# ---- load_seq_unit ----
load_seq_unit, wires at chosen ports, followed through buffers:
Scale bar: 20 µm.
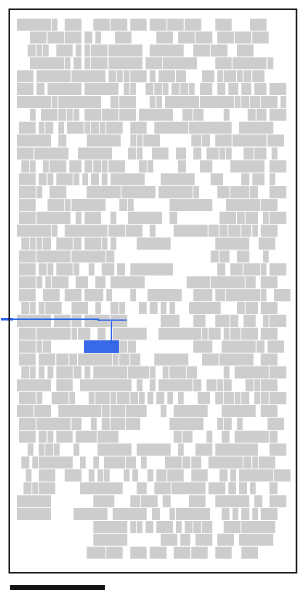

## config.mk

```make
export PLATFORM = sky130hd
export DESIGN_NAME = load_seq_unit
export DESIGN_NICKNAME = d
export VERILOG_FILES = /design/src/rtl/load_seq_unit.sv
export SDC_FILE = /design/constraint.sdc
export NUM_CORES = 1
export LEC_CHECK = 0
export ABC_AREA = 0
export ABC_CLOCK_PERIOD_IN_PS = 3200
export CORE_ASPECT_RATIO = 2
export CORE_UTILIZATION = 45
export DETAILED_ROUTE_END_ITERATION = 16
export GPL_TIMING_DRIVEN = 0
export PLACE_DENSITY = 0.84
export SLEW_MARGIN = 20
export SYNTH_ARGS = -nofsm -noshare
export SYNTH_HDL_FRONTEND = slang
export SYNTH_SLANG_ARGS = --single-unit
```

## constraint.sdc

```tcl
create_clock -name clk -period 3.2 [get_ports clk]
set_input_delay 0.8 -clock clk [delete_from_list [all_inputs] [get_ports clk]]
set_output_delay 0.8 -clock clk [all_outputs]
set_load 0.02 [all_outputs]
```

## src/rtl/load_seq_unit.sv

```systemverilog
// rtl/load_seq_unit.sv - Load sequencer: issues one memory read per accepted load and returns the extended result
module load_seq_unit #(
    parameter int unsigned MEM_WAIT = 2
) (
    input  logic        clk,
    input  logic        reset,
    input  logic        start,
    input  logic [2:0]  LScontrol,
    input  logic [31:0] address,
    input  logic [31:0] mem_data_in,
    output logic [31:0] mem_addr,
    output logic        mem_rd,
    output logic        busy,
    output logic        done,
    output logic [31:0] LS_output,
    output logic        addr_err
);

    localparam logic [2:0] LW  = 3'b001;
    localparam logic [2:0] LH  = 3'b010;
    localparam logic [2:0] LB  = 3'b011;
    localparam logic [2:0] LHU = 3'b110;
    localparam logic [2:0] LBU = 3'b111;

    // WAIT occupies MEM_WAIT-1 cycles; the counter is loaded on leaving READ.
    localparam logic [3:0] WAIT_LOAD = 4'(MEM_WAIT - 1);

    typedef enum logic [1:0] {IDLE, READ, WAIT, CAPTURE} state_t;

    state_t      state, state_nx;
    logic [3:0]  wait_cnt, wait_cnt_nx;
    logic [2:0]  code_q;
    logic        code_ok, misaligned, accept, reject;

    function automatic logic [31:0] extract(input logic [2:0] code, input logic [31:0] d);
        case (code)
            LW:      return d;
            LH:      return {{16{d[15]}}, d[15:0]};
            LHU:     return {16'h0000, d[15:0]};
            LB:      return {{24{d[7]}}, d[7:0]};
            LBU:     return {24'h000000, d[7:0]};
            default: return 32'h0000_0000;
        endcase
    endfunction

    always_comb begin
        code_ok    = (LScontrol == LW) || (LScontrol == LH) || (LScontrol == LB) ||
                     (LScontrol == LHU) || (LScontrol == LBU);
        misaligned = ((LScontrol == LW) && (address[1:0] != 2'b00)) ||
                     (((LScontrol == LH) || (LScontrol == LHU)) && address[0]);
        // Invalid codes are dropped silently, so they never raise addr_err.
        accept     = (state == IDLE) && start && code_ok && !misaligned;
        reject     = (state == IDLE) && start && code_ok && misaligned;
    end

    always_comb begin
        state_nx    = state;
        wait_cnt_nx = wait_cnt;
        mem_rd      = 1'b0;
        busy        = (state != IDLE);
        case (state)
            IDLE: begin
                if (accept) state_nx = READ;
            end
            READ: begin
                mem_rd = 1'b1;
                if (MEM_WAIT <= 1) begin
                    state_nx = CAPTURE;
                end else begin
                    state_nx    = WAIT;
                    wait_cnt_nx = WAIT_LOAD;
                end
            end
            WAIT: begin
                if (wait_cnt <= 4'd1) begin
                    state_nx    = CAPTURE;
                    wait_cnt_nx = 4'd0;
                end else begin
                    wait_cnt_nx = wait_cnt - 4'd1;
                end
            end
            CAPTURE: begin
                state_nx = IDLE;
            end
            default: state_nx = IDLE;
        endcase
    end

    // mem_addr doubles as the latched load address; it only moves on an accepted start.
    always_ff @(posedge clk) begin
        if (reset) begin
            state     <= IDLE;
            wait_cnt  <= 4'd0;
            code_q    <= 3'b000;
            mem_addr  <= 32'h0000_0000;
            LS_output <= 32'h0000_0000;
            done      <= 1'b0;
            addr_err  <= 1'b0;
        end else begin
            state    <= state_nx;
            wait_cnt <= wait_cnt_nx;
            done     <= (state == CAPTURE);
            addr_err <= reject;
            if (accept) begin
                mem_addr <= address;
                code_q   <= LScontrol;
            end
            if (state == CAPTURE) LS_output <= extract(code_q, mem_data_in);
        end
    end

endmodule
```

# ---- wb_arbiter ----
### config.mk
export PLATFORM = sky130hd
export DESIGN_NAME = wb_arbiter
export DESIGN_NICKNAME = d
export VERILOG_FILES = /design/src/rtl/wb_arbiter_pkg.sv /design/src/rtl/wb_fifo.sv /design/src/rtl/wb_arbiter.sv
export SDC_FILE = /design/constraint.sdc
export NUM_CORES = 1
export LEC_CHECK = 0
export CAP_MARGIN = 40
export CORE_ASPECT_RATIO = 0.9
export CORE_MARGIN = 2
export CORE_UTILIZATION = 50
export DETAILED_ROUTE_END_ITERATION = 8
export DONT_BUFFER_PORTS = 1
export PLACE_DENSITY_LB_ADDON = 0.15
export SYNTH_ARGS = -nofsm -noshare
export SYNTH_HDL_FRONTEND = slang
export SYNTH_SLANG_ARGS = --single-unit
### constraint.sdc
create_clock -name clk -period 6.64 [get_ports clk]
set_clock_uncertainty 0.1 [all_clocks]
set_input_delay 0.996 -clock clk [delete_from_list [all_inputs] [get_ports clk]]
set_output_delay 0.996 -clock clk [all_outputs]
set_load 0.01 [all_outputs]
### src/rtl/wb_arbiter_pkg.sv
// Shared constants for the writeback arbiter slice: source indices and
// default datapath widths for the physical register file write port.
package wb_arbiter_pkg;

    localparam int WB_NSRC       = 3;
    localparam int WB_SRC_ALU    = 0;
    localparam int WB_SRC_FPU    = 1;
    localparam int WB_SRC_MEM    = 2;
    localparam int WB_DEPTH      = 2;
    localparam int LEN_PREG_ADDR = 6;
    localparam int LEN_WORD      = 32;

endpackage

### src/rtl/wb_fifo.sv
// Small synchronous FIFO holding {addr, data} results of one execution unit.
// Push into a full FIFO and pop from an empty FIFO are ignored; push and pop
// in the same cycle both take effect.
module wb_fifo #(
    parameter int DEPTH = 2,
    parameter int W     = 38
) (
    input  logic         clk,
    input  logic         rstn,
    input  logic         push,
    input  logic         pop,
    input  logic [W-1:0] din,
    output logic         full,
    output logic         empty,
    output logic [W-1:0] head
);

    localparam int AW = $clog2(DEPTH);

    logic [W-1:0]  mem [DEPTH];
    logic [AW-1:0] wr_ptr, rd_ptr;
    logic [AW:0]   count;
    logic          do_push, do_pop;

    assign full    = (count == (AW+1)'(DEPTH));
    assign empty   = (count == '0);
    assign do_push = push && !full;
    assign do_pop  = pop && !empty;
    assign head    = mem[rd_ptr];

    // Storage array: written on accepted push, never reset.
    always_ff @(posedge clk) begin
        if (do_push) mem[wr_ptr] <= din;
    end

    // Pointers wrap naturally on power-of-two depth; count tracks occupancy.
    always_ff @(posedge clk) begin
        if (!rstn) begin
            wr_ptr <= '0;
            rd_ptr <= '0;
            count  <= '0;
        end else begin
            if (do_push) wr_ptr <= wr_ptr + 1'b1;
            if (do_pop)  rd_ptr <= rd_ptr + 1'b1;
            if (do_push && !do_pop)      count <= count + 1'b1;
            else if (!do_push && do_pop) count <= count - 1'b1;
        end
    end

endmodule

### src/rtl/wb_arbiter.sv
// Writeback arbiter: buffers results from NSRC execution units in per-source
// FIFOs and round-robins them onto the single regfile write port.
// Optional feature macro: WB_FWD_EN (forwarding of the write in flight).
module wb_arbiter
    import wb_arbiter_pkg::*;
#(
    parameter int NSRC   = WB_NSRC,
    parameter int DEPTH  = WB_DEPTH,
    parameter int ADDR_W = LEN_PREG_ADDR,
    parameter int DATA_W = LEN_WORD
) (
    input  logic                     clk,
    input  logic                     rstn,
    input  logic [NSRC-1:0]          src_valid,
    output logic [NSRC-1:0]          src_ready,
    input  logic [NSRC*ADDR_W-1:0]   src_addr,
    input  logic [NSRC*DATA_W-1:0]   src_data,
    output logic                     wen,
    output logic [ADDR_W-1:0]        ard,
    output logic [DATA_W-1:0]        drd,
`ifdef WB_FWD_EN
    input  logic [ADDR_W-1:0]        fwd_ars1,
    input  logic [ADDR_W-1:0]        fwd_ars2,
    output logic                     fwd_hit1,
    output logic                     fwd_hit2,
    output logic [DATA_W-1:0]        fwd_d1,
    output logic [DATA_W-1:0]        fwd_d2,
`endif
    output logic                     busy
);

    localparam int SW = (NSRC > 1) ? $clog2(NSRC) : 1;

    logic [NSRC-1:0]             full, empty, pop;
    logic [NSRC-1:0][ADDR_W-1:0] head_addr;
    logic [NSRC-1:0][DATA_W-1:0] head_data;
    logic [SW-1:0]               rr_ptr, gnt_idx, cand;
    logic                        gnt_vld;

    for (genvar i = 0; i < NSRC; i++) begin : g_src
        logic [ADDR_W+DATA_W-1:0] head_w;

        wb_fifo #(.DEPTH(DEPTH), .W(ADDR_W+DATA_W)) u_fifo (
            .clk   (clk),
            .rstn  (rstn),
            .push  (src_valid[i]),
            .pop   (pop[i]),
            .din   ({src_addr[i*ADDR_W +: ADDR_W], src_data[i*DATA_W +: DATA_W]}),
            .full  (full[i]),
            .empty (empty[i]),
            .head  (head_w)
        );

        assign head_addr[i] = head_w[ADDR_W+DATA_W-1:DATA_W];
        assign head_data[i] = head_w[DATA_W-1:0];
        assign pop[i]       = gnt_vld && (gnt_idx == SW'(i));
    end

    // Ready depends only on occupancy, so there is no path from grant/valid.
    assign src_ready = ~full;
    assign busy      = ~(&empty);

    // Round-robin scan starting at rr_ptr: first non-empty head wins.
    always_comb begin
        gnt_vld = 1'b0;
        gnt_idx = '0;
        cand    = '0;
        for (int k = 0; k < NSRC; k++) begin
            cand = SW'((int'(rr_ptr) + k) % NSRC);
            if (!gnt_vld && !empty[cand]) begin
                gnt_vld = 1'b1;
                gnt_idx = cand;
            end
        end
    end

    // Regfile drive: addr 0 entries are popped but never written, port stays zero.
    always_comb begin
        wen = 1'b0;
        ard = '0;
        drd = '0;
        if (gnt_vld && (head_addr[gnt_idx] != '0)) begin
            wen = 1'b1;
            ard = head_addr[gnt_idx];
            drd = head_data[gnt_idx];
        end
    end

    // Pointer moves past the granted source; idle cycles leave it alone.
    always_ff @(posedge clk) begin
        if (!rstn)        rr_ptr <= '0;
        else if (gnt_vld) rr_ptr <= (int'(gnt_idx) == NSRC-1) ? '0 : gnt_idx + 1'b1;
    end

`ifdef WB_FWD_EN
    // Bypass the value being written this cycle, before the regfile holds it.
    always_comb begin
        fwd_hit1 = wen && (fwd_ars1 == ard) && (fwd_ars1 != '0);
        fwd_hit2 = wen && (fwd_ars2 == ard) && (fwd_ars2 != '0);
        fwd_d1   = fwd_hit1 ? drd : '0;
        fwd_d2   = fwd_hit2 ? drd : '0;
    end
`endif

endmodule

# ---- afifo_read_sched ----
**src/rtl/afifo_read_sched.sv**
```systemverilog
// Read-side scheduler for the async FIFO: shares the single read port among
// NReq consumers, granting one at a time in round-robin order and streaming
// up to BurstLen words per grant over a valid/ready handshake.
module afifo_read_sched #(
    parameter int Width    = 12,
    parameter int NReq     = 4,
    parameter int BurstLen = 8,
    parameter int StallMax = 16
) (
    input  logic              rclk,
    input  logic              dirclr,
    output logic              fifo_r,
    input  logic [Width-1:0]  fifo_rd,
    input  logic              fifo_rempty,
    input  logic [NReq-1:0]   req,
    output logic [NReq-1:0]   gnt,
    output logic [Width-1:0]  dout,
    output logic              dvalid,
    input  logic [NReq-1:0]   dready,
    output logic              burst_done,
    output logic              burst_short
);

    localparam int SelW = $clog2(NReq);
    localparam int CntW = $clog2(BurstLen + 1);

    typedef enum logic [1:0] {
        S_IDLE  = 2'd0,
        S_BURST = 2'd1,
        S_END   = 2'd2
    } state_e;

    state_e            state_q, state_d;
    logic [SelW-1:0]   sel_q, sel_d;
    logic [SelW-1:0]   rr_q, rr_d;
    logic [CntW-1:0]   word_q, word_d;
    logic [7:0]        stall_q, stall_d;
    logic [NReq-1:0]   gnt_q, gnt_d;
    logic              done_q, done_d;   // END flavour: 1 = full burst, 0 = truncated

    logic              arb_hit;
    logic [SelW-1:0]   arb_sel;
    logic              pop;
    logic              last_pop;
    logic              req_drop;
    logic              stall_to;

    // First requester at or after ptr, scanning upward with explicit wrap at
    // NReq so non-power-of-two consumer counts work.
    function automatic logic [SelW:0] rr_pick(input logic [NReq-1:0] r,
                                              input logic [SelW-1:0] ptr);
        logic            hit;
        logic [SelW-1:0] s;
        int              idx;
        hit = 1'b0;
        s   = '0;
        for (int k = 0; k < NReq; k++) begin
            idx = int'(ptr) + k;
            if (idx >= NReq) idx = idx - NReq;
            if (!hit && r[idx[SelW-1:0]]) begin
                hit = 1'b1;
                s   = idx[SelW-1:0];
            end
        end
        return {hit, s};
    endfunction

    // Round-robin arbitration against the current pointer
    always_comb begin
        {arb_hit, arb_sel} = rr_pick(req, rr_q);
    end

    // Burst events; a pop needs a live head word and the granted consumer ready
    assign pop      = (state_q == S_BURST) & ~fifo_rempty & dready[sel_q] & ~dirclr;
    assign last_pop = pop && (word_q == CntW'(BurstLen - 1));
    assign req_drop = ~req[sel_q] & ~pop;
    assign stall_to = fifo_rempty && (stall_q >= 8'(StallMax - 1));

    // FSM state register
    always_ff @(posedge rclk or posedge dirclr) begin
        if (dirclr) state_q <= S_IDLE;
        else        state_q <= state_d;
    end

    // FSM next state; a completing pop outranks a req drop, which outranks a stall timeout
    always_comb begin
        state_d = state_q;
        case (state_q)
            S_IDLE:  if (arb_hit) state_d = S_BURST;
            S_BURST: begin
                if (last_pop)      state_d = S_END;
                else if (req_drop) state_d = S_END;
                else if (stall_to) state_d = S_END;
            end
            S_END:   state_d = S_IDLE;
            default: state_d = S_IDLE;
        endcase
    end

    // FSM outputs; data path is combinational from the FIFO head
    always_comb begin
        fifo_r      = 1'b0;
        dvalid      = 1'b0;
        burst_done  = 1'b0;
        burst_short = 1'b0;
        dout        = fifo_rd;
        case (state_q)
            S_BURST: begin
                dvalid = ~fifo_rempty;
                fifo_r = pop;
            end
            S_END: begin
                burst_done  = done_q;
                burst_short = ~done_q;
            end
            default: ;
        endcase
    end

    assign gnt = gnt_q;

    // Grant, pointer and counter next-state
    always_comb begin
        gnt_d   = gnt_q;
        sel_d   = sel_q;
        rr_d    = rr_q;
        word_d  = word_q;
        stall_d = stall_q;
        done_d  = done_q;
        case (state_q)
            S_IDLE: begin
                if (arb_hit) begin
                    gnt_d   = NReq'(1) << arb_sel;
                    sel_d   = arb_sel;
                    rr_d    = (arb_sel == SelW'(NReq - 1)) ? '0 : arb_sel + 1'b1;
                    word_d  = '0;
                    stall_d = '0;
                end
            end
            S_BURST: begin
                if (pop) begin
                    word_d  = word_q + 1'b1;
                    stall_d = '0;
                end else if (fifo_rempty && stall_q != 8'hFF) begin
                    stall_d = stall_q + 8'd1;
                end
                if (state_d == S_END) begin
                    gnt_d  = '0;
                    done_d = last_pop;
                end
            end
            default: ;
        endcase
    end

    // Grant and counter registers; reset drops the grant immediately
    always_ff @(posedge rclk or posedge dirclr) begin
        if (dirclr) begin
            gnt_q   <= '0;
            sel_q   <= '0;
            rr_q    <= '0;
            word_q  <= '0;
            stall_q <= '0;
            done_q  <= 1'b0;
        end else begin
            gnt_q   <= gnt_d;
            sel_q   <= sel_d;
            rr_q    <= rr_d;
            word_q  <= word_d;
            stall_q <= stall_d;
            done_q  <= done_d;
        end
    end

endmodule

```
**config.mk**
```make
export PLATFORM = sky130hd
export DESIGN_NAME = afifo_read_sched
export DESIGN_NICKNAME = d
export VERILOG_FILES = /design/src/rtl/afifo_read_sched.sv
export SDC_FILE = /design/constraint.sdc
export NUM_CORES = 1
export LEC_CHECK = 0
export ABC_CLOCK_PERIOD_IN_PS = 2000
export CORE_UTILIZATION = 48
export DETAILED_ROUTE_END_ITERATION = 10
export GPL_ROUTABILITY_DRIVEN = 1
export PLACE_DENSITY = 0.83
export SYNTH_ARGS = -nofsm -noshare
export SYNTH_HDL_FRONTEND = slang
export SYNTH_SLANG_ARGS = --single-unit
```
**constraint.sdc**
```tcl
create_clock -name rclk -period 2 [get_ports rclk]
set_input_delay 0.5 -clock rclk [delete_from_list [all_inputs] [get_ports rclk]]
set_output_delay 0.5 -clock rclk [all_outputs]
set_load 0.01 [all_outputs]
```
# ---- arb_requester ----
**src/rtl/arb_requester.sv**
```systemverilog
// arb_requester: requester end of the req/gnt handshake with a shared-resource arbiter.
//
// A one-cycle start with a non-zero burst length raises req. Once granted, one beat is
// streamed per granted cycle. Losing the grant mid-burst re-requests the remainder. After
// the last beat, req drops for one cycle so the arbiter can rotate. A request that waits
// TIMEOUT cycles without a grant is abandoned.
//
// Ports:
//   clk_i         system clock, rising edge
//   rst_i         asynchronous, active-high reset
//   start_i       one-cycle burst request from local logic
//   burst_len_i   beats requested, sampled only when start_i is accepted
//   gnt_i         grant from arbiter
//   req_o         request to arbiter
//   beat_valid_o  a beat is transferred this cycle
//   remain_o      beats outstanding, including the current beat
//   busy_o        block is not idle
//   done_o        one-cycle pulse on burst completion
//   timeout_o     one-cycle pulse on starvation abort
module arb_requester #(
  parameter int unsigned BURST_W = 4,
  parameter int unsigned TIMEOUT = 16,
  parameter int unsigned TO_W    = 5
) (
  input  logic               clk_i,
  input  logic               rst_i,
  input  logic               start_i,
  input  logic [BURST_W-1:0] burst_len_i,
  input  logic               gnt_i,
  output logic               req_o,
  output logic               beat_valid_o,
  output logic [BURST_W-1:0] remain_o,
  output logic               busy_o,
  output logic               done_o,
  output logic               timeout_o
);

  typedef enum logic [1:0] {
    StIdle = 2'd0,
    StReq  = 2'd1,
    StOwn  = 2'd2,
    StRel  = 2'd3
  } state_e;

  localparam logic [TO_W-1:0]    WaitLast = TO_W'(TIMEOUT - 1);
  localparam logic [BURST_W-1:0] OneBeat  = BURST_W'(1);

  state_e             state_q, state_d;
  logic [BURST_W-1:0] remain_q, remain_d;
  logic [TO_W-1:0]    wait_q, wait_d;
  logic               done_q, done_d;
  logic               timeout_q, timeout_d;

  always_ff @(posedge clk_i or posedge rst_i) begin
    if (rst_i) begin
      state_q   <= StIdle;
      remain_q  <= '0;
      wait_q    <= '0;
      done_q    <= 1'b0;
      timeout_q <= 1'b0;
    end else begin
      state_q   <= state_d;
      remain_q  <= remain_d;
      wait_q    <= wait_d;
      done_q    <= done_d;
      timeout_q <= timeout_d;
    end
  end

  always_comb begin
    state_d   = state_q;
    remain_d  = remain_q;
    wait_d    = wait_q;
    done_d    = 1'b0;
    timeout_d = 1'b0;
    unique case (state_q)
      StIdle: begin
        // Zero-length starts are dropped without any visible effect.
        if (start_i && (burst_len_i != '0)) begin
          state_d  = StReq;
          remain_d = burst_len_i;
          wait_d   = '0;
        end
      end
      StReq: begin
        // A grant on the final wait cycle still wins over the abort.
        if (gnt_i) begin
          state_d = StOwn;
          wait_d  = '0;
        end else if (wait_q == WaitLast) begin
          state_d   = StIdle;
          remain_d  = '0;
          wait_d    = '0;
          timeout_d = 1'b1;
        end else begin
          wait_d = wait_q + TO_W'(1);
        end
      end
      StOwn: begin
        if (gnt_i) begin
          if (remain_q == OneBeat) begin
            state_d  = StRel;
            remain_d = '0;
          end else begin
            remain_d = remain_q - OneBeat;
          end
        end else begin
          // Pre-empted: keep the remainder and ask again.
          state_d = StReq;
          wait_d  = '0;
        end
      end
      StRel: begin
        state_d = StIdle;
        done_d  = 1'b1;
      end
      default: state_d = StIdle;
    endcase
  end

  assign req_o        = (state_q == StReq) || (state_q == StOwn);
  assign busy_o       = (state_q != StIdle);
  assign beat_valid_o = (state_q == StOwn) && gnt_i;
  assign remain_o     = remain_q;
  assign done_o       = done_q;
  assign timeout_o    = timeout_q;

endmodule

```
**config.mk**
```make
export PLATFORM = sky130hd
export DESIGN_NAME = arb_requester
export DESIGN_NICKNAME = d
export VERILOG_FILES = /design/src/rtl/arb_requester.sv
export SDC_FILE = /design/constraint.sdc
export NUM_CORES = 1
export LEC_CHECK = 0
export ABC_CLOCK_PERIOD_IN_PS = 3200
export CAP_MARGIN = 5
export CORE_MARGIN = 2
export CORE_UTILIZATION = 52
export CTS_BUF_LIST = sky130_fd_sc_hd__clkbuf_8 sky130_fd_sc_hd__clkbuf_16
export DETAILED_ROUTE_END_ITERATION = 16
export PLACE_DENSITY = 0.86
export SYNTH_ARGS = -nofsm -noshare
export SYNTH_HDL_FRONTEND = slang
export SYNTH_SLANG_ARGS = --single-unit
```
**constraint.sdc**
```tcl
create_clock -name clk_i -period 3.2 [get_ports clk_i]
set_clock_uncertainty 0.1 [all_clocks]
set_input_delay 0.64 -clock clk_i [delete_from_list [all_inputs] [get_ports clk_i]]
set_output_delay 0.64 -clock clk_i [all_outputs]
set_load 0.02 [all_outputs]
```
# ---- z_fetch ----
[config.mk]
export PLATFORM = sky130hd
export DESIGN_NAME = z_fetch
export DESIGN_NICKNAME = d
export VERILOG_FILES = /design/src/rtl/z_pkg.sv /design/src/rtl/z_fetch_timer.sv /design/src/rtl/z_fetch.sv
export SDC_FILE = /design/constraint.sdc
export NUM_CORES = 1
export LEC_CHECK = 0
export CAP_MARGIN = 0
export CORE_ASPECT_RATIO = 0.75
export CORE_UTILIZATION = 25
export CTS_CLUSTER_SIZE = 8
export DETAILED_ROUTE_END_ITERATION = 10
export GPL_TIMING_DRIVEN = 0
export PLACE_DENSITY = 0.6
export SLEW_MARGIN = 20
export SYNTH_ARGS = -nofsm -noshare
export SYNTH_HDL_FRONTEND = slang
export SYNTH_SLANG_ARGS = --single-unit
[constraint.sdc]
create_clock -name clk -period 1.7 [get_ports clk]
set_input_delay 0.255 -clock clk [delete_from_list [all_inputs] [get_ports clk]]
set_output_delay 0.255 -clock clk [all_outputs]
set_load 0.02 [all_outputs]
[src/rtl/z_pkg.sv]
// Shared fetch/controller definitions: FSM encoding, word width, alignment helper.
package z_pkg;

  localparam int WORD_W = 32;

  // Low address bits that must be zero for a word-aligned instruction address.
  localparam logic [1:0] ALIGN_MASK = 2'b11;

  typedef enum logic [1:0] {
    IDLE  = 2'd0,
    REQ   = 2'd1,
    HOLD  = 2'd2,
    FAULT = 2'd3
  } fetch_state_t;

  // True when an instruction address is not on a word boundary.
  function automatic logic is_misaligned(input logic [WORD_W-1:0] addr);
    return (addr[1:0] & ALIGN_MASK) != 2'b00;
  endfunction

endpackage

[src/rtl/z_fetch_timer.sv]
// 8-bit clear/enable wait counter for the fetch request phase.
// expired flags the enabled cycle whose increment brings the count up to
// TIMEOUT, so the owner leaves REQ after exactly TIMEOUT unacknowledged cycles.
module z_fetch_timer #(
  parameter int unsigned TIMEOUT = 15
) (
  input  logic clk,
  input  logic rst_n,
  input  logic clr,
  input  logic en,
  output logic expired
);

  localparam logic [7:0] LIMIT = 8'(TIMEOUT);

  logic [7:0] count_q;

  // Wait counter: clear has priority over increment.
  // NOTE: sequential state uses non-blocking assignments so every flop samples
  // the pre-edge values of its inputs, independent of block ordering.
  always_ff @(posedge clk or negedge rst_n) begin
    if (!rst_n) begin
      count_q <= 8'd0;
    end else if (clr) begin
      count_q <= 8'd0;
    end else if (en) begin
      count_q <= count_q + 8'd1;
    end
  end

  assign expired = en && ((count_q + 8'd1) == LIMIT);

endmodule

[src/rtl/z_fetch.sv]
// Instruction fetch unit: req/ack toward instruction memory, valid/ready toward
// the controller, with flush redirect, misalignment and timeout faults.
// Every output is a flop or a decode of the state register.
module z_fetch
  import z_pkg::*;
#(
  parameter logic [WORD_W-1:0] RESET_PC = 32'h0000_0000,
  parameter int unsigned       TIMEOUT  = 15
) (
  input  logic              clk,
  input  logic              rst_n,
  output logic              imem_req,
  output logic [WORD_W-1:0] imem_addr,
  input  logic              imem_ack,
  input  logic [WORD_W-1:0] imem_rdata,
  output logic [WORD_W-1:0] inst,
  output logic [WORD_W-1:0] pc,
  output logic              inst_valid,
  input  logic              inst_ready,
  input  logic [WORD_W-1:0] next_pc,
  input  logic              flush,
  input  logic [WORD_W-1:0] flush_pc,
  output logic              fault,
  output logic [15:0]       fetch_count
);

  fetch_state_t      state_q;
  fetch_state_t      state_next;
  logic [WORD_W-1:0] fetch_addr_q;
  logic [WORD_W-1:0] inst_q;
  logic [WORD_W-1:0] pc_q;
  logic [15:0]       count_q;

  logic capture;     // latch imem_rdata/fetch_addr into inst/pc
  logic accept;      // controller took the held instruction
  logic load_next;   // adopt next_pc as the fetch address
  logic load_flush;  // adopt flush_pc as the fetch address
  logic timer_clr;
  logic timer_en;
  logic timer_expired;

  // The timer only runs while waiting for an ack; leaving REQ or any flush
  // zeroes it, so each entry into REQ starts a fresh wait window.
  assign timer_clr = (state_q != REQ) || flush;
  assign timer_en  = (state_q == REQ) && !imem_ack && !flush;

  z_fetch_timer #(
    .TIMEOUT (TIMEOUT)
  ) u_timer (
    .clk     (clk),
    .rst_n   (rst_n),
    .clr     (timer_clr),
    .en      (timer_en),
    .expired (timer_expired)
  );

  // Next-state and datapath-enable decode; flush overrides every other event.
  // NOTE: every signal driven here gets a default first so no path through the
  // block leaves it unassigned, which would otherwise infer a latch.
  always_comb begin
    state_next = state_q;
    capture    = 1'b0;
    accept     = 1'b0;
    load_next  = 1'b0;
    load_flush = 1'b0;
    if (flush) begin
      if (is_misaligned(flush_pc)) begin
        state_next = FAULT;
      end else begin
        state_next = IDLE;
        load_flush = 1'b1;
      end
    end else begin
      unique case (state_q)
        IDLE: state_next = REQ;
        REQ: begin
          if (imem_ack) begin
            capture    = 1'b1;
            state_next = HOLD;
          end else if (timer_expired) begin
            state_next = FAULT;
          end
        end
        HOLD: begin
          if (inst_ready) begin
            accept = 1'b1;
            if (is_misaligned(next_pc)) begin
              state_next = FAULT;
            end else begin
              load_next  = 1'b1;
              state_next = REQ;
            end
          end
        end
        FAULT: state_next = FAULT;
        default: state_next = IDLE;
      endcase
    end
  end

  // State register.
  always_ff @(posedge clk or negedge rst_n) begin
    if (!rst_n) begin
      state_q <= IDLE;
    end else begin
      state_q <= state_next;
    end
  end

  // Fetch address: redirected by flush or by the controller's next_pc.
  always_ff @(posedge clk or negedge rst_n) begin
    if (!rst_n) begin
      fetch_addr_q <= RESET_PC;
    end else if (load_flush) begin
      fetch_addr_q <= flush_pc;
    end else if (load_next) begin
      fetch_addr_q <= next_pc;
    end
  end

  // Instruction/PC capture on an accepted memory response.
  always_ff @(posedge clk or negedge rst_n) begin
    if (!rst_n) begin
      inst_q <= '0;
      pc_q   <= '0;
    end else if (capture) begin
      inst_q <= imem_rdata;
      pc_q   <= fetch_addr_q;
    end
  end

  // Retired-fetch counter; wraps naturally at 16 bits.
  always_ff @(posedge clk or negedge rst_n) begin
    if (!rst_n) begin
      count_q <= 16'd0;
    end else if (accept) begin
      count_q <= count_q + 16'd1;
    end
  end

  assign imem_req    = (state_q == REQ);
  assign imem_addr   = fetch_addr_q;
  assign inst_valid  = (state_q == HOLD);
  assign fault       = (state_q == FAULT);
  assign inst        = inst_q;
  assign pc          = pc_q;
  assign fetch_count = count_q;

endmodule
load_seq_unit, sequential cells grouped by signal name:
Scale bar: 20 µm.
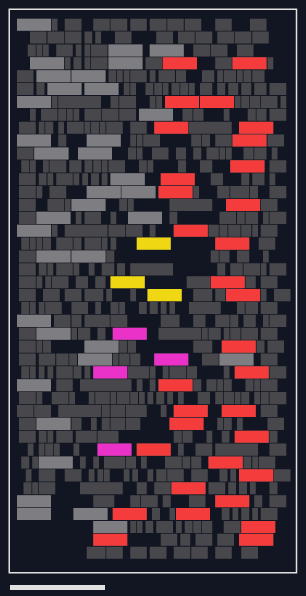
- `code_q`: yellow (flops 3)
- `wait_cnt`: magenta (flops 4)
- `LS_output`: red (flops 32)
- not colored: 36

## Picture notes: 'wires at chosen ports, followed through buffers' of load_seq_unit
- `addr_err`: blue (bits 1; direction output; edge left; end cells 1; buffers 1; wire 30.1 µm)

==> flow_metrics.py, load_seq_unit <==
# Synthesis and PnR figures
metrics = {
    "power_and_ir_drop": {
        "powerComb_uw": 586,
        "switching_power_uw": 693,
        "p_seq_uw": 1020,
        "leakage_uw": 0.00169,
        "power.share.clock_pct": 37.7,
    },
    "final_timing": {
        "setup_ws_ns": 0.660,
        "max_freq_mhz": 394,
        "finalCritPeriodShare_pct": 79.4,
    },
    "outcome": {
        "status": "finished, final reports clean",
    },
    "worst_setup_path": {
        "cp.arrival_ns": 1.74,
        "crit_start": "state[0]",
        "path_class": "reg -> out",
        "cp-endpoint": "busy",
        "max_stage_delay_ns": 0.60,
        "end_kind": "primary output",
    },
    "floorplanning": {
        "core_um2": 6620,
        "taps": 88,
    },
    "clocking": {
        "htree_levels": 3,
        "numCtsBuffers": 9,
        "postCtsHoldBufs": 0,
        "cts_tree": "yes",
    },
    "layout": {
        "clock_area_share_pct": 5.98,
        "flops": 75,
        "layout_top_cell": "clkdlybuf4s50_1",
        "seq_area_um2": 1500,
    },
    "logic_synthesis": {
        "edf_count": 0,
        "yosys_cells": 372,
        "fp_nets": 448,
    },
    "global_route": {
        "grt_pass1_wl_um": 13100,
    },
    "detailed_routing": {
        "drt-pass1-iter-count": 4,
        "ant_nets": 0,
    },
    "min_path": {
        "hold_path_depth": 2,
    },
}
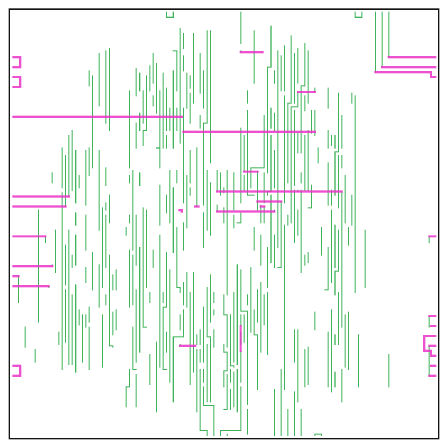
afifo_read_sched: metal layers overlaid
Two of the layers only.
- met2: green (wire length 1760 µm)
- met3: magenta (wire length 154 µm)

==> flow_metrics.py, afifo_read_sched <==
# Synthesis and PnR figures
metrics = {
    "floorplanning": {
        "die_x_um": 58.5,
    },
    "worst_setup_path": {
        "r2r_slack_ns": 0.26,
        "crit_slowest_cell": "dfrtp_1",
        "cp-endpoint": "fifo_r",
        "worstSetupPathDepth": 4,
    },
    "layout": {
        "area_growth_pct": 20.4,
        "inverters": 10,
    },
    "outcome": {
        "status": "finished, final reports clean",
    },
    "logic_synthesis": {
        "ys_top_cells_by_count": "23 x dfrtp_1, 15 x nand2_1, 14 x buf_4, 10 x inv_1",
        "async_flop_share_pct": 100,
        "synth-seq-cells": 23,
    },
    "global_route": {
        "antenna_found_initial": 0,
    },
    "final_timing": {
        "tns_ns": 0,
        "period_needed_ns": 1.97,
    },
    "clocking": {
        "numCtsBuffers": 3,
        "cts_setup_buffers": 0,
    },
    "placement": {
        "portBuffers": 18,
        "post-place-ws_ns": -0.547,
    },
    "power_and_ir_drop": {
        "powerComb_uw": 1120,
        "vdd_ir_drop_max_mv": 0.756,
    },
    "detailed_routing": {
        "wl_met2_um": 1760,
    },
}
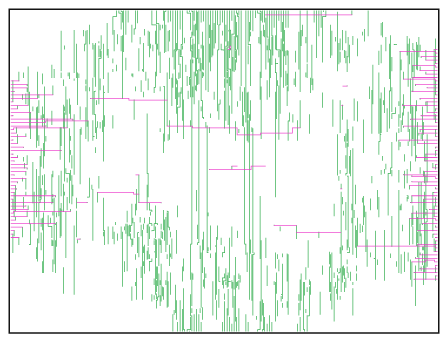
z_fetch: metal layers overlaid
Two of the layers only.
- met3: magenta (wire length 965 µm)
- met2: green (wire length 7310 µm)

==> flow_metrics.py, z_fetch <==
# Synthesis and PnR figures
metrics = {
    "layout": {
        "top_area_cell_class": "sequential cells",
        "buffer_area_share_pct": 30.3,
    },
    "clocking": {
        "htree_levels": 4,
        "clk_path_buf_depth": 2,
        "cts_setup_buffers": 9,
    },
    "logic_synthesis": {
        "edf_count": 0,
        "yosys_warnings": 0,
        "postSynthSeqShare_pct": 59.6,
        "xor_area_share_pct": 3.93,
        "yosys-stat-area_um2": 5130,
    },
    "global_route": {
        "grt_usage_pct": 15.0,
    },
    "outcome": {
        "violations": "setup timing",
        "status": "finished, violations left",
    },
    "power_and_ir_drop": {
        "power.share.clock_pct": 29.3,
    },
    "final_timing": {
        "worst_pin_slew_ns": 0.495,
        "setup_ws_ns": -0.0653,
        "hold_ws_ns": 0.358,
        "setup_violations": 59,
    },
    "detailed_routing": {
        "avgViaCountPerCell": 4.36,
    },
    "placement": {
        "gp_congestion": 0.750,
    },
}
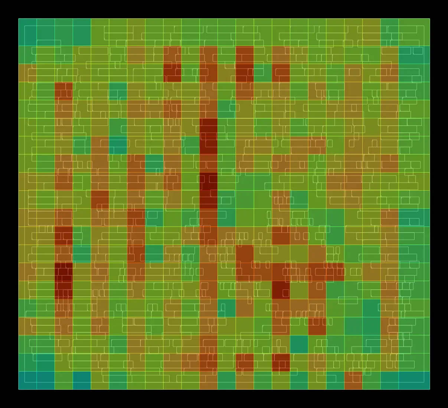
wb_arbiter: routing congestion map
routed wire length per instance: 25.1 µm
met2 GRT Util: 36.7%
fin util: 56.7%

==> flow_metrics.py, wb_arbiter <==
# Synthesis and PnR figures
metrics = {
    "detailed_routing": {
        "drt-total-wl_um": 24800,
        "vias": 5792,
        "drtIter0Drc": 373,
    },
    "logic_synthesis": {
        "synth_area_um2": 10500,
        "yosys_cells": 672,
        "simple_gate_area_share_pct": 5.09,
        "synth-seq-cells": 245,
        "yosys.area.top_type_share_pct": 65.2,
        "ys_top_cells_by_count": "228 x edfxtp_1, 76 x mux2i_1, 73 x o21ai_0, 37 x mux2_2, 31 x clkbuf_1",
        "avgSynthCellArea_um2": 15.6,
        "synth.area.top_cells": "edfxtp_1 65%, mux2i_1 7.2%, a2111oi_2 4.1%",
    },
    "layout": {
        "nClkBuffers": 32,
        "design_area_um2": 11700,
        "n_antenna_cell": 6,
    },
    "final_timing": {
        "max_freq_mhz": 171,
        "setup_violations": 0,
    },
    "power_and_ir_drop": {
        "comb_power_share_pct": 47.7,
        "p_seq_uw": 2040,
    },
    "global_route": {
        "grt_pass1_wl_um": 37300,
    },
    "min_path": {
        "whs_endpoint": "rr_ptr[1]",
        "hold_start": "rr_ptr[1]",
    },
    "floorplanning": {
        "die_x_um": 157,
    },
    "worst_setup_path": {
        "path_class": "reg -> out",
        "worstSetupPathDepth": 12,
    },
    "outcome": {
        "status": "finished, final reports clean",
    },
}
arb_requester, wires at chosen ports, followed through buffers:
Scale bar: 10 µm.
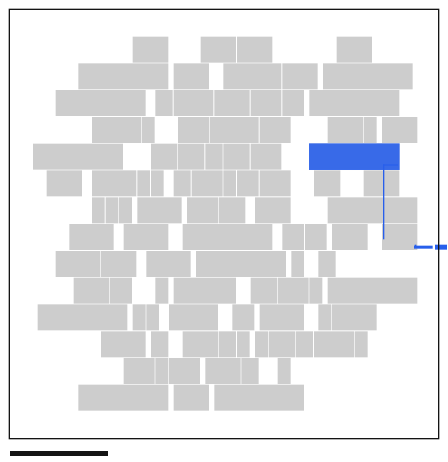
- `timeout_o`: blue (bits 1; direction output; edge right; end cells 1; buffers 1; wire 10.6 µm)

arb_requester, sequential cells grouped by signal name:
Scale bar: 10 µm.
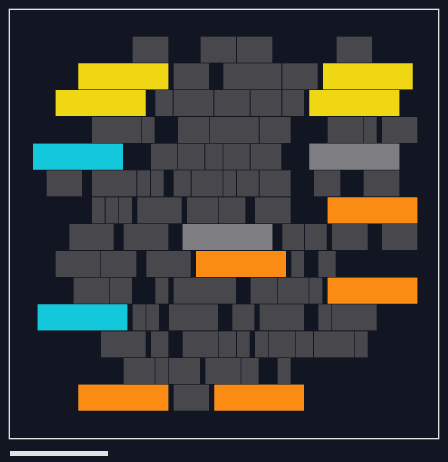
- `state_q`: cyan (flops 2)
- `wait_q`: orange (flops 5)
- `remain_o`: yellow (flops 4)
- not colored: 2

==> flow_metrics.py, arb_requester <==
# Synthesis and PnR figures
metrics = {
    "logic_synthesis": {
        "yosys_warnings": 0,
        "synth.area.top_cells": "dfrtp_1 40%, ha_1 12%, inv_1 4.2%",
        "ys_types": 30,
        "async_flop_share_pct": 100,
        "yosys-stat-area_um2": 810,
        "synthAoiAreaFrac_pct": 21.5,
        "adder_share_pct": 12.4,
        "yosys_cells": 78,
        "synth-seq-cells": 13,
        "avgSynthCellArea_um2": 10.4,
        "simple_gate_area_share_pct": 16.7,
        "postSynthSeqShare_pct": 40.2,
    },
    "layout": {
        "buffers": 16,
        "seq_share_pct": 31.4,
        "inverters": 9,
        "nMultiInputCombCells": 56,
        "largest-register": "wait_q",
        "area_growth_pct": 27.8,
    },
    "detailed_routing": {
        "wl_met3_um": 53,
        "drc_errors": 0,
        "avgViaCountPerCell": 5.93,
        "highest_layer": "met4",
        "drtIter0Drc": 19,
    },
    "global_route": {
        "antenna_found_initial": 0,
        "grt_pass1_vias": 641,
        "grt_pass1_wl_um": 2910,
        "gr-max-usage-layer": "met2",
    },
    "worst_setup_path": {
        "path_buffers": 2,
        "crit_start": "gnt_i",
        "r2r_cells": 6,
    },
    "floorplanning": {
        "die_x_um": 43.5,
        "dieArea_um2": 1890,
    },
    "power_and_ir_drop": {
        "powerComb_uw": 542,
        "power-top-group": "combinational logic",
    },
    "placement": {
        "gp_congestion": 0.874,
    },
    "clocking": {
        "clk_path_buf_depth": 2,
        "postCtsHoldBufs": 0,
    },
    "outcome": {
        "status": "finished, final reports clean",
    },
    "min_path": {
        "min_path_type": "reg -> reg",
    },
    "final_timing": {
        "tns_ns": 0,
    },
    "job": {
        "maxCapViolations": 0,
    },
}

==> layout pictures side by side <==
Met1 routing.
(a)
Scale bar: 50 µm. Supply wires on this layer in gray.
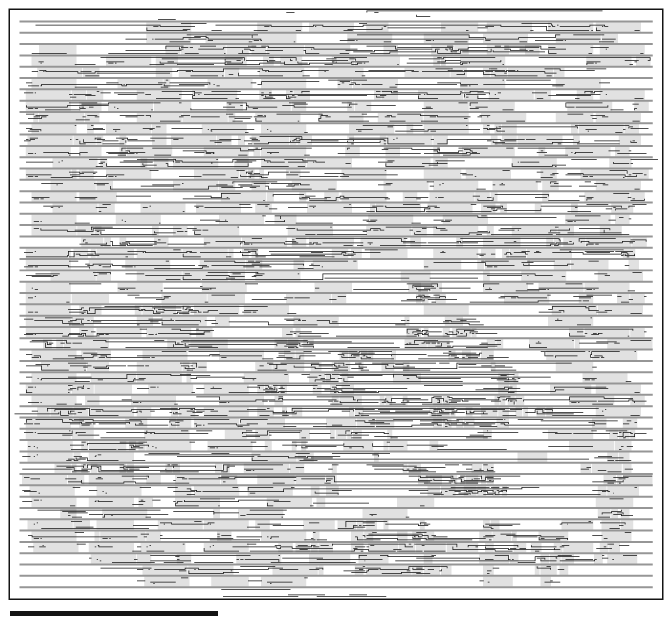
(b)
Scale bar: 10 µm. Supply wires on this layer in gray.
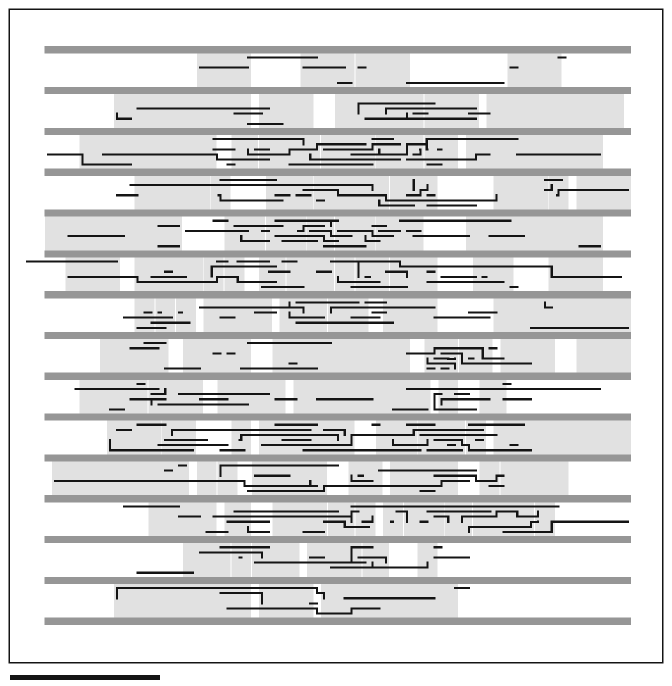
(c)
Scale bar: 20 µm. Supply wires on this layer in gray.
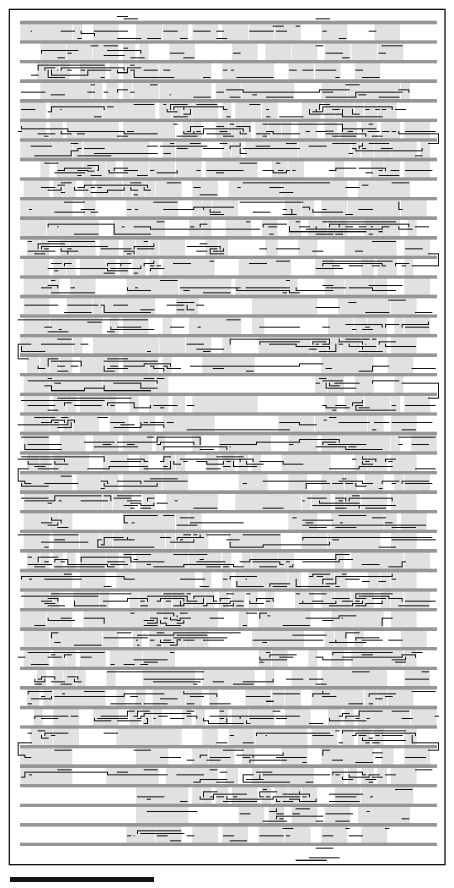
(d)
Scale bar: 20 µm. Supply wires on this layer in gray.
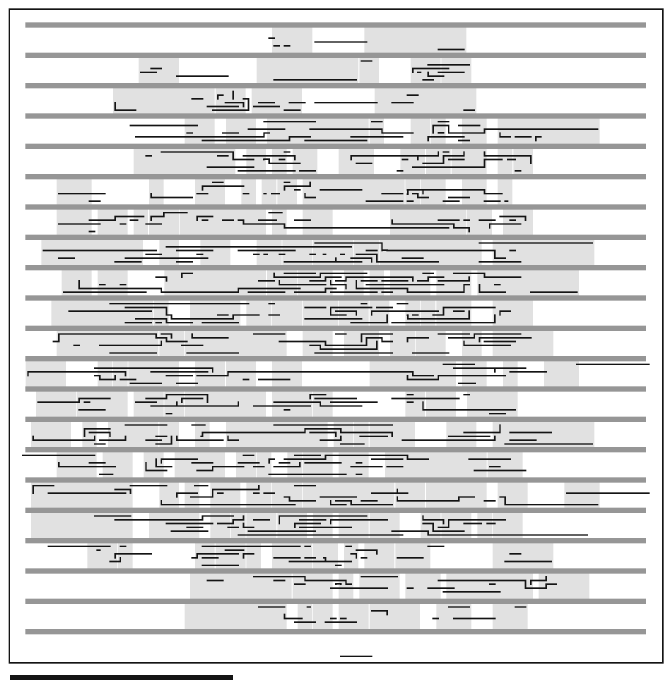
(e)
Scale bar: 50 µm. Supply wires on this layer in gray.
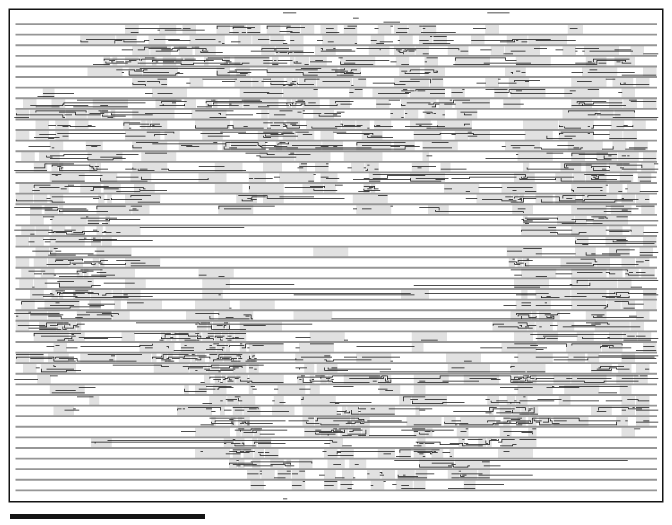
z_fetch is (e).
arb_requester is (b).
afifo_read_sched is (d).
wb_arbiter is (a).
load_seq_unit is (c).
Of these, smallest die: (b)


# ---- reg_writeback_queue ----
reg_writeback_queue, metal layers overlaid:
Two of the layers only.
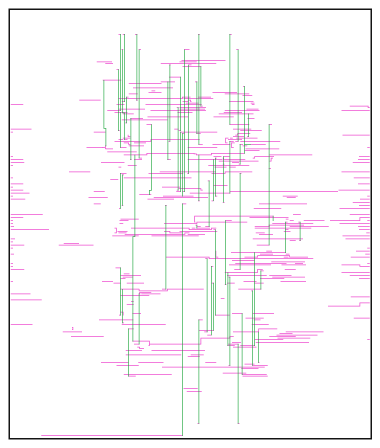

## src/rtl/reg_writeback_queue_pkg.sv

```systemverilog
// Shared widths, default depth and queue entry layout for the writeback queue.
package reg_writeback_queue_pkg;

  localparam int unsigned RS_WIDTH       = 5;
  localparam int unsigned REG_DATA_WIDTH = 32;
  localparam int unsigned WBQ_DEPTH      = 4;

  // One queued register-file write.
  typedef struct packed {
    logic                      valid;
    logic [RS_WIDTH-1:0]       rd;
    logic [REG_DATA_WIDTH-1:0] data;
  } wbq_entry_t;

endpackage

```

## src/rtl/reg_writeback_queue_fwd_match.sv

```systemverilog
// Youngest-match priority search over the queued entries (combinational).
module wbq_fwd_match
  import reg_writeback_queue_pkg::*;
#(
  parameter int unsigned DEPTH = WBQ_DEPTH
) (
  input  wbq_entry_t [DEPTH-1:0]    entries_yf,  // index 0 is the youngest entry
  input  logic [RS_WIDTH-1:0]       rs,
  output logic                      hit,
  output logic [REG_DATA_WIDTH-1:0] data
);

  // Walk oldest to youngest so the youngest match overwrites older ones; x0 never hits.
  always_comb begin
    hit  = 1'b0;
    data = '0;
    for (int unsigned k = 0; k < DEPTH; k++) begin
      if (entries_yf[DEPTH-1-k].valid && (entries_yf[DEPTH-1-k].rd == rs) && (rs != '0)) begin
        hit  = 1'b1;
        data = entries_yf[DEPTH-1-k].data;
      end
    end
  end

endmodule

```

## src/rtl/reg_writeback_queue.sv

```systemverilog
// In-order buffered writer in front of the register-file write port, with bypass lookup.
module reg_writeback_queue
  import reg_writeback_queue_pkg::*;
#(
  parameter  int unsigned DEPTH = WBQ_DEPTH,
  localparam int unsigned PTR_W = $clog2(DEPTH)
) (
  input  logic                      clk,
  input  logic                      rst,
  input  logic                      push_valid,
  output logic                      push_ready,
  input  logic [RS_WIDTH-1:0]       push_rd,
  input  logic [REG_DATA_WIDTH-1:0] push_data,
  input  logic                      drain_en,
  output logic                      regwrite,
  output logic [RS_WIDTH-1:0]       rd,
  output logic [REG_DATA_WIDTH-1:0] write_data,
  input  logic [RS_WIDTH-1:0]       rs1,
  input  logic [RS_WIDTH-1:0]       rs2,
  output logic                      fwd1_hit,
  output logic                      fwd2_hit,
  output logic [REG_DATA_WIDTH-1:0] fwd1_data,
  output logic [REG_DATA_WIDTH-1:0] fwd2_data,
  output logic [PTR_W:0]            count
);

  localparam int unsigned CNT_W = PTR_W + 1;

  wbq_entry_t [DEPTH-1:0] mem_q, mem_d;
  wbq_entry_t [DEPTH-1:0] age_view;
  logic [CNT_W-1:0]       wr_ptr_q, wr_ptr_d;
  logic [CNT_W-1:0]       rd_ptr_q, rd_ptr_d;
  logic [CNT_W-1:0]       count_d;
  logic                   ready_q, ready_d;
  logic [PTR_W-1:0]       wr_idx, rd_idx;
  logic                   empty, push_fire, enq, pop;

  assign wr_idx     = wr_ptr_q[PTR_W-1:0];
  assign rd_idx     = rd_ptr_q[PTR_W-1:0];
  assign empty      = (wr_ptr_q == rd_ptr_q);
  assign count      = wr_ptr_q - rd_ptr_q;
  assign push_ready = ready_q;

  // Head entry drives the register-file port; zeros while empty.
  always_comb begin
    regwrite   = !empty && drain_en;
    rd         = '0;
    write_data = '0;
    if (!empty) begin
      rd         = mem_q[rd_idx].rd;
      write_data = mem_q[rd_idx].data;
    end
  end

  // Next-state: enqueue non-x0 transfers, retire the head on a write, track readiness.
  always_comb begin
    mem_d     = mem_q;
    wr_ptr_d  = wr_ptr_q;
    rd_ptr_d  = rd_ptr_q;
    push_fire = push_valid && ready_q;
    enq       = push_fire && (push_rd != '0);
    pop       = regwrite;
    if (pop) begin
      mem_d[rd_idx].valid = 1'b0;
      rd_ptr_d            = rd_ptr_q + CNT_W'(1);
    end
    if (enq) begin
      mem_d[wr_idx] = '{valid: 1'b1, rd: push_rd, data: push_data};
      wr_ptr_d      = wr_ptr_q + CNT_W'(1);
    end
    count_d = wr_ptr_d - rd_ptr_d;
    ready_d = (count_d != CNT_W'(DEPTH));
  end

  // State registers; reset discards every queued entry.
  always_ff @(posedge clk or negedge rst) begin
    if (!rst) begin
      mem_q    <= '0;
      wr_ptr_q <= '0;
      rd_ptr_q <= '0;
      ready_q  <= 1'b0;
    end else begin
      mem_q    <= mem_d;
      wr_ptr_q <= wr_ptr_d;
      rd_ptr_q <= rd_ptr_d;
      ready_q  <= ready_d;
    end
  end

  // Reorder storage youngest-first for the bypass search.
  always_comb begin
    age_view = '0;
    for (int unsigned k = 0; k < DEPTH; k++) begin
      age_view[k] = mem_q[wr_idx - PTR_W'(k + 1)];
    end
  end

  wbq_fwd_match #(.DEPTH(DEPTH)) u_fwd1 (
    .entries_yf (age_view),
    .rs         (rs1),
    .hit        (fwd1_hit),
    .data       (fwd1_data)
  );

  wbq_fwd_match #(.DEPTH(DEPTH)) u_fwd2 (
    .entries_yf (age_view),
    .rs         (rs2),
    .hit        (fwd2_hit),
    .data       (fwd2_data)
  );

endmodule

```

## config.mk

```make
export PLATFORM = sky130hd
export DESIGN_NAME = reg_writeback_queue
export DESIGN_NICKNAME = d
export VERILOG_FILES = /design/src/rtl/reg_writeback_queue_pkg.sv /design/src/rtl/reg_writeback_queue_fwd_match.sv /design/src/rtl/reg_writeback_queue.sv
export SDC_FILE = /design/constraint.sdc
export NUM_CORES = 1
export LEC_CHECK = 0
export ABC_AREA = 0
export CAP_MARGIN = 20
export CORE_ASPECT_RATIO = 1.2
export CORE_MARGIN = 5
export CORE_UTILIZATION = 50
export DETAILED_ROUTE_END_ITERATION = 10
export PLACE_DENSITY = 0.72
export SETUP_SLACK_MARGIN = 0.3
export SYNTH_ARGS = -nofsm -noshare
export SYNTH_HDL_FRONTEND = slang
export SYNTH_SLANG_ARGS = --single-unit
```

## constraint.sdc

```tcl
create_clock -name clk -period 9.1 [get_ports clk]
set_input_delay 1.82 -clock clk [delete_from_list [all_inputs] [get_ports clk]]
set_output_delay 1.82 -clock clk [all_outputs]
set_load 0.005 [all_outputs]
```

# ---- mem_bus_interface ----
File: config.mk
export PLATFORM = sky130hd
export DESIGN_NAME = mem_bus_interface
export DESIGN_NICKNAME = d
export VERILOG_FILES = /design/src/rtl/mem_bus_interface.sv
export SDC_FILE = /design/constraint.sdc
export NUM_CORES = 1
export LEC_CHECK = 0
export CORE_UTILIZATION = 40
export CTS_BUF_LIST = sky130_fd_sc_hd__clkbuf_16
export CTS_CLUSTER_DIAMETER = 200
export DETAILED_ROUTE_END_ITERATION = 6
export PLACE_DENSITY = 0.8
export SETUP_SLACK_MARGIN = 0.15
export SKIP_CTS_REPAIR_TIMING = 1
export SYNTH_ARGS = -nofsm -noshare
export SYNTH_HDL_FRONTEND = slang
export SYNTH_SLANG_ARGS = --single-unit
File: constraint.sdc
create_clock -name clock -period 2.3 [get_ports clock]
set_input_delay 0.46 -clock clock [delete_from_list [all_inputs] [get_ports clock]]
set_output_delay 0.46 -clock clock [all_outputs]
set_load 0.02 [all_outputs]
File: src/rtl/mem_bus_interface.sv
`timescale 1ns/1ps
// Memory-side endpoint of the 32-bit datapath bus.
// Captures address/data from BusMuxOut into MAR/MDR, runs a req/ack
// transaction with word-addressed RAM (with timeout), and returns read data
// via MDR onto BusMuxInMDR.
//
// Ports:
//   clock, clear      : clock and synchronous active-high reset
//   BusMuxOut         : datapath bus value
//   MARin, MDRin      : load MAR / MDR from bus (IDLE or FINISH only)
//   MemRead, MemWrite : one-cycle transaction strobes (read has priority)
//   BusMuxInMDR       : MDR contents to bus mux
//   mem_addr          : MAR contents to RAM
//   mem_wdata         : MDR contents to RAM
//   mem_rd, mem_wr    : request, held until ack or timeout
//   mem_rdata,mem_ack : RAM read data and one-cycle acknowledge
//   mem_busy          : transaction in progress
//   mem_done, mem_err : one-cycle completion / timeout pulses
module mem_bus_interface #(
    parameter int unsigned DATA_W  = 32,
    parameter int unsigned ADDR_W  = 9,
    parameter int unsigned TIMEOUT = 15
) (
    input  logic              clock,
    input  logic              clear,
    input  logic [DATA_W-1:0] BusMuxOut,
    input  logic              MARin,
    input  logic              MDRin,
    input  logic              MemRead,
    input  logic              MemWrite,
    output logic [DATA_W-1:0] BusMuxInMDR,
    output logic [ADDR_W-1:0] mem_addr,
    output logic [DATA_W-1:0] mem_wdata,
    output logic              mem_rd,
    output logic              mem_wr,
    input  logic [DATA_W-1:0] mem_rdata,
    input  logic              mem_ack,
    output logic              mem_busy,
    output logic              mem_done,
    output logic              mem_err
);

    localparam int unsigned CNT_W = 8;

    typedef enum logic [1:0] {
        S_IDLE   = 2'd0,
        S_READ   = 2'd1,
        S_WRITE  = 2'd2,
        S_FINISH = 2'd3
    } state_t;

    state_t              state_q, state_d;
    logic [ADDR_W-1:0]   mar_q, mar_d;
    logic [DATA_W-1:0]   mdr_q, mdr_d;
    logic [CNT_W-1:0]    cnt_q, cnt_d;
    logic                mem_rd_q, mem_rd_d;
    logic                mem_wr_q, mem_wr_d;
    logic                mem_busy_q, mem_busy_d;
    logic                mem_done_q, mem_done_d;
    logic                mem_err_q, mem_err_d;
    logic                timeout_hit;

    // Last waiting cycle: counter has reached TIMEOUT-1 with the request still up
    assign timeout_hit = (cnt_q == CNT_W'(TIMEOUT - 1));

    // Next-state and registered-output logic; outputs reflect the state being entered
    always_comb begin
        state_d    = state_q;
        mar_d      = mar_q;
        mdr_d      = mdr_q;
        cnt_d      = cnt_q;
        mem_rd_d   = 1'b0;
        mem_wr_d   = 1'b0;
        mem_busy_d = 1'b0;
        mem_done_d = 1'b0;
        mem_err_d  = 1'b0;

        case (state_q)
            // FINISH behaves like IDLE so back-to-back commands are accepted
            S_IDLE, S_FINISH: begin
                if (MARin) mar_d = BusMuxOut[ADDR_W-1:0];
                if (MDRin) mdr_d = BusMuxOut;
                cnt_d = '0;
                if (MemRead) begin
                    state_d    = S_READ;
                    mem_rd_d   = 1'b1;
                    mem_busy_d = 1'b1;
                end else if (MemWrite) begin
                    state_d    = S_WRITE;
                    mem_wr_d   = 1'b1;
                    mem_busy_d = 1'b1;
                end else begin
                    state_d = S_IDLE;
                end
            end

            // Ack wins over a coincident timeout
            S_READ: begin
                if (mem_ack) begin
                    mdr_d      = mem_rdata;
                    state_d    = S_FINISH;
                    mem_done_d = 1'b1;
                end else if (timeout_hit) begin
                    state_d   = S_FINISH;
                    mem_err_d = 1'b1;
                end else begin
                    cnt_d      = cnt_q + CNT_W'(1);
                    mem_rd_d   = 1'b1;
                    mem_busy_d = 1'b1;
                end
            end

            S_WRITE: begin
                if (mem_ack) begin
                    state_d    = S_FINISH;
                    mem_done_d = 1'b1;
                end else if (timeout_hit) begin
                    state_d   = S_FINISH;
                    mem_err_d = 1'b1;
                end else begin
                    cnt_d      = cnt_q + CNT_W'(1);
                    mem_wr_d   = 1'b1;
                    mem_busy_d = 1'b1;
                end
            end

            default: begin
                state_d = S_IDLE;
            end
        endcase
    end

    // State and output registers; clear aborts any request in flight silently
    always_ff @(posedge clock) begin
        if (clear) begin
            state_q    <= S_IDLE;
            mar_q      <= '0;
            mdr_q      <= '0;
            cnt_q      <= '0;
            mem_rd_q   <= 1'b0;
            mem_wr_q   <= 1'b0;
            mem_busy_q <= 1'b0;
            mem_done_q <= 1'b0;
            mem_err_q  <= 1'b0;
        end else begin
            state_q    <= state_d;
            mar_q      <= mar_d;
            mdr_q      <= mdr_d;
            cnt_q      <= cnt_d;
            mem_rd_q   <= mem_rd_d;
            mem_wr_q   <= mem_wr_d;
            mem_busy_q <= mem_busy_d;
            mem_done_q <= mem_done_d;
            mem_err_q  <= mem_err_d;
        end
    end

    assign BusMuxInMDR = mdr_q;
    assign mem_wdata   = mdr_q;
    assign mem_addr    = mar_q;
    assign mem_rd      = mem_rd_q;
    assign mem_wr      = mem_wr_q;
    assign mem_busy    = mem_busy_q;
    assign mem_done    = mem_done_q;
    assign mem_err     = mem_err_q;

endmodule

# ---- clock_domain_export_arbiter_flat ----
--- config.mk ---
export PLATFORM = sky130hd
export DESIGN_NAME = clock_domain_export_arbiter_flat
export DESIGN_NICKNAME = d
export VERILOG_FILES = /design/src/rtl/clock_domain_export_arbiter_if.sv /design/src/rtl/clock_domain_export_arbiter.sv /design/src/flat_wrapper.sv
export SDC_FILE = /design/constraint.sdc
export NUM_CORES = 1
export LEC_CHECK = 0
export ABC_AREA = 1
export CORE_ASPECT_RATIO = 0.8
export CORE_MARGIN = 10
export CORE_UTILIZATION = 43
export CTS_CLUSTER_DIAMETER = 100
export DETAILED_ROUTE_END_ITERATION = 16
export GPL_TIMING_DRIVEN = 1
export PLACE_DENSITY_LB_ADDON = 0.12
export RECOVER_POWER = 100
export SKIP_LAST_GASP = 1
export SYNTH_ARGS = -nofsm -noshare
export SYNTH_HDL_FRONTEND = slang
export SYNTH_SLANG_ARGS = --single-unit
--- constraint.sdc ---
create_clock -name clk -period 2.1 [get_ports clk]
set_input_delay 0.21 -clock clk [delete_from_list [all_inputs] [get_ports clk]]
set_output_delay 0.21 -clock clk [all_outputs]
set_load 0.02 [all_outputs]
--- src/rtl/clock_domain_export_arbiter_if.sv ---
// Request/export bundle for clock_domain_export_arbiter.
// CDC_EXPORT_ARB_TAG_EN widens exp_data by IDX_W to carry the source index in the MSBs.
interface clock_domain_export_arbiter_if #(
  parameter int N    = 4,
  parameter int SIZE = 8
);
  localparam int IDX_W  = $clog2(N);
`ifdef CDC_EXPORT_ARB_TAG_EN
  localparam int DATA_W = SIZE + IDX_W;
`else
  localparam int DATA_W = SIZE;
`endif

  logic [N*SIZE-1:0] req_data;
  logic [N-1:0]      req_stb;
  logic [N-1:0]      req_busy;
  logic [DATA_W-1:0] exp_data;
  logic              exp_stb;
  logic              exp_busy;
  logic [IDX_W-1:0]  grant_id;

  modport master (
    output req_data, req_stb, exp_busy,
    input  req_busy, exp_data, exp_stb, grant_id
  );

  modport slave (
    input  req_data, req_stb, exp_busy,
    output req_busy, exp_data, exp_stb, grant_id
  );
endinterface

--- src/rtl/clock_domain_export_arbiter.sv ---
// Round-robin arbiter draining N one-entry request slots into one clock_domain_export channel.
// Optional macro CDC_EXPORT_ARB_TAG_EN: prefix exported payload with the source slot index.
module clock_domain_export_arbiter #(
  parameter int N    = 4,
  parameter int SIZE = 8
) (
  input logic                      clk,
  input logic                      rst_n,
  clock_domain_export_arbiter_if.slave bus
);
  localparam int IDX_W = $clog2(N);

  typedef enum logic [1:0] {IDLE, ISSUE, WAIT} state_t;

  state_t           state;
  logic [SIZE-1:0]  slot [N];
  logic [IDX_W-1:0] sel;
  logic [IDX_W-1:0] cand;
  logic             any_busy;

  // First occupied slot searching from grant_id+1 around to grant_id itself.
  always_comb begin
    sel      = '0;
    cand     = '0;
    any_busy = 1'b0;
    for (int unsigned k = 1; k <= N; k++) begin
      cand = IDX_W'((32'(bus.grant_id) + k) % N);
      if (!any_busy && bus.req_busy[cand]) begin
        sel      = cand;
        any_busy = 1'b1;
      end
    end
  end

  always_ff @(posedge clk or negedge rst_n) begin
    if (!rst_n) begin
      state        <= IDLE;
      bus.req_busy <= '0;
      bus.exp_stb  <= 1'b0;
      bus.exp_data <= '0;
      bus.grant_id <= IDX_W'(N - 1);
      for (int unsigned i = 0; i < N; i++) slot[i] <= '0;
    end else begin
      // A slot being granted this edge is still busy, so its req_stb is dropped here.
      for (int unsigned i = 0; i < N; i++) begin
        if (bus.req_stb[i] && !bus.req_busy[i]) begin
          slot[i]         <= bus.req_data[i*SIZE +: SIZE];
          bus.req_busy[i] <= 1'b1;
        end
      end
      case (state)
        IDLE: begin
          if (any_busy && !bus.exp_busy) begin
            bus.exp_stb <= 1'b1;
`ifdef CDC_EXPORT_ARB_TAG_EN
            bus.exp_data <= {sel, slot[sel]};
`else
            bus.exp_data <= slot[sel];
`endif
            bus.grant_id      <= sel;
            bus.req_busy[sel] <= 1'b0;
            state             <= ISSUE;
          end
        end
        ISSUE: begin
          bus.exp_stb <= 1'b0;
          state       <= WAIT;
        end
        WAIT: begin
          if (!bus.exp_busy) state <= IDLE;
        end
        default: state <= IDLE;
      endcase
    end
  end
endmodule

--- src/flat_wrapper.sv ---
// flat-port wrapper written by rule: the top's interface ports become plain ports
module clock_domain_export_arbiter_flat 
#(
  parameter int N    = 4,
  parameter int SIZE = 8
)
  (clk, rst_n, bus_req_data, bus_req_stb, bus_exp_busy, bus_req_busy, bus_exp_data, bus_exp_stb, bus_grant_id);
  clock_domain_export_arbiter_if #(.N(N), .SIZE(SIZE)) bus_i ();
  input logic clk;
  input logic rst_n;
  input wire logic [$bits(bus_i.req_data)-1:0] bus_req_data;
  input wire logic [$bits(bus_i.req_stb)-1:0] bus_req_stb;
  input wire logic [$bits(bus_i.exp_busy)-1:0] bus_exp_busy;
  output wire logic [$bits(bus_i.req_busy)-1:0] bus_req_busy;
  output wire logic [$bits(bus_i.exp_data)-1:0] bus_exp_data;
  output wire logic [$bits(bus_i.exp_stb)-1:0] bus_exp_stb;
  output wire logic [$bits(bus_i.grant_id)-1:0] bus_grant_id;
  assign bus_i.req_data = bus_req_data;
  assign bus_i.req_stb = bus_req_stb;
  assign bus_i.exp_busy = bus_exp_busy;
  assign bus_req_busy = bus_i.req_busy;
  assign bus_exp_data = bus_i.exp_data;
  assign bus_exp_stb = bus_i.exp_stb;
  assign bus_grant_id = bus_i.grant_id;
  clock_domain_export_arbiter #(.N(N), .SIZE(SIZE)) u_core (.clk(clk), .rst_n(rst_n), .bus(bus_i));
endmodule

==> screenshots <==
Routing congestion map.
Plate I
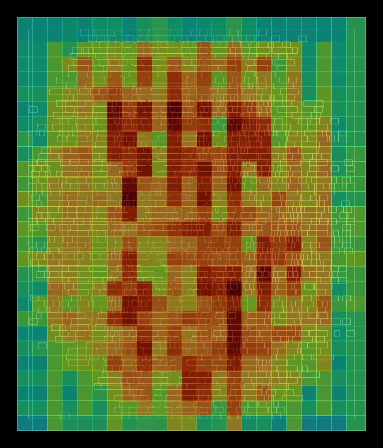
Plate II
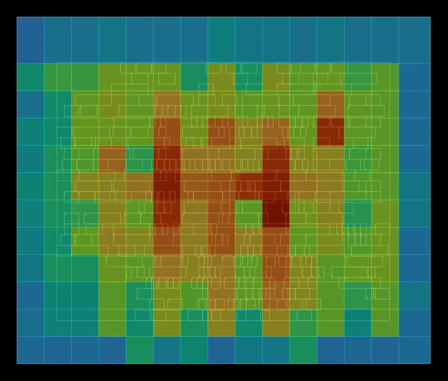
Plate III
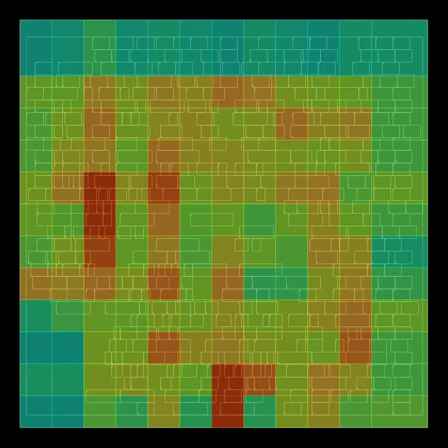
The one with the most wire per cell is Plate I.
The one with the highest track usage is Plate I.
Plate III: mem_bus_interface
Plate I: reg_writeback_queue
Plate II: clock_domain_export_arbiter_flat

reg_writeback_queue, wires at chosen ports, followed through buffers:
Scale bar: 50 µm.
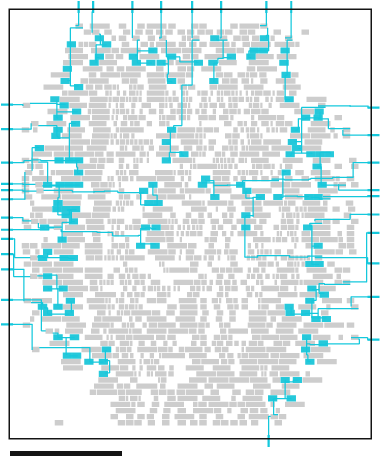
- `push_data`: cyan (bits 32; direction input; edge 13 left, 10 right, 8 top, 1 bottom; end cells 128; buffers 32; wire 1790 µm)

## Picture notes: 'metal layers overlaid' of reg_writeback_queue
- met3: magenta (wire length 3120 µm)
- met4: green (wire length 1840 µm)

==> flow_metrics.py, reg_writeback_queue <==
# Synthesis and PnR figures
metrics = {
    "layout": {
        "seq_area_um2": 3990,
        "fill_cells": 2245,
        "nNetsFinal": 1404,
        "fin_cells": 1693,
        "nMultiInputCombCells": 963,
        "drive_above_1_share_pct": 29.5,
        "area_growth_pct": 16.3,
        "largest-register": "mem_q",
        "seq_share_pct": 25.2,
        "clock_area_share_pct": 3.60,
    },
    "logic_synthesis": {
        "adder_share_pct": 1.25,
        "postSynthSeqShare_pct": 29.2,
        "synth-seq-cells": 159,
        "yosys-stat-area_um2": 13600,
        "fp_nets": 1325,
        "yosys_cells": 1261,
        "top_area_cell": "dfrtp_1",
    },
    "global_route": {
        "grt_usage_pct": 27.5,
        "gr-max-usage-layer": "met2",
        "met1_usage_pct": 35.6,
    },
    "worst_setup_path": {
        "crit_slowest_cell": "ha_2",
        "end_kind": "primary output",
        "max_stage_delay_ns": 0.94,
        "r2r_start": "wr_ptr_q[1]",
    },
    "detailed_routing": {
        "wl_met2_um": 20500,
    },
    "job": {
        "maxCapViolations": 0,
    },
    "power_and_ir_drop": {
        "p_total_uw": 7680,
        "sw_frac_of_total_pct": 45.3,
        "leakage_uw": 0.00593,
        "switching_power_uw": 3480,
        "power-top-group": "combinational logic",
        "p_int_uw": 4200,
    },
    "final_timing": {
        "tns_ns": 0,
        "setup_ws_ns": 1.31,
        "period_needed_ns": 7.79,
    },
    "placement": {
        "portBuffers": 158,
        "placed_cell_area_um2": 15300,
        "post-place-ws_ns": 1.80,
    },
    "min_path": {
        "hold_start": "wr_ptr_q[2]",
    },
    "clocking": {
        "numCtsBuffers": 17,
        "cts_resized": 0,
    },
    "floorplanning": {
        "io-pin-count": 159,
    },
    "outcome": {
        "status": "finished, final reports clean",
    },
}
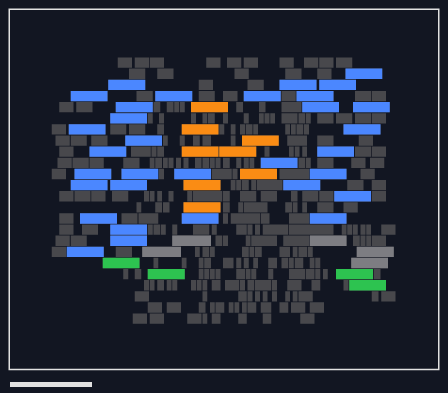
clock_domain_export_arbiter_flat: sequential cells grouped by signal name
Scale bar: 20 µm.
- `u_core.slot`: blue (flops 32)
- `u_core.bus.exp_data`: orange (flops 8; where middle)
- `u_core.bus.req_busy`: green (flops 4)

==> flow_metrics.py, clock_domain_export_arbiter_flat <==
# Synthesis and PnR figures
metrics = {
    "logic_synthesis": {
        "ys_types": 23,
        "synthAoiAreaFrac_pct": 2.49,
        "yosys_warnings": 0,
        "top_area_cell": "dfrtp_1",
        "edf_count": 0,
    },
    "placement": {
        "gp_congestion": 0.818,
    },
    "floorplanning": {
        "io-pin-count": 54,
        "taps": 78,
        "dieArea_um2": 9170,
        "initCoreUtil_pct": 44.8,
    },
    "layout": {
        "design_area_um2": 3260,
        "clock_area_share_pct": 3.56,
        "area_growth_pct": 32.6,
        "seq_area_um2": 1230,
        "largest_register_ff_count": 32,
        "final_util_pct": 59.4,
        "nMultiInputCombCells": 187,
        "nNetsFinal": 362,
    },
    "global_route": {
        "grt_usage_pct": 12.9,
        "grt_use_met2_pct": 19.1,
    },
    "power_and_ir_drop": {
        "powerComb_uw": 3030,
        "p_seq_uw": 1700,
    },
    "clocking": {
        "clk_path_buf_depth": 2,
        "clkSlewWorstSetupHoldPaths_ns": 0.08,
    },
    "detailed_routing": {
        "avgViaCountPerCell": 4.85,
        "vias": 1948,
        "drt-total-wl_um": 6130,
    },
    "worst_setup_path": {
        "cp.arrival_ns": 2.14,
        "r2r_slack_ns": 0.15,
        "cp_common_cell": "nand2_1",
        "worstSetupPathDepth": 12,
        "end_kind": "flop",
    },
    "outcome": {
        "status": "finished, final reports clean",
    },
    "final_timing": {
        "worst_pin_slew_ns": 1.17,
        "period_needed_ns": 1.95,
    },
}
mem_bus_interface, sequential cells grouped by signal name:
Scale bar: 20 µm.
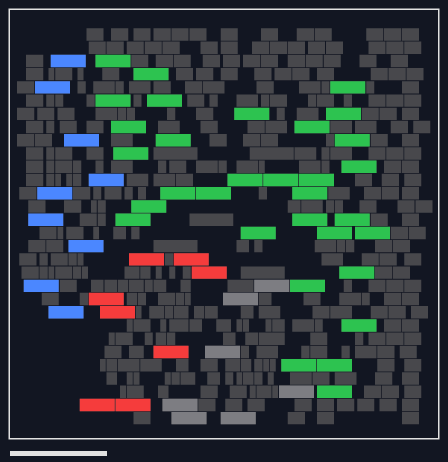
- `BusMuxInMDR`: green (flops 32)
- `cnt_q`: red (flops 8)
- `mem_addr`: blue (flops 9)
- not colored: 7

==> flow_metrics.py, mem_bus_interface <==
# Synthesis and PnR figures
metrics = {
    "outcome": {
        "status": "finished, final reports clean",
    },
    "power_and_ir_drop": {
        "power-top-group": "combinational logic",
        "p_int_uw": 2300,
        "leakage_uw": 0.00153,
        "sw_frac_of_total_pct": 36.3,
        "p_seq_uw": 1240,
    },
    "min_path": {
        "min_path_type": "reg -> reg",
        "hold_start": "mem_addr[1]",
    },
    "layout": {
        "nMultiInputCombCells": 190,
        "n_antenna_cell": 0,
        "buffer_area_share_pct": 34.9,
        "fill_cells": 606,
    },
    "global_route": {
        "grt_usage_pct": 19.9,
        "met3_usage_pct": 5.00,
        "gr-max-usage-layer": "met2",
    },
    "final_timing": {
        "worst_pin_slew_ns": 0.528,
    },
    "logic_synthesis": {
        "xor_area_share_pct": 0,
        "yosys-stat-area_um2": 2960,
        "async_flop_share_pct": 0,
    },
    "worst_setup_path": {
        "path_buffers": 1,
        "r2r_start": "state_q[0]",
    },
    "placement": {
        "gp_congestion": 0.784,
        "post-place-ws_ns": 0.225,
        "portBuffers": 148,
    },
}

# ---- vend_sequencer ----
vend_sequencer, wires at chosen ports, followed through buffers:
Scale bar: 20 µm.
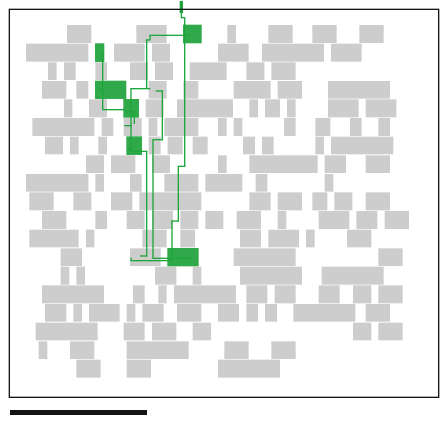

**config.mk**
```make
export PLATFORM = sky130hd
export DESIGN_NAME = vend_sequencer
export DESIGN_NICKNAME = d
export VERILOG_FILES = /design/src/rtl/vend_sequencer.sv
export SDC_FILE = /design/constraint.sdc
export NUM_CORES = 1
export LEC_CHECK = 0
export CAP_MARGIN = 20
export CELL_PAD_IN_SITES_DETAIL_PLACEMENT = 1
export CELL_PAD_IN_SITES_GLOBAL_PLACEMENT = 1
export CORE_ASPECT_RATIO = 0.9
export CORE_UTILIZATION = 35
export CTS_CLUSTER_DIAMETER = 200
export CTS_CLUSTER_SIZE = 12
export DETAILED_ROUTE_END_ITERATION = 10
export PLACE_DENSITY_LB_ADDON = 0.1
export SLEW_MARGIN = 20
export SYNTH_ARGS = -nofsm -noshare
export SYNTH_HDL_FRONTEND = slang
export SYNTH_SLANG_ARGS = --single-unit
```
**constraint.sdc**
```tcl
create_clock -name clk -period 2.5 [get_ports clk]
set_input_delay 0.75 -clock clk [delete_from_list [all_inputs] [get_ports clk]]
set_output_delay 0.75 -clock clk [all_outputs]
set_load 0.03 [all_outputs]
```
**src/rtl/vend_sequencer.sv**
```systemverilog
// Single-product vend controller: coin credit, vend and change handshakes.
// Optional refund-on-cancel enabled by defining VEND_CANCEL_EN.
module vend_sequencer #(
  parameter int PRICE    = 4,
  parameter int CREDIT_W = 5,
  parameter int CNT_W    = 8
) (
  input  logic                clk,
  input  logic                rst,
  input  logic                nickel,
  input  logic                dime,
  input  logic                quarter,
`ifdef VEND_CANCEL_EN
  input  logic                cancel,
`endif
  input  logic                vend_ack,
  input  logic                chg_ack,
  output logic                vend_req,
  output logic                chg_req,
  output logic                coin_reject,
  output logic [CREDIT_W-1:0] credit,
  output logic [CNT_W-1:0]    sales_count,
  output logic [2:0]          state_check
);

  typedef enum logic [2:0] {
    IDLE   = 3'd0,
    ACCUM  = 3'd1,
    VEND   = 3'd2,
    CHANGE = 3'd3
  } state_e;

  localparam logic [CREDIT_W-1:0] PRICE_C = PRICE[CREDIT_W-1:0];

  state_e              state_q;
  logic [CREDIT_W-1:0] credit_q;
  logic [CNT_W-1:0]    sales_q;
  logic                reject_q;

  logic [2:0]          coin_val;
  logic                coin_any;
  logic                coin_multi;
  logic                cancel_w;
  logic [CREDIT_W:0]   sum_d;
  logic                accepting;

`ifdef VEND_CANCEL_EN
  assign cancel_w = cancel;
`else
  assign cancel_w = 1'b0;
`endif

  always_comb begin
    coin_val = 3'd0;
    priority case (1'b1)
      quarter: coin_val = 3'd5;
      dime:    coin_val = 3'd2;
      nickel:  coin_val = 3'd1;
      default: coin_val = 3'd0;
    endcase
  end

  assign coin_any   = nickel | dime | quarter;
  assign coin_multi = (nickel & dime) | (nickel & quarter)
                    | (dime & quarter);
  assign sum_d      = {1'b0, credit_q} + (CREDIT_W+1)'(coin_val);
  assign accepting  = (state_q == IDLE) || (state_q == ACCUM);

  always_ff @(posedge clk or negedge rst) begin
    if (!rst) begin
      state_q  <= IDLE;
      credit_q <= '0;
      sales_q  <= '0;
      reject_q <= 1'b0;
    end else begin
      reject_q <= 1'b0;
      case (state_q)
        IDLE, ACCUM: begin
          if (coin_any) begin
            credit_q <= sum_d[CREDIT_W-1:0];
            reject_q <= coin_multi;
          end
          // Cancel overrides the coin's own routing, even past PRICE.
          if (cancel_w && state_q == ACCUM)
            state_q <= CHANGE;
          else if (coin_any)
            state_q <= (sum_d >= {1'b0, PRICE_C}) ? VEND : ACCUM;
        end
        VEND: begin
          reject_q <= coin_any;
          if (vend_ack) begin
            credit_q <= credit_q - PRICE_C;
            sales_q  <= sales_q + 1'b1;
            state_q  <= (credit_q > PRICE_C) ? CHANGE : IDLE;
          end
        end
        CHANGE: begin
          reject_q <= coin_any;
          if (credit_q == '0) begin
            state_q <= IDLE;
          end else if (chg_ack) begin
            credit_q <= credit_q - 1'b1;
            if (credit_q == CREDIT_W'(1))
              state_q <= IDLE;
          end
        end
        default: begin
          state_q  <= IDLE;
          credit_q <= '0;
        end
      endcase
    end
  end

  always_ff @(posedge clk) begin
    if (rst && accepting && coin_any)
      assert (!sum_d[CREDIT_W])
        else $error("credit overflow");
  end

  assign vend_req    = (state_q == VEND);
  assign chg_req     = (state_q == CHANGE);
  assign coin_reject = reject_q;
  assign credit      = credit_q;
  assign sales_count = sales_q;
  assign state_check = state_q;

endmodule

```
# ---- keypad_scan_4x4_flat ----
[src/rtl/keypad_scan_4x4_if.sv]
// Keypad scanner bundle: the matrix pins plus the accepted-key report.
// The master side is the scanner; the slave side is the keypad/host.
interface keypad_scan_4x4_if;
   logic [3:0] row;
   logic [3:0] col;
   logic [3:0] key_code;
   logic       key_valid;
   logic       key_held;

   modport master (input row, output col, key_code, key_valid, key_held);
   modport slave  (output row, input col, key_code, key_valid, key_held);
endinterface

[src/rtl/keypad_scan_4x4.sv]
// 4x4 matrix keypad scanner: one column driven low per tick, rows synchronized,
// press and release each debounced over DEB_TICKS ticks, one code per press.
module keypad_scan_4x4 #(
   parameter int SCAN_DIV  = 50_000,
   parameter int DEB_TICKS = 16
) (
   input  logic              clk,
   input  logic              rst,
   keypad_scan_4x4_if.master kp
);
   localparam int TW = (SCAN_DIV > 1) ? $clog2(SCAN_DIV) : 1;
   localparam int CW = $clog2(DEB_TICKS + 1);

   typedef enum logic [1:0] {SCAN, DEBOUNCE, PRESSED} state_t;

   logic [3:0]    row_m_q, row_s_q;
   logic [TW-1:0] tick_cnt_q, tick_cnt_d;
   logic          tick;
   state_t        state_q, state_d;
   logic [1:0]    col_idx_q, col_idx_d;
   logic [3:0]    col_q, col_d;
   logic [3:0]    row_cap_q, row_cap_d;
   logic [CW-1:0] deb_cnt_q, deb_cnt_d;
   logic [CW-1:0] rel_cnt_q, rel_cnt_d;
   logic [3:0]    key_code_q, key_code_d;
   logic          key_valid_q, key_valid_d;
   logic          key_held_q, key_held_d;
   logic [3:0]    row_low;
   logic          one_low;
   logic [1:0]    row_idx;

   assign tick       = (tick_cnt_q == TW'(SCAN_DIV - 1));
   assign tick_cnt_d = tick ? '0 : tick_cnt_q + 1'b1;

   // Exactly one row low; more than one means ghosting or a multi-key press.
   assign row_low = ~row_s_q;
   assign one_low = (row_low != 4'h0) && ((row_low & (row_low - 4'd1)) == 4'h0);

   always_comb begin
      case (row_cap_q)
         4'b1101: row_idx = 2'd1;
         4'b1011: row_idx = 2'd2;
         4'b0111: row_idx = 2'd3;
         default: row_idx = 2'd0;
      endcase
   end

   always_comb begin
      state_d     = state_q;
      col_idx_d   = col_idx_q;
      col_d       = col_q;
      row_cap_d   = row_cap_q;
      deb_cnt_d   = deb_cnt_q;
      rel_cnt_d   = rel_cnt_q;
      key_code_d  = key_code_q;
      key_valid_d = 1'b0;
      key_held_d  = key_held_q;
      if (tick) begin
         case (state_q)
            SCAN: begin
               if (one_low) begin
                  row_cap_d = row_s_q;
                  deb_cnt_d = CW'(1);
                  state_d   = DEBOUNCE;
               end else begin
                  col_idx_d = col_idx_q + 1'b1;
                  col_d     = ~(4'b0001 << col_idx_d);
               end
            end
            DEBOUNCE: begin
               if (row_s_q == row_cap_q) begin
                  if (deb_cnt_q == CW'(DEB_TICKS - 1)) begin
                     key_code_d  = {row_idx, col_idx_q};
                     key_valid_d = 1'b1;
                     key_held_d  = 1'b1;
                     deb_cnt_d   = '0;
                     rel_cnt_d   = '0;
                     state_d     = PRESSED;
                  end else begin
                     deb_cnt_d = deb_cnt_q + 1'b1;
                  end
               end else begin
                  deb_cnt_d = '0;
                  state_d   = SCAN;
               end
            end
            PRESSED: begin
               // Any low row, including a second key, restarts the release count.
               if (row_s_q == 4'hF) begin
                  if (rel_cnt_q == CW'(DEB_TICKS - 1)) begin
                     key_held_d = 1'b0;
                     rel_cnt_d  = '0;
                     state_d    = SCAN;
                  end else begin
                     rel_cnt_d = rel_cnt_q + 1'b1;
                  end
               end else begin
                  rel_cnt_d = '0;
               end
            end
            default: state_d = SCAN;
         endcase
      end
   end

   always_ff @(posedge clk or posedge rst) begin
      if (rst) begin
         row_m_q     <= 4'hF;
         row_s_q     <= 4'hF;
         tick_cnt_q  <= '0;
         state_q     <= SCAN;
         col_idx_q   <= 2'd0;
         col_q       <= 4'b1110;
         row_cap_q   <= 4'hF;
         deb_cnt_q   <= '0;
         rel_cnt_q   <= '0;
         key_code_q  <= 4'h0;
         key_valid_q <= 1'b0;
         key_held_q  <= 1'b0;
      end else begin
         row_m_q     <= kp.row;
         row_s_q     <= row_m_q;
         tick_cnt_q  <= tick_cnt_d;
         state_q     <= state_d;
         col_idx_q   <= col_idx_d;
         col_q       <= col_d;
         row_cap_q   <= row_cap_d;
         deb_cnt_q   <= deb_cnt_d;
         rel_cnt_q   <= rel_cnt_d;
         key_code_q  <= key_code_d;
         key_valid_q <= key_valid_d;
         key_held_q  <= key_held_d;
      end
   end

   assign kp.col       = col_q;
   assign kp.key_code  = key_code_q;
   assign kp.key_valid = key_valid_q;
   assign kp.key_held  = key_held_q;
endmodule
[src/flat_wrapper.sv]
// flat-port wrapper written by rule: the top's interface ports become plain ports
module keypad_scan_4x4_flat 
#(
   parameter int SCAN_DIV  = 50_000,
   parameter int DEB_TICKS = 16
)
  (clk, rst, kp_row, kp_col, kp_key_code, kp_key_valid, kp_key_held);
  keypad_scan_4x4_if kp_i ();
  input  logic clk;
  input  logic rst;
  input wire logic [$bits(kp_i.row)-1:0] kp_row;
  output wire logic [$bits(kp_i.col)-1:0] kp_col;
  output wire logic [$bits(kp_i.key_code)-1:0] kp_key_code;
  output wire logic [$bits(kp_i.key_valid)-1:0] kp_key_valid;
  output wire logic [$bits(kp_i.key_held)-1:0] kp_key_held;
  assign kp_i.row = kp_row;
  assign kp_col = kp_i.col;
  assign kp_key_code = kp_i.key_code;
  assign kp_key_valid = kp_i.key_valid;
  assign kp_key_held = kp_i.key_held;
  keypad_scan_4x4 #(.SCAN_DIV(SCAN_DIV), .DEB_TICKS(DEB_TICKS)) u_core (.clk(clk), .rst(rst), .kp(kp_i));
endmodule
[config.mk]
export PLATFORM = sky130hd
export DESIGN_NAME = keypad_scan_4x4_flat
export DESIGN_NICKNAME = d
export VERILOG_FILES = /design/src/rtl/keypad_scan_4x4_if.sv /design/src/rtl/keypad_scan_4x4.sv /design/src/flat_wrapper.sv
export SDC_FILE = /design/constraint.sdc
export NUM_CORES = 1
export LEC_CHECK = 0
export CAP_MARGIN = 20
export CELL_PAD_IN_SITES_DETAIL_PLACEMENT = 0
export CELL_PAD_IN_SITES_GLOBAL_PLACEMENT = 1
export CORE_MARGIN = 4
export CORE_UTILIZATION = 35
export CTS_CLUSTER_SIZE = 24
export DETAILED_ROUTE_END_ITERATION = 7
export GPL_TIMING_DRIVEN = 0
export PLACE_DENSITY = 0.62
export SYNTH_ARGS = -nofsm -noshare
export SYNTH_HDL_FRONTEND = slang
export SYNTH_SLANG_ARGS = --single-unit
[constraint.sdc]
create_clock -name clk -period 3.8 [get_ports clk]
set_clock_uncertainty 0.2 [all_clocks]
set_input_delay 0.76 -clock clk [delete_from_list [all_inputs] [get_ports clk]]
set_output_delay 0.76 -clock clk [all_outputs]
set_load 0.005 [all_outputs]
vend_sequencer, metal layers overlaid:
Two of the layers only.
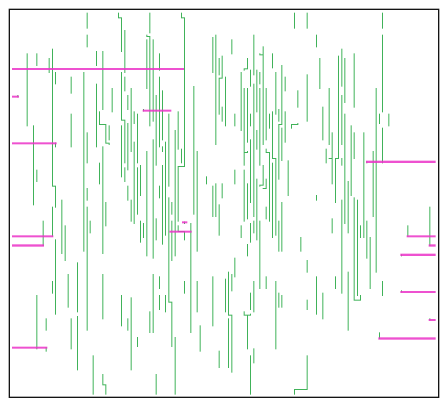
- met3: magenta (wire length 86.7 µm)
- met2: green (wire length 1390 µm)

About 'wires at chosen ports, followed through buffers' of vend_sequencer:
- `quarter`: green (bits 1; direction input; edge top; end cells 6; buffers 3; wire 140 µm)

==> flow_metrics.py, vend_sequencer <==
# Synthesis and PnR figures
metrics = {
    "power_and_ir_drop": {
        "p_per_area_nw_per_um2": 1290,
        "leakage_uw": 0.000724,
        "vdd_ir_drop_max_mv": 0.596,
        "sw_frac_of_total_pct": 48.9,
    },
    "worst_setup_path": {
        "cp_cell_sequence": "nand2_1, inv_2, clkdlybuf4s50_1",
        "r2r_start": "credit[0]",
    },
    "floorplanning": {
        "die_x_um": 62.6,
        "dieArea_um2": 3540,
    },
    "detailed_routing": {
        "drt-total-wl_um": 3020,
        "wl_met2_um": 1390,
        "wl_per_cell_um": 15.8,
        "route.layer.met1.wl_um": 1500,
    },
    "job": {
        "maxCapViolations": 0,
    },
    "clocking": {
        "cts_resized": 0,
        "clk_path_buf_depth": 2,
    },
    "final_timing": {
        "rsz0062_at_grt": "false",
        "report.final.slew_viol_count": 0,
    },
    "global_route": {
        "grt_pass1_vias": 1017,
        "grt_use_met2_pct": 27.2,
    },
    "layout": {
        "buffer_area_share_pct": 19.9,
        "n_antenna_cell": 0,
        "comb_area_um2": 706,
        "drive_above_1_share_pct": 18.8,
        "clock_area_share_pct": 2.36,
        "seq_area_um2": 400,
        "design_area_um2": 1540,
        "nNetsFinal": 167,
    },
    "min_path": {
        "whs_endpoint": "sales_count[7]",
        "hold_start": "sales_count[7]",
    },
    "logic_synthesis": {
        "yosys_cells": 117,
        "ys_types": 43,
    },
    "placement": {
        "post-dp-hpwl_um": 2220,
    },
    "outcome": {
        "status": "finished, final reports clean",
    },
}
keypad_scan_4x4_flat, sequential cells grouped by signal name:
Scale bar: 20 µm.
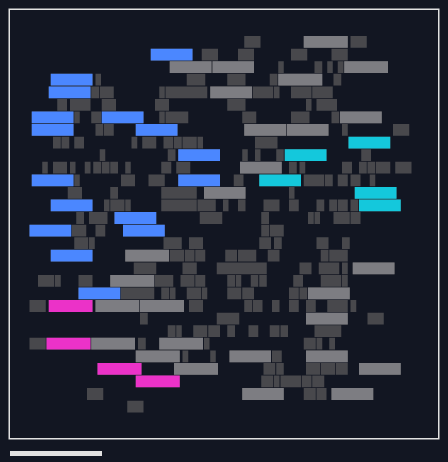
- `u_core.deb_cnt_q`: cyan (flops 5; where right middle)
- `u_core.tick_cnt_q`: blue (flops 16)
- `u_core.row_m_q`: magenta (flops 4; where bottom left)

==> flow_metrics.py, keypad_scan_4x4_flat <==
# Synthesis and PnR figures
metrics = {
    "outcome": {
        "status": "finished, final reports clean",
    },
    "global_route": {
        "grt_start_max_net_pins": 37,
        "met1_usage_pct": 15.1,
        "met3_usage_pct": 2.76,
        "grt_pass1_wl_um": 7660,
    },
    "detailed_routing": {
        "highest_layer": "met4",
        "wl_per_cell_um": 12.8,
        "wl_met2_um": 1980,
    },
    "power_and_ir_drop": {
        "switching_power_uw": 205,
        "power-top-group": "registers",
        "leakage_uw": 0.00128,
    },
    "floorplanning": {
        "io-pin-count": 16,
        "die_height_um": 92.6,
        "rows": 30,
    },
    "worst_setup_path": {
        "r2r_slack_ns": 1.14,
        "path_delay_family": "simple AND/OR/NAND/NOR gates",
        "path_buffers": 1,
        "cp_cell_sequence": "clkbuf_1, xnor2_1, nand4_1, nor2_1, nand3_1, mux2_2",
        "crit_start": "u_core.row_s_q[3]",
        "path_class": "reg -> reg",
        "max_stage_delay_ns": 0.52,
    },
    "logic_synthesis": {
        "flop_cell": "dfrtp_1",
        "adder_share_pct": 5.00,
        "synth-seq-cells": 52,
        "simple_gate_area_share_pct": 16.8,
        "synth.area.top_cells": "dfrtp_1 37%, dfstp_2 16%, ha_1 5.0%",
        "ys_top_cells_by_count": "37 x dfrtp_1, 16 x o21ai_0, 15 x dfstp_2, 14 x inv_1, 14 x nand3_1",
    },
    "final_timing": {
        "max_freq_mhz": 376,
        "finalCritPeriodShare_pct": 70.0,
    },
    "clocking": {
        "htree_levels": 2,
        "cts_resized": 0,
    },
    "job": {
        "maxCapViolations": 0,
    },
    "min_path": {
        "hold_start": "u_core.row_m_q[3]",
        "hold_path_depth": 0,
    },
    "layout": {
        "nMultiInputCombCells": 155,
        "inverters": 14,
        "reg_top3": "u_core.tick_cnt_q: 16 flops, u_core.deb_cnt_q: 5 flops, u_core.rel_cnt_q: 5 flops",
    },
}

# ---- floor_position_tracker ----
[config.mk]
export PLATFORM = sky130hd
export DESIGN_NAME = floor_position_tracker
export DESIGN_NICKNAME = d
export VERILOG_FILES = /design/src/rtl/elevator_pkg.sv /design/src/rtl/sensor_debounce.sv /design/src/rtl/floor_position_tracker.sv
export SDC_FILE = /design/constraint.sdc
export NUM_CORES = 1
export LEC_CHECK = 0
export CORE_MARGIN = 3
export CORE_UTILIZATION = 35
export DETAILED_ROUTE_END_ITERATION = 7
export PLACE_DENSITY_LB_ADDON = 0.08
export SLEW_MARGIN = 10
export SYNTH_ARGS = -nofsm -noshare
export SYNTH_HDL_FRONTEND = slang
export SYNTH_HIERARCHICAL = 1
export SYNTH_SLANG_ARGS = --single-unit
[constraint.sdc]
create_clock -name clk -period 2.25 [get_ports clk]
set_input_delay 0.225 -clock clk [delete_from_list [all_inputs] [get_ports clk]]
set_output_delay 0.225 -clock clk [all_outputs]
set_load 0.01 [all_outputs]
[src/rtl/elevator_pkg.sv]
// Shared elevator definitions: motor commands, tracker states and fault codes.
package elevator_pkg;
  localparam logic [1:0] CMD_STOP = 2'b00;
  localparam logic [1:0] CMD_UP   = 2'b01;
  localparam logic [1:0] CMD_DOWN = 2'b10;
  localparam logic [1:0] CMD_ILL  = 2'b11;

  typedef enum logic [1:0] {
    ST_STOPPED     = 2'd0,
    ST_MOVING_UP   = 2'd1,
    ST_MOVING_DOWN = 2'd2,
    ST_FAULT       = 2'd3
  } tracker_state_t;

  localparam logic [1:0] FC_NONE       = 2'd0;
  localparam logic [1:0] FC_OVERTRAVEL = 2'd1;
  localparam logic [1:0] FC_TIMEOUT    = 2'd2;
  localparam logic [1:0] FC_ILLEGAL    = 2'd3;
endpackage

[src/rtl/sensor_debounce.sv]
// Landing-vane conditioning: 2-flop synchronizer, run-length debounce and
// a single-cycle pulse on each debounced 0->1 transition.
module sensor_debounce #(
  parameter int DEBOUNCE_CYCLES = 4
) (
  input  logic clk,
  input  logic rst_n,
  input  logic i_raw,
  output logic o_level,
  output logic o_rise
);
  localparam logic [3:0] LP_LAST = 4'(DEBOUNCE_CYCLES - 1);

  logic [1:0] r_sync;
  logic [3:0] r_cnt;
  logic       r_deb;
  logic       r_deb_q;

  always_ff @(posedge clk or negedge rst_n) begin
    if (!rst_n) begin
      r_sync  <= '0;
      r_cnt   <= '0;
      r_deb   <= 1'b0;
      r_deb_q <= 1'b0;
    end else begin
      r_sync  <= {r_sync[0], i_raw};
      r_deb_q <= r_deb;
      // Count consecutive samples that disagree with the debounced level.
      if (r_sync[1] != r_deb) begin
        if (r_cnt == LP_LAST) begin
          r_deb <= r_sync[1];
          r_cnt <= '0;
        end else begin
          r_cnt <= r_cnt + 4'd1;
        end
      end else begin
        r_cnt <= '0;
      end
    end
  end

  assign o_level = r_deb;
  assign o_rise  = r_deb & ~r_deb_q;
endmodule

[src/rtl/floor_position_tracker.sv]
// Tracks the car's floor from debounced landing edges and the motor command;
// raises a sticky fault on overtravel, travel timeout or illegal/reversed command.
module floor_position_tracker
  import elevator_pkg::*;
#(
  parameter int DEBOUNCE_CYCLES = 4,
  parameter int TRAVEL_TIMEOUT  = 255,
  parameter int RESET_FLOOR     = 1
) (
  input  logic       clk,
  input  logic       rst_n,
  input  logic [1:0] elevator_control,
  input  logic       floor_sensor,
  input  logic       fault_clear,
  output logic [3:0] current_floor,
  output logic       at_landing,
  output logic       fault,
  output logic [1:0] fault_code
);
  localparam logic [7:0] LP_TMO      = 8'(TRAVEL_TIMEOUT);
  localparam logic [7:0] LP_TMO_LAST = 8'(TRAVEL_TIMEOUT - 1);

  tracker_state_t r_state;
  logic [3:0]     r_floor;
  logic [7:0]     r_timer;
  logic           r_at_landing;
  logic           r_fault;
  logic [1:0]     r_code;

  logic       w_level;
  logic       w_rise;
  logic       w_up;
  logic [1:0] w_rev_cmd;
  logic       w_at_end;
  logic [3:0] w_next_floor;

  sensor_debounce #(.DEBOUNCE_CYCLES(DEBOUNCE_CYCLES)) u_deb (
    .clk     (clk),
    .rst_n   (rst_n),
    .i_raw   (floor_sensor),
    .o_level (w_level),
    .o_rise  (w_rise)
  );

  assign w_up         = (r_state == ST_MOVING_UP);
  assign w_rev_cmd    = w_up ? CMD_DOWN : CMD_UP;
  assign w_at_end     = w_up ? (r_floor == 4'd15) : (r_floor == 4'd0);
  assign w_next_floor = w_up ? r_floor + 4'd1 : r_floor - 4'd1;

  always_ff @(posedge clk or negedge rst_n) begin
    if (!rst_n) begin
      r_state      <= ST_STOPPED;
      r_floor      <= 4'(RESET_FLOOR);
      r_timer      <= '0;
      r_at_landing <= 1'b0;
      r_fault      <= 1'b0;
      r_code       <= FC_NONE;
    end else begin
      r_at_landing <= w_level;
      case (r_state)
        ST_STOPPED: begin
          case (elevator_control)
            CMD_UP: begin
              r_state <= ST_MOVING_UP;
              r_timer <= '0;
            end
            CMD_DOWN: begin
              r_state <= ST_MOVING_DOWN;
              r_timer <= '0;
            end
            CMD_ILL: begin
              r_state <= ST_FAULT;
              r_fault <= 1'b1;
              r_code  <= FC_ILLEGAL;
            end
            default: ;
          endcase
        end
        ST_MOVING_UP, ST_MOVING_DOWN: begin
          // Illegal command beats a coincident landing edge; the edge beats timeout.
          if (elevator_control == CMD_ILL || elevator_control == w_rev_cmd) begin
            r_state <= ST_FAULT;
            r_fault <= 1'b1;
            r_code  <= FC_ILLEGAL;
          end else if (w_rise) begin
            if (w_at_end) begin
              r_state <= ST_FAULT;
              r_fault <= 1'b1;
              r_code  <= FC_OVERTRAVEL;
            end else begin
              r_floor <= w_next_floor;
              r_timer <= '0;
              if (elevator_control == CMD_STOP) r_state <= ST_STOPPED;
            end
          end else if (elevator_control == CMD_STOP) begin
            r_state <= ST_STOPPED;
          end else if (r_timer == LP_TMO_LAST) begin
            r_state <= ST_FAULT;
            r_fault <= 1'b1;
            r_code  <= FC_TIMEOUT;
            r_timer <= LP_TMO;
          end else begin
            r_timer <= r_timer + 8'd1;
          end
        end
        ST_FAULT: begin
          if (fault_clear && elevator_control == CMD_STOP) begin
            r_state <= ST_STOPPED;
            r_fault <= 1'b0;
            r_code  <= FC_NONE;
          end
        end
        default: r_state <= ST_STOPPED;
      endcase
    end
  end

  assign current_floor = r_floor;
  assign at_landing    = r_at_landing;
  assign fault         = r_fault;
  assign fault_code    = r_code;
endmodule

# ---- keypad_entry ----
File: config.mk
export PLATFORM = sky130hd
export DESIGN_NAME = keypad_entry
export DESIGN_NICKNAME = d
export VERILOG_FILES = /design/src/rtl/keypad_pkg.sv /design/src/rtl/entry_timer.sv /design/src/rtl/keypad_entry.sv
export SDC_FILE = /design/constraint.sdc
export NUM_CORES = 1
export LEC_CHECK = 0
export ABC_CLOCK_PERIOD_IN_PS = 4500
export CAP_MARGIN = 10
export CORE_MARGIN = 1.5
export CORE_UTILIZATION = 45
export CTS_BUF_LIST = sky130_fd_sc_hd__clkbuf_8
export CTS_CLUSTER_DIAMETER = 40
export DETAILED_ROUTE_END_ITERATION = 8
export GPL_TIMING_DRIVEN = 0
export PLACE_DENSITY = 0.67
export REMOVE_ABC_BUFFERS = 1
export SLEW_MARGIN = 20
export SYNTH_ARGS = -nofsm -noshare
export SYNTH_HDL_FRONTEND = slang
export SYNTH_SLANG_ARGS = --single-unit
File: constraint.sdc
create_clock -name clk -period 4.5 [get_ports clk]
set_input_delay 0.675 -clock clk [delete_from_list [all_inputs] [get_ports clk]]
set_output_delay 0.675 -clock clk [all_outputs]
set_load 0.1 [all_outputs]
File: src/rtl/keypad_pkg.sv
// Shared encodings for the keypad code-entry front end: key commands,
// entry FSM states and the buffered code layout.
package keypad_pkg;

  localparam int CODE_DIGITS = 4;

  typedef enum logic [1:0] {
    KEY_DIGIT = 2'd0,
    KEY_CLEAR = 2'd1,
    KEY_BACK  = 2'd2,
    KEY_ENTER = 2'd3
  } key_cmd_e;

  typedef enum logic [1:0] {
    ST_IDLE  = 2'd0,
    ST_ENTRY = 2'd1,
    ST_FULL  = 2'd2,
    ST_SEND  = 2'd3
  } state_e;

  // Element [CODE_DIGITS-1] holds the first entered (most significant) nibble.
  typedef logic [CODE_DIGITS-1:0][3:0] code_t;

endpackage

File: src/rtl/entry_timer.sv
// Inactivity counter for a partial code entry: held at zero while not running,
// restarted by clear_i, and pulses expire_o when it reaches LIMIT cycles.
module entry_timer #(
  parameter int unsigned LIMIT = 1000,
  parameter int unsigned TW    = 10
) (
  input  logic clk,
  input  logic reset,
  input  logic run_i,
  input  logic clear_i,
  output logic expire_o
);

  logic [TW-1:0] cnt_q, cnt_d;

  // Expiry depends only on the registered count so a same-cycle key can
  // still be processed against the cleared entry without a loop.
  assign expire_o = run_i && (cnt_q == TW'(LIMIT - 1));

  always_comb begin
    cnt_d = cnt_q + TW'(1);
    if (!run_i || clear_i || expire_o) cnt_d = '0;
  end

  always_ff @(posedge clk) begin
    if (reset) cnt_q <= '0;
    else       cnt_q <= cnt_d;
  end

endmodule

File: src/rtl/keypad_entry.sv
// Assembles keypad events into a four-nibble code and presents it to the lock
// with a one-cycle strobe. Optional idle timeout: `define KEYPAD_ENTRY_TIMEOUT_EN.
module keypad_entry
  import keypad_pkg::*;
#(
  parameter int unsigned TIMEOUT_CYCLES = 1000,
  parameter int unsigned TW             = 10
) (
  input  logic       clk,
  input  logic       reset,
  input  logic       key_valid,
  input  logic [1:0] key_cmd,
  input  logic [3:0] key_val,
  input  logic       lock_busy,
  output logic [3:0] digit_1,
  output logic [3:0] digit_2,
  output logic [3:0] digit_3,
  output logic [3:0] digit_4,
  output logic       code_valid,
  output logic [2:0] entry_count,
  output logic       key_err
);

  if ((64'd1 << TW) <= 64'(TIMEOUT_CYCLES)) begin : g_tw_too_narrow
    $error("keypad_entry: TW too narrow for TIMEOUT_CYCLES");
  end

  state_e     state_q, state_d;
  code_t      buf_q, buf_d;
  code_t      hold_q, hold_d;
  code_t      pres_q, pres_d;
  logic [2:0] cnt_q, cnt_d;
  logic       code_valid_q, code_valid_d;
  logic       key_err_q, key_err_d;
  logic [1:0] slot;
  logic       expire;

`ifdef KEYPAD_ENTRY_TIMEOUT_EN
  logic key_taken;

  // Every processed key restarts the idle count except a digit rejected in FULL.
  assign key_taken = key_valid && !lock_busy &&
                     !(key_cmd_e'(key_cmd) == KEY_DIGIT && state_q == ST_FULL && !expire);

  entry_timer #(
    .LIMIT (TIMEOUT_CYCLES),
    .TW    (TW)
  ) u_entry_timer (
    .clk      (clk),
    .reset    (reset),
    .run_i    (state_q == ST_ENTRY || state_q == ST_FULL),
    .clear_i  (key_taken),
    .expire_o (expire)
  );
`else
  assign expire = 1'b0;
`endif

  // NOTE: every variable gets its default before any branch so no path can
  // leave one unassigned and infer a latch.
  always_comb begin
    state_d      = state_q;
    buf_d        = buf_q;
    cnt_d        = cnt_q;
    hold_d       = hold_q;
    pres_d       = pres_q;
    code_valid_d = 1'b0;
    key_err_d    = 1'b0;
    slot         = 2'd0;

    if (expire) begin
      state_d   = ST_IDLE;
      buf_d     = '0;
      cnt_d     = '0;
      key_err_d = 1'b1;
    end

    if (state_q == ST_SEND) begin
      state_d      = ST_IDLE;
      pres_d       = hold_q;
      code_valid_d = 1'b1;
      if (key_valid && !lock_busy) key_err_d = 1'b1;
    end else if (key_valid && !lock_busy) begin
      unique case (key_cmd_e'(key_cmd))
        KEY_DIGIT: begin
          if (cnt_d == 3'd4) begin
            key_err_d = 1'b1;
          end else begin
            slot        = 2'd3 - cnt_d[1:0];
            buf_d[slot] = key_val;
            cnt_d       = cnt_d + 3'd1;
            state_d     = (cnt_d == 3'd4) ? ST_FULL : ST_ENTRY;
          end
        end
        KEY_CLEAR: begin
          buf_d   = '0;
          cnt_d   = '0;
          state_d = ST_IDLE;
        end
        KEY_BACK: begin
          if (cnt_d != 3'd0) begin
            cnt_d       = cnt_d - 3'd1;
            slot        = 2'd3 - cnt_d[1:0];
            buf_d[slot] = 4'h0;
            state_d     = (cnt_d == 3'd0) ? ST_IDLE : ST_ENTRY;
          end
        end
        KEY_ENTER: begin
          if (cnt_d == 3'd4) begin
            hold_d  = buf_d;
            state_d = ST_SEND;
          end else begin
            key_err_d = 1'b1;
            state_d   = ST_IDLE;
          end
          buf_d = '0;
          cnt_d = '0;
        end
      endcase
    end
  end

  // NOTE: state registers use non-blocking assignments so every flop samples
  // the pre-edge values regardless of statement order.
  always_ff @(posedge clk) begin
    if (reset) begin
      state_q      <= ST_IDLE;
      buf_q        <= '0;
      hold_q       <= '0;
      pres_q       <= '0;
      cnt_q        <= '0;
      code_valid_q <= 1'b0;
      key_err_q    <= 1'b0;
    end else begin
      state_q      <= state_d;
      buf_q        <= buf_d;
      hold_q       <= hold_d;
      pres_q       <= pres_d;
      cnt_q        <= cnt_d;
      code_valid_q <= code_valid_d;
      key_err_q    <= key_err_d;
    end
  end

  assign digit_1     = pres_q[3];
  assign digit_2     = pres_q[2];
  assign digit_3     = pres_q[1];
  assign digit_4     = pres_q[0];
  assign code_valid  = code_valid_q;
  assign entry_count = cnt_q;
  assign key_err     = key_err_q;

endmodule
floor_position_tracker, wires at chosen ports, followed through buffers:
Scale bar: 20 µm.
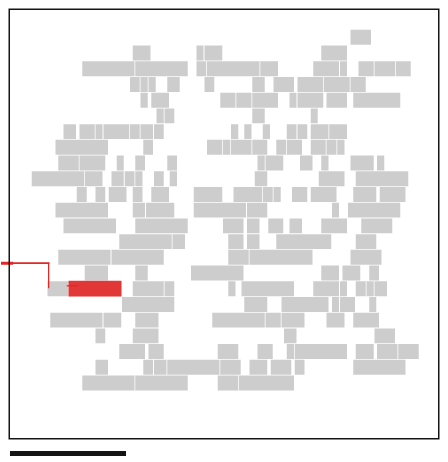
- `floor_sensor`: red (bits 1; direction input; edge left; end cells 1; buffers 1; wire 12.3 µm)

==> flow_metrics.py, floor_position_tracker <==
# Synthesis and PnR figures
metrics = {
    "power_and_ir_drop": {
        "sw_frac_of_total_pct": 39.5,
        "p_seq_uw": 779,
        "p_per_area_nw_per_um2": 1370,
        "power_frac_seq_pct": 28.9,
        "vdd_ir_drop_max_mv": 0.545,
    },
    "clocking": {
        "cts_setup_buffers": 0,
        "clock_sinks": 26,
        "clk_path_buf_depth": 2,
        "clkLatencyLatePin_ns": 0.27,
        "cts_tree": "yes",
    },
    "layout": {
        "seq_share_pct": 33.2,
        "nClkBuffers": 3,
        "n_antenna_cell": 0,
        "largest-register": "r_timer",
        "buffer_area_share_pct": 10.8,
    },
    "detailed_routing": {
        "route.layer.met1.wl_um": 1510,
        "wl_per_cell_um": 14.2,
    },
    "worst_setup_path": {
        "crit_start": "r_state[1]",
        "crit_slowest_cell": "dfrtp_1",
        "path_max_fanout": 6,
    },
    "floorplanning": {
        "taps": 52,
        "die_height_um": 74.1,
        "io-pin-count": 14,
    },
    "global_route": {
        "grt_usage_pct": 13.2,
        "antenna_found_initial": 0,
        "grt_pass1_wl_um": 5710,
    },
    "logic_synthesis": {
        "synthAoiAreaFrac_pct": 19.4,
        "top_area_cell": "dfrtp_1",
        "async_flop_share_pct": 100,
        "ys_sh_mux_pct": 6.78,
        "synth_cells": 153,
        "simple_gate_area_share_pct": 14.5,
    },
    "outcome": {
        "status": "finished, final reports clean",
    },
    "final_timing": {
        "slew_headroom_pct": 74.2,
    },
}
keypad_entry, wires at chosen ports, followed through buffers:
Scale bar: 20 µm.
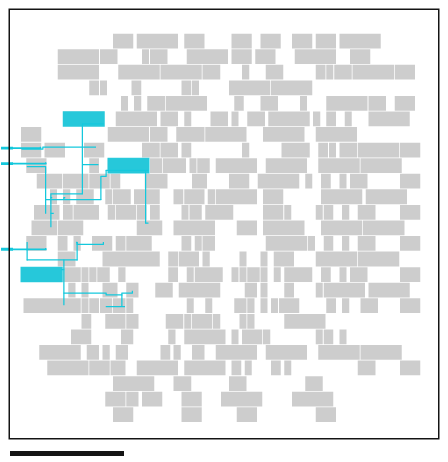
- `entry_count`: cyan (bits 3; direction output; edge left; end cells 3; buffers 3; wire 152 µm)

keypad_entry, sequential cells grouped by signal name:
Scale bar: 20 µm.
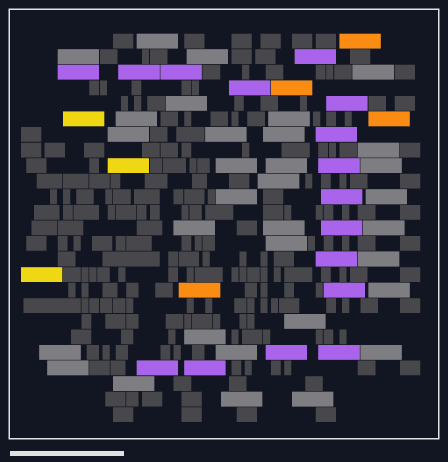
- `hold_q`: purple (flops 16)
- `digit_3`: orange (flops 4)
- `entry_count`: yellow (flops 3)

==> flow_metrics.py, keypad_entry <==
# Synthesis and PnR figures
metrics = {
    "logic_synthesis": {
        "adder_share_pct": 4.31,
        "ys_sh_mux_pct": 3.13,
        "synth.area.top_cells": "dfxtp_1 47%, nand2_1 9.1%, a22o_1 8.3%",
        "synth_cells": 245,
        "yosys_warnings": 0,
        "postSynthSeqShare_pct": 47.5,
    },
    "clocking": {
        "clk_path_buf_depth": 2,
        "cts_resized": 0,
        "clock_sinks": 55,
    },
    "outcome": {
        "status": "finished, final reports clean",
    },
    "final_timing": {
        "report.final.slew_viol_count": 0,
        "setup_ws_ns": 1.48,
        "worst_clock_skew_ns": 0.00716,
    },
    "power_and_ir_drop": {
        "comb_power_share_pct": 8.9,
    },
    "worst_setup_path": {
        "worstSetupPathDepth": 5,
        "path_buffers": 1,
        "path_delay_family": "simple AND/OR/NAND/NOR gates",
        "cp_cell_sequence": "clkdlybuf4s50_1, nand4_1, nor3_2, nand2_1, a21oi_1",
        "r2r_cells": 6,
    },
    "layout": {
        "nNetsFinal": 285,
        "nClkBuffers": 5,
        "comb_area_share_pct": 41.1,
        "n_antenna_cell": 0,
    },
    "min_path": {
        "hold_path_depth": 2,
        "hold_start": "hold_q[3]",
    },
    "placement": {
        "placed_cell_area_um2": 2630,
        "post-place-cells": 327,
    },
    "detailed_routing": {
        "wl_per_cell_um": 13.7,
    },
    "global_route": {
        "met1_usage_pct": 23.5,
        "met3_usage_pct": 3.35,
        "grt_start_max_net_pins": 27,
        "grt_usage_pct": 17.7,
    },
    "floorplanning": {
        "die_x_um": 74.8,
    },
}

# ---- fetch_ctrl ----
===== config.mk =====
export PLATFORM = sky130hd
export DESIGN_NAME = fetch_ctrl
export DESIGN_NICKNAME = d
export VERILOG_FILES = /design/src/rtl/fetch_ctrl.sv
export SDC_FILE = /design/constraint.sdc
export NUM_CORES = 1
export LEC_CHECK = 0
export ABC_CLOCK_PERIOD_IN_PS = 3500
export CORE_UTILIZATION = 37
export CTS_CLUSTER_SIZE = 28
export DETAILED_ROUTE_END_ITERATION = 8
export HOLD_SLACK_MARGIN = 0.15
export PLACE_DENSITY = 0.73
export SETUP_SLACK_MARGIN = 0.2
export SYNTH_ARGS = -nofsm -noshare
export SYNTH_HDL_FRONTEND = slang
export SYNTH_SLANG_ARGS = --single-unit

===== constraint.sdc =====
create_clock -name clk -period 3.5 [get_ports clk]
set_input_delay 0.35 -clock clk [delete_from_list [all_inputs] [get_ports clk]]
set_output_delay 0.35 -clock clk [all_outputs]
set_load 0.03 [all_outputs]

===== src/rtl/fetch_ctrl.sv =====
// Instruction-fetch sequencer: owns the PC, drives the instruction-memory
// request/ready handshake, delivers words into IF/ID under the hazard
// unit's stall, and accepts already-resolved redirects.
module fetch_ctrl #(
  parameter logic [31:0] RESET_PC = 32'h0000_3000
) (
  input  logic        clk,
  input  logic        rst_n,
  input  logic        stall,
  input  logic        redirect_valid,
  input  logic [31:0] redirect_pc,
  input  logic        im_ready,
  input  logic [31:0] im_rdata,
  output logic        im_req,
  output logic [31:0] im_addr,
  output logic [31:0] pc_add_out,
  output logic        if_id_we,
  output logic [31:0] if_id_inst,
  output logic [31:0] if_id_pc,
  output logic        if_id_flush,
  output logic        misalign,
  output logic [31:0] fetch_count
);

  typedef enum logic [1:0] {IDLE, FETCH, DRAIN, HOLD} state_e;

  state_e      state_q, state_d;
  logic [31:0] pc_q, pc_d;
  logic [31:0] buf_q, buf_d;
  logic [31:0] fetch_count_q, fetch_count_d;
  logic        misalign_q, misalign_d;

  logic [31:0] pc_inc;
  logic [31:0] tgt;
  logic        req_c;
  logic        deliver;
  logic        kill;

  // Redirect targets are forced to word alignment; the low bits only feed misalign.
  assign pc_inc = pc_q + 32'd4;
  assign tgt    = {redirect_pc[31:2], 2'b00};

  // State register and datapath registers, synchronous active-low reset.
  always_ff @(posedge clk) begin
    if (!rst_n) begin
      state_q       <= IDLE;
      pc_q          <= RESET_PC;
      buf_q         <= 32'h0;
      misalign_q    <= 1'b0;
      fetch_count_q <= 32'h0;
    end else begin
      state_q       <= state_d;
      pc_q          <= pc_d;
      buf_q         <= buf_d;
      misalign_q    <= misalign_d;
      fetch_count_q <= fetch_count_d;
    end
  end

  // Next-state and register updates; a redirect outranks stall and im_ready.
  always_comb begin
    state_d       = state_q;
    pc_d          = pc_q;
    buf_d         = buf_q;
    misalign_d    = misalign_q | (redirect_valid && (redirect_pc[1:0] != 2'b00));
    fetch_count_d = fetch_count_q + {31'b0, deliver};
    if (deliver) begin
      pc_d = pc_inc;
    end
    case (state_q)
      IDLE: begin
        state_d = FETCH;
        if (redirect_valid) begin
          pc_d = tgt;
        end
      end
      FETCH: begin
        if (redirect_valid) begin
          pc_d    = tgt;
          // Without a response this cycle the old one is still in flight.
          state_d = im_ready ? FETCH : DRAIN;
        end else if (im_ready && stall) begin
          buf_d   = im_rdata;
          state_d = HOLD;
        end
      end
      DRAIN: begin
        if (redirect_valid) begin
          pc_d = tgt;
          if (im_ready) begin
            state_d = FETCH;
          end
        end else if (im_ready) begin
          // This is the stale response to the pre-redirect address.
          state_d = FETCH;
        end
      end
      HOLD: begin
        if (redirect_valid) begin
          pc_d    = tgt;
          state_d = FETCH;
        end else if (!stall) begin
          state_d = FETCH;
        end
      end
      default: state_d = IDLE;
    endcase
  end

  // Handshake decode from state plus same-cycle inputs.
  always_comb begin
    req_c   = 1'b0;
    deliver = 1'b0;
    kill    = 1'b0;
    case (state_q)
      FETCH: begin
        req_c   = 1'b1;
        kill    = redirect_valid;
        deliver = !redirect_valid && im_ready && !stall;
      end
      DRAIN: begin
        req_c = 1'b1;
        kill  = redirect_valid;
      end
      HOLD: begin
        kill    = redirect_valid;
        deliver = !redirect_valid && !stall;
      end
      default: ;
    endcase
  end

  // Control outputs are held quiet while reset is asserted.
  assign im_req      = rst_n & req_c;
  assign if_id_we    = rst_n & deliver;
  assign if_id_flush = rst_n & kill;

  assign im_addr     = pc_q;
  assign pc_add_out  = pc_inc;
  assign if_id_pc    = pc_q;
  assign if_id_inst  = (state_q == HOLD) ? buf_q : im_rdata;
  assign misalign    = misalign_q;
  assign fetch_count = fetch_count_q;

endmodule


fetch_ctrl, sequential cells grouped by signal name:
Scale bar: 50 µm.
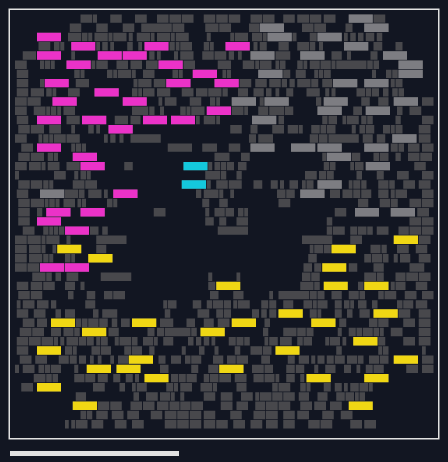
- `state_q`: cyan (flops 2)
- `buf_q`: magenta (flops 32)
- `if_id_pc`: yellow (flops 30)

fetch_ctrl, wires at chosen ports, followed through buffers:
Scale bar: 50 µm.
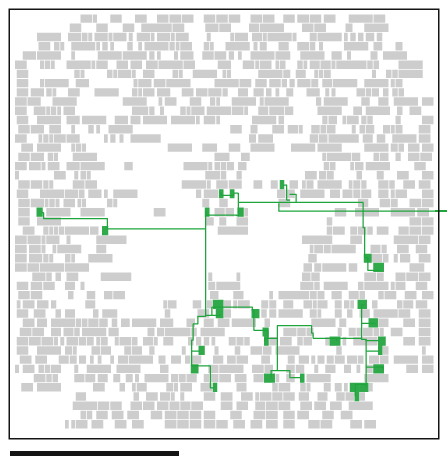
- `redirect_valid`: green (bits 1; direction input; edge right; end cells 28; buffers 2; wire 405 µm)

==> flow_metrics.py <==
# Synthesis and PnR figures
metrics = {
    "layout": {
        "comb_area_um2": 3250,
        "comb_area_share_pct": 39.6,
        "drive_above_1_share_pct": 9.97,
        "fill_cells": 1405,
        "nClkBuffers": 10,
        "nMultiInputCombCells": 517,
    },
    "outcome": {
        "status": "finished, final reports clean",
    },
    "min_path": {
        "hold_start": "buf_q[21]",
    },
    "power_and_ir_drop": {
        "sw_frac_of_total_pct": 32.1,
        "p_int_uw": 1980,
    },
    "worst_setup_path": {
        "max_stage_delay_ns": 0.70,
        "r2r_slack_ns": 0.43,
        "cp-start-kind": "flop",
    },
    "floorplanning": {
        "initCoreUtil_pct": 37.7,
        "die_height_um": 126,
    },
    "placement": {
        "gp_congestion": 0.804,
        "post-place-cells": 1062,
    },
    "logic_synthesis": {
        "synth-seq-cells": 97,
        "synthAoiAreaFrac_pct": 15.8,
        "most_common_cell": "nand2_1",
        "flop_cell": "dfxtp_1",
        "avgSynthCellArea_um2": 7.96,
        "yosys_warnings": 0,
    },
    "clocking": {
        "clock_sinks": 97,
        "numCtsBuffers": 9,
    },
    "detailed_routing": {
        "wl_met2_um": 7840,
        "wl_per_cell_um": 15.5,
    },
    "global_route": {
        "grt_use_met2_pct": 32.9,
        "grt_overflow": 0,
    },
}


==> notes/layouts.md <==
Pictures saved along the way, in no particular order.

Sequential cells grouped by signal name.
image #1
Scale bar: 50 µm.
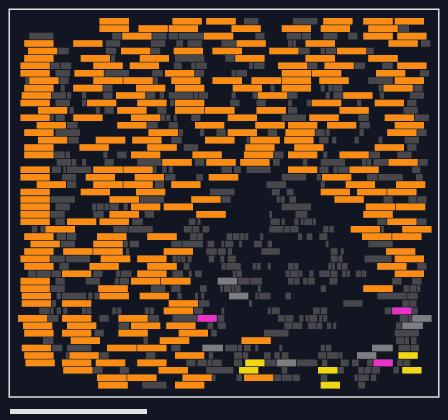
image #2
Scale bar: 20 µm.
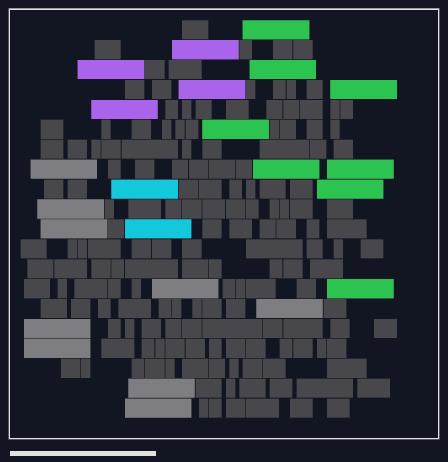
image #3
Scale bar: 50 µm.
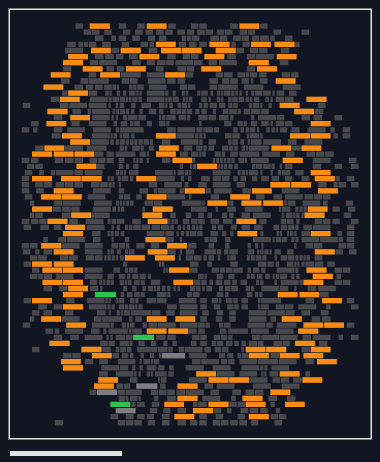
image #4
Scale bar: 50 µm.
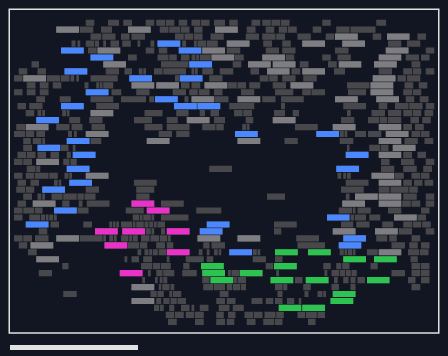
image #5
Scale bar: 20 µm.
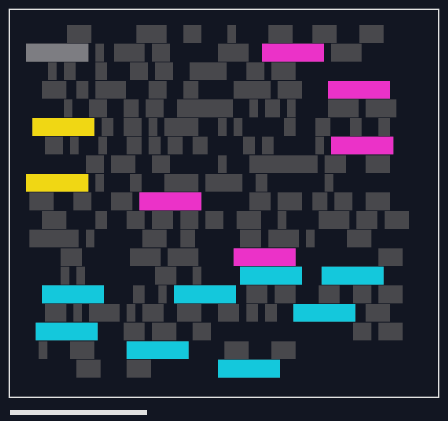
image #6
Scale bar: 20 µm.
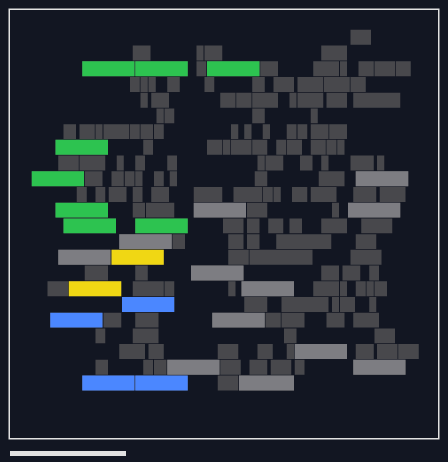
Image #5 is vend_sequencer.
Image #1 is wb_arbiter.
Image #6 is floor_position_tracker.
Image #2 is afifo_read_sched.
Image #3 is reg_writeback_queue.
Image #4 is z_fetch.


==> layout pictures side by side <==
Routing congestion map.
picture 1
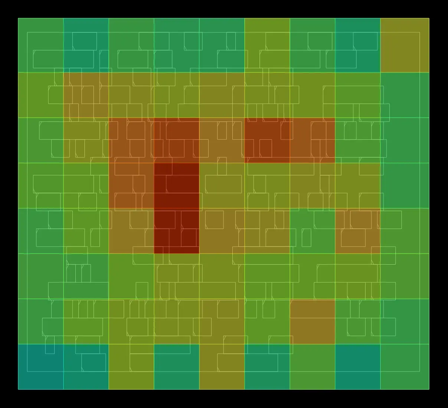
picture 2
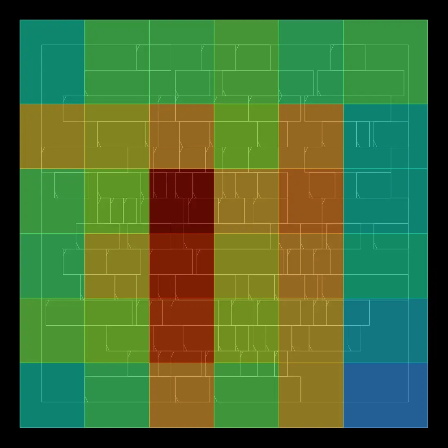
picture 3
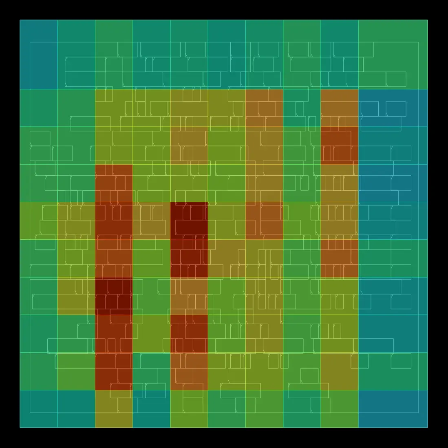
picture 4
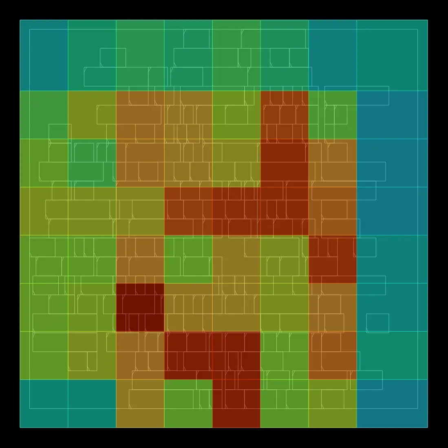
picture 5
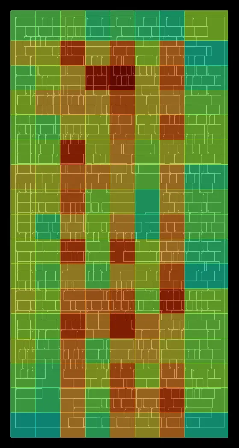
picture 6
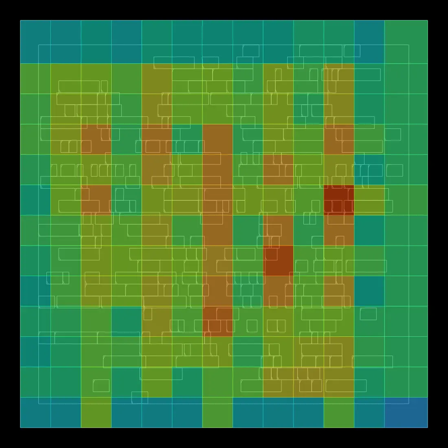
afifo_read_sched is picture 4.
keypad_entry is picture 3.
load_seq_unit is picture 5.
arb_requester is picture 2.
keypad_scan_4x4_flat is picture 6.
vend_sequencer is picture 1.

Power and IR drop assume default switching activity.
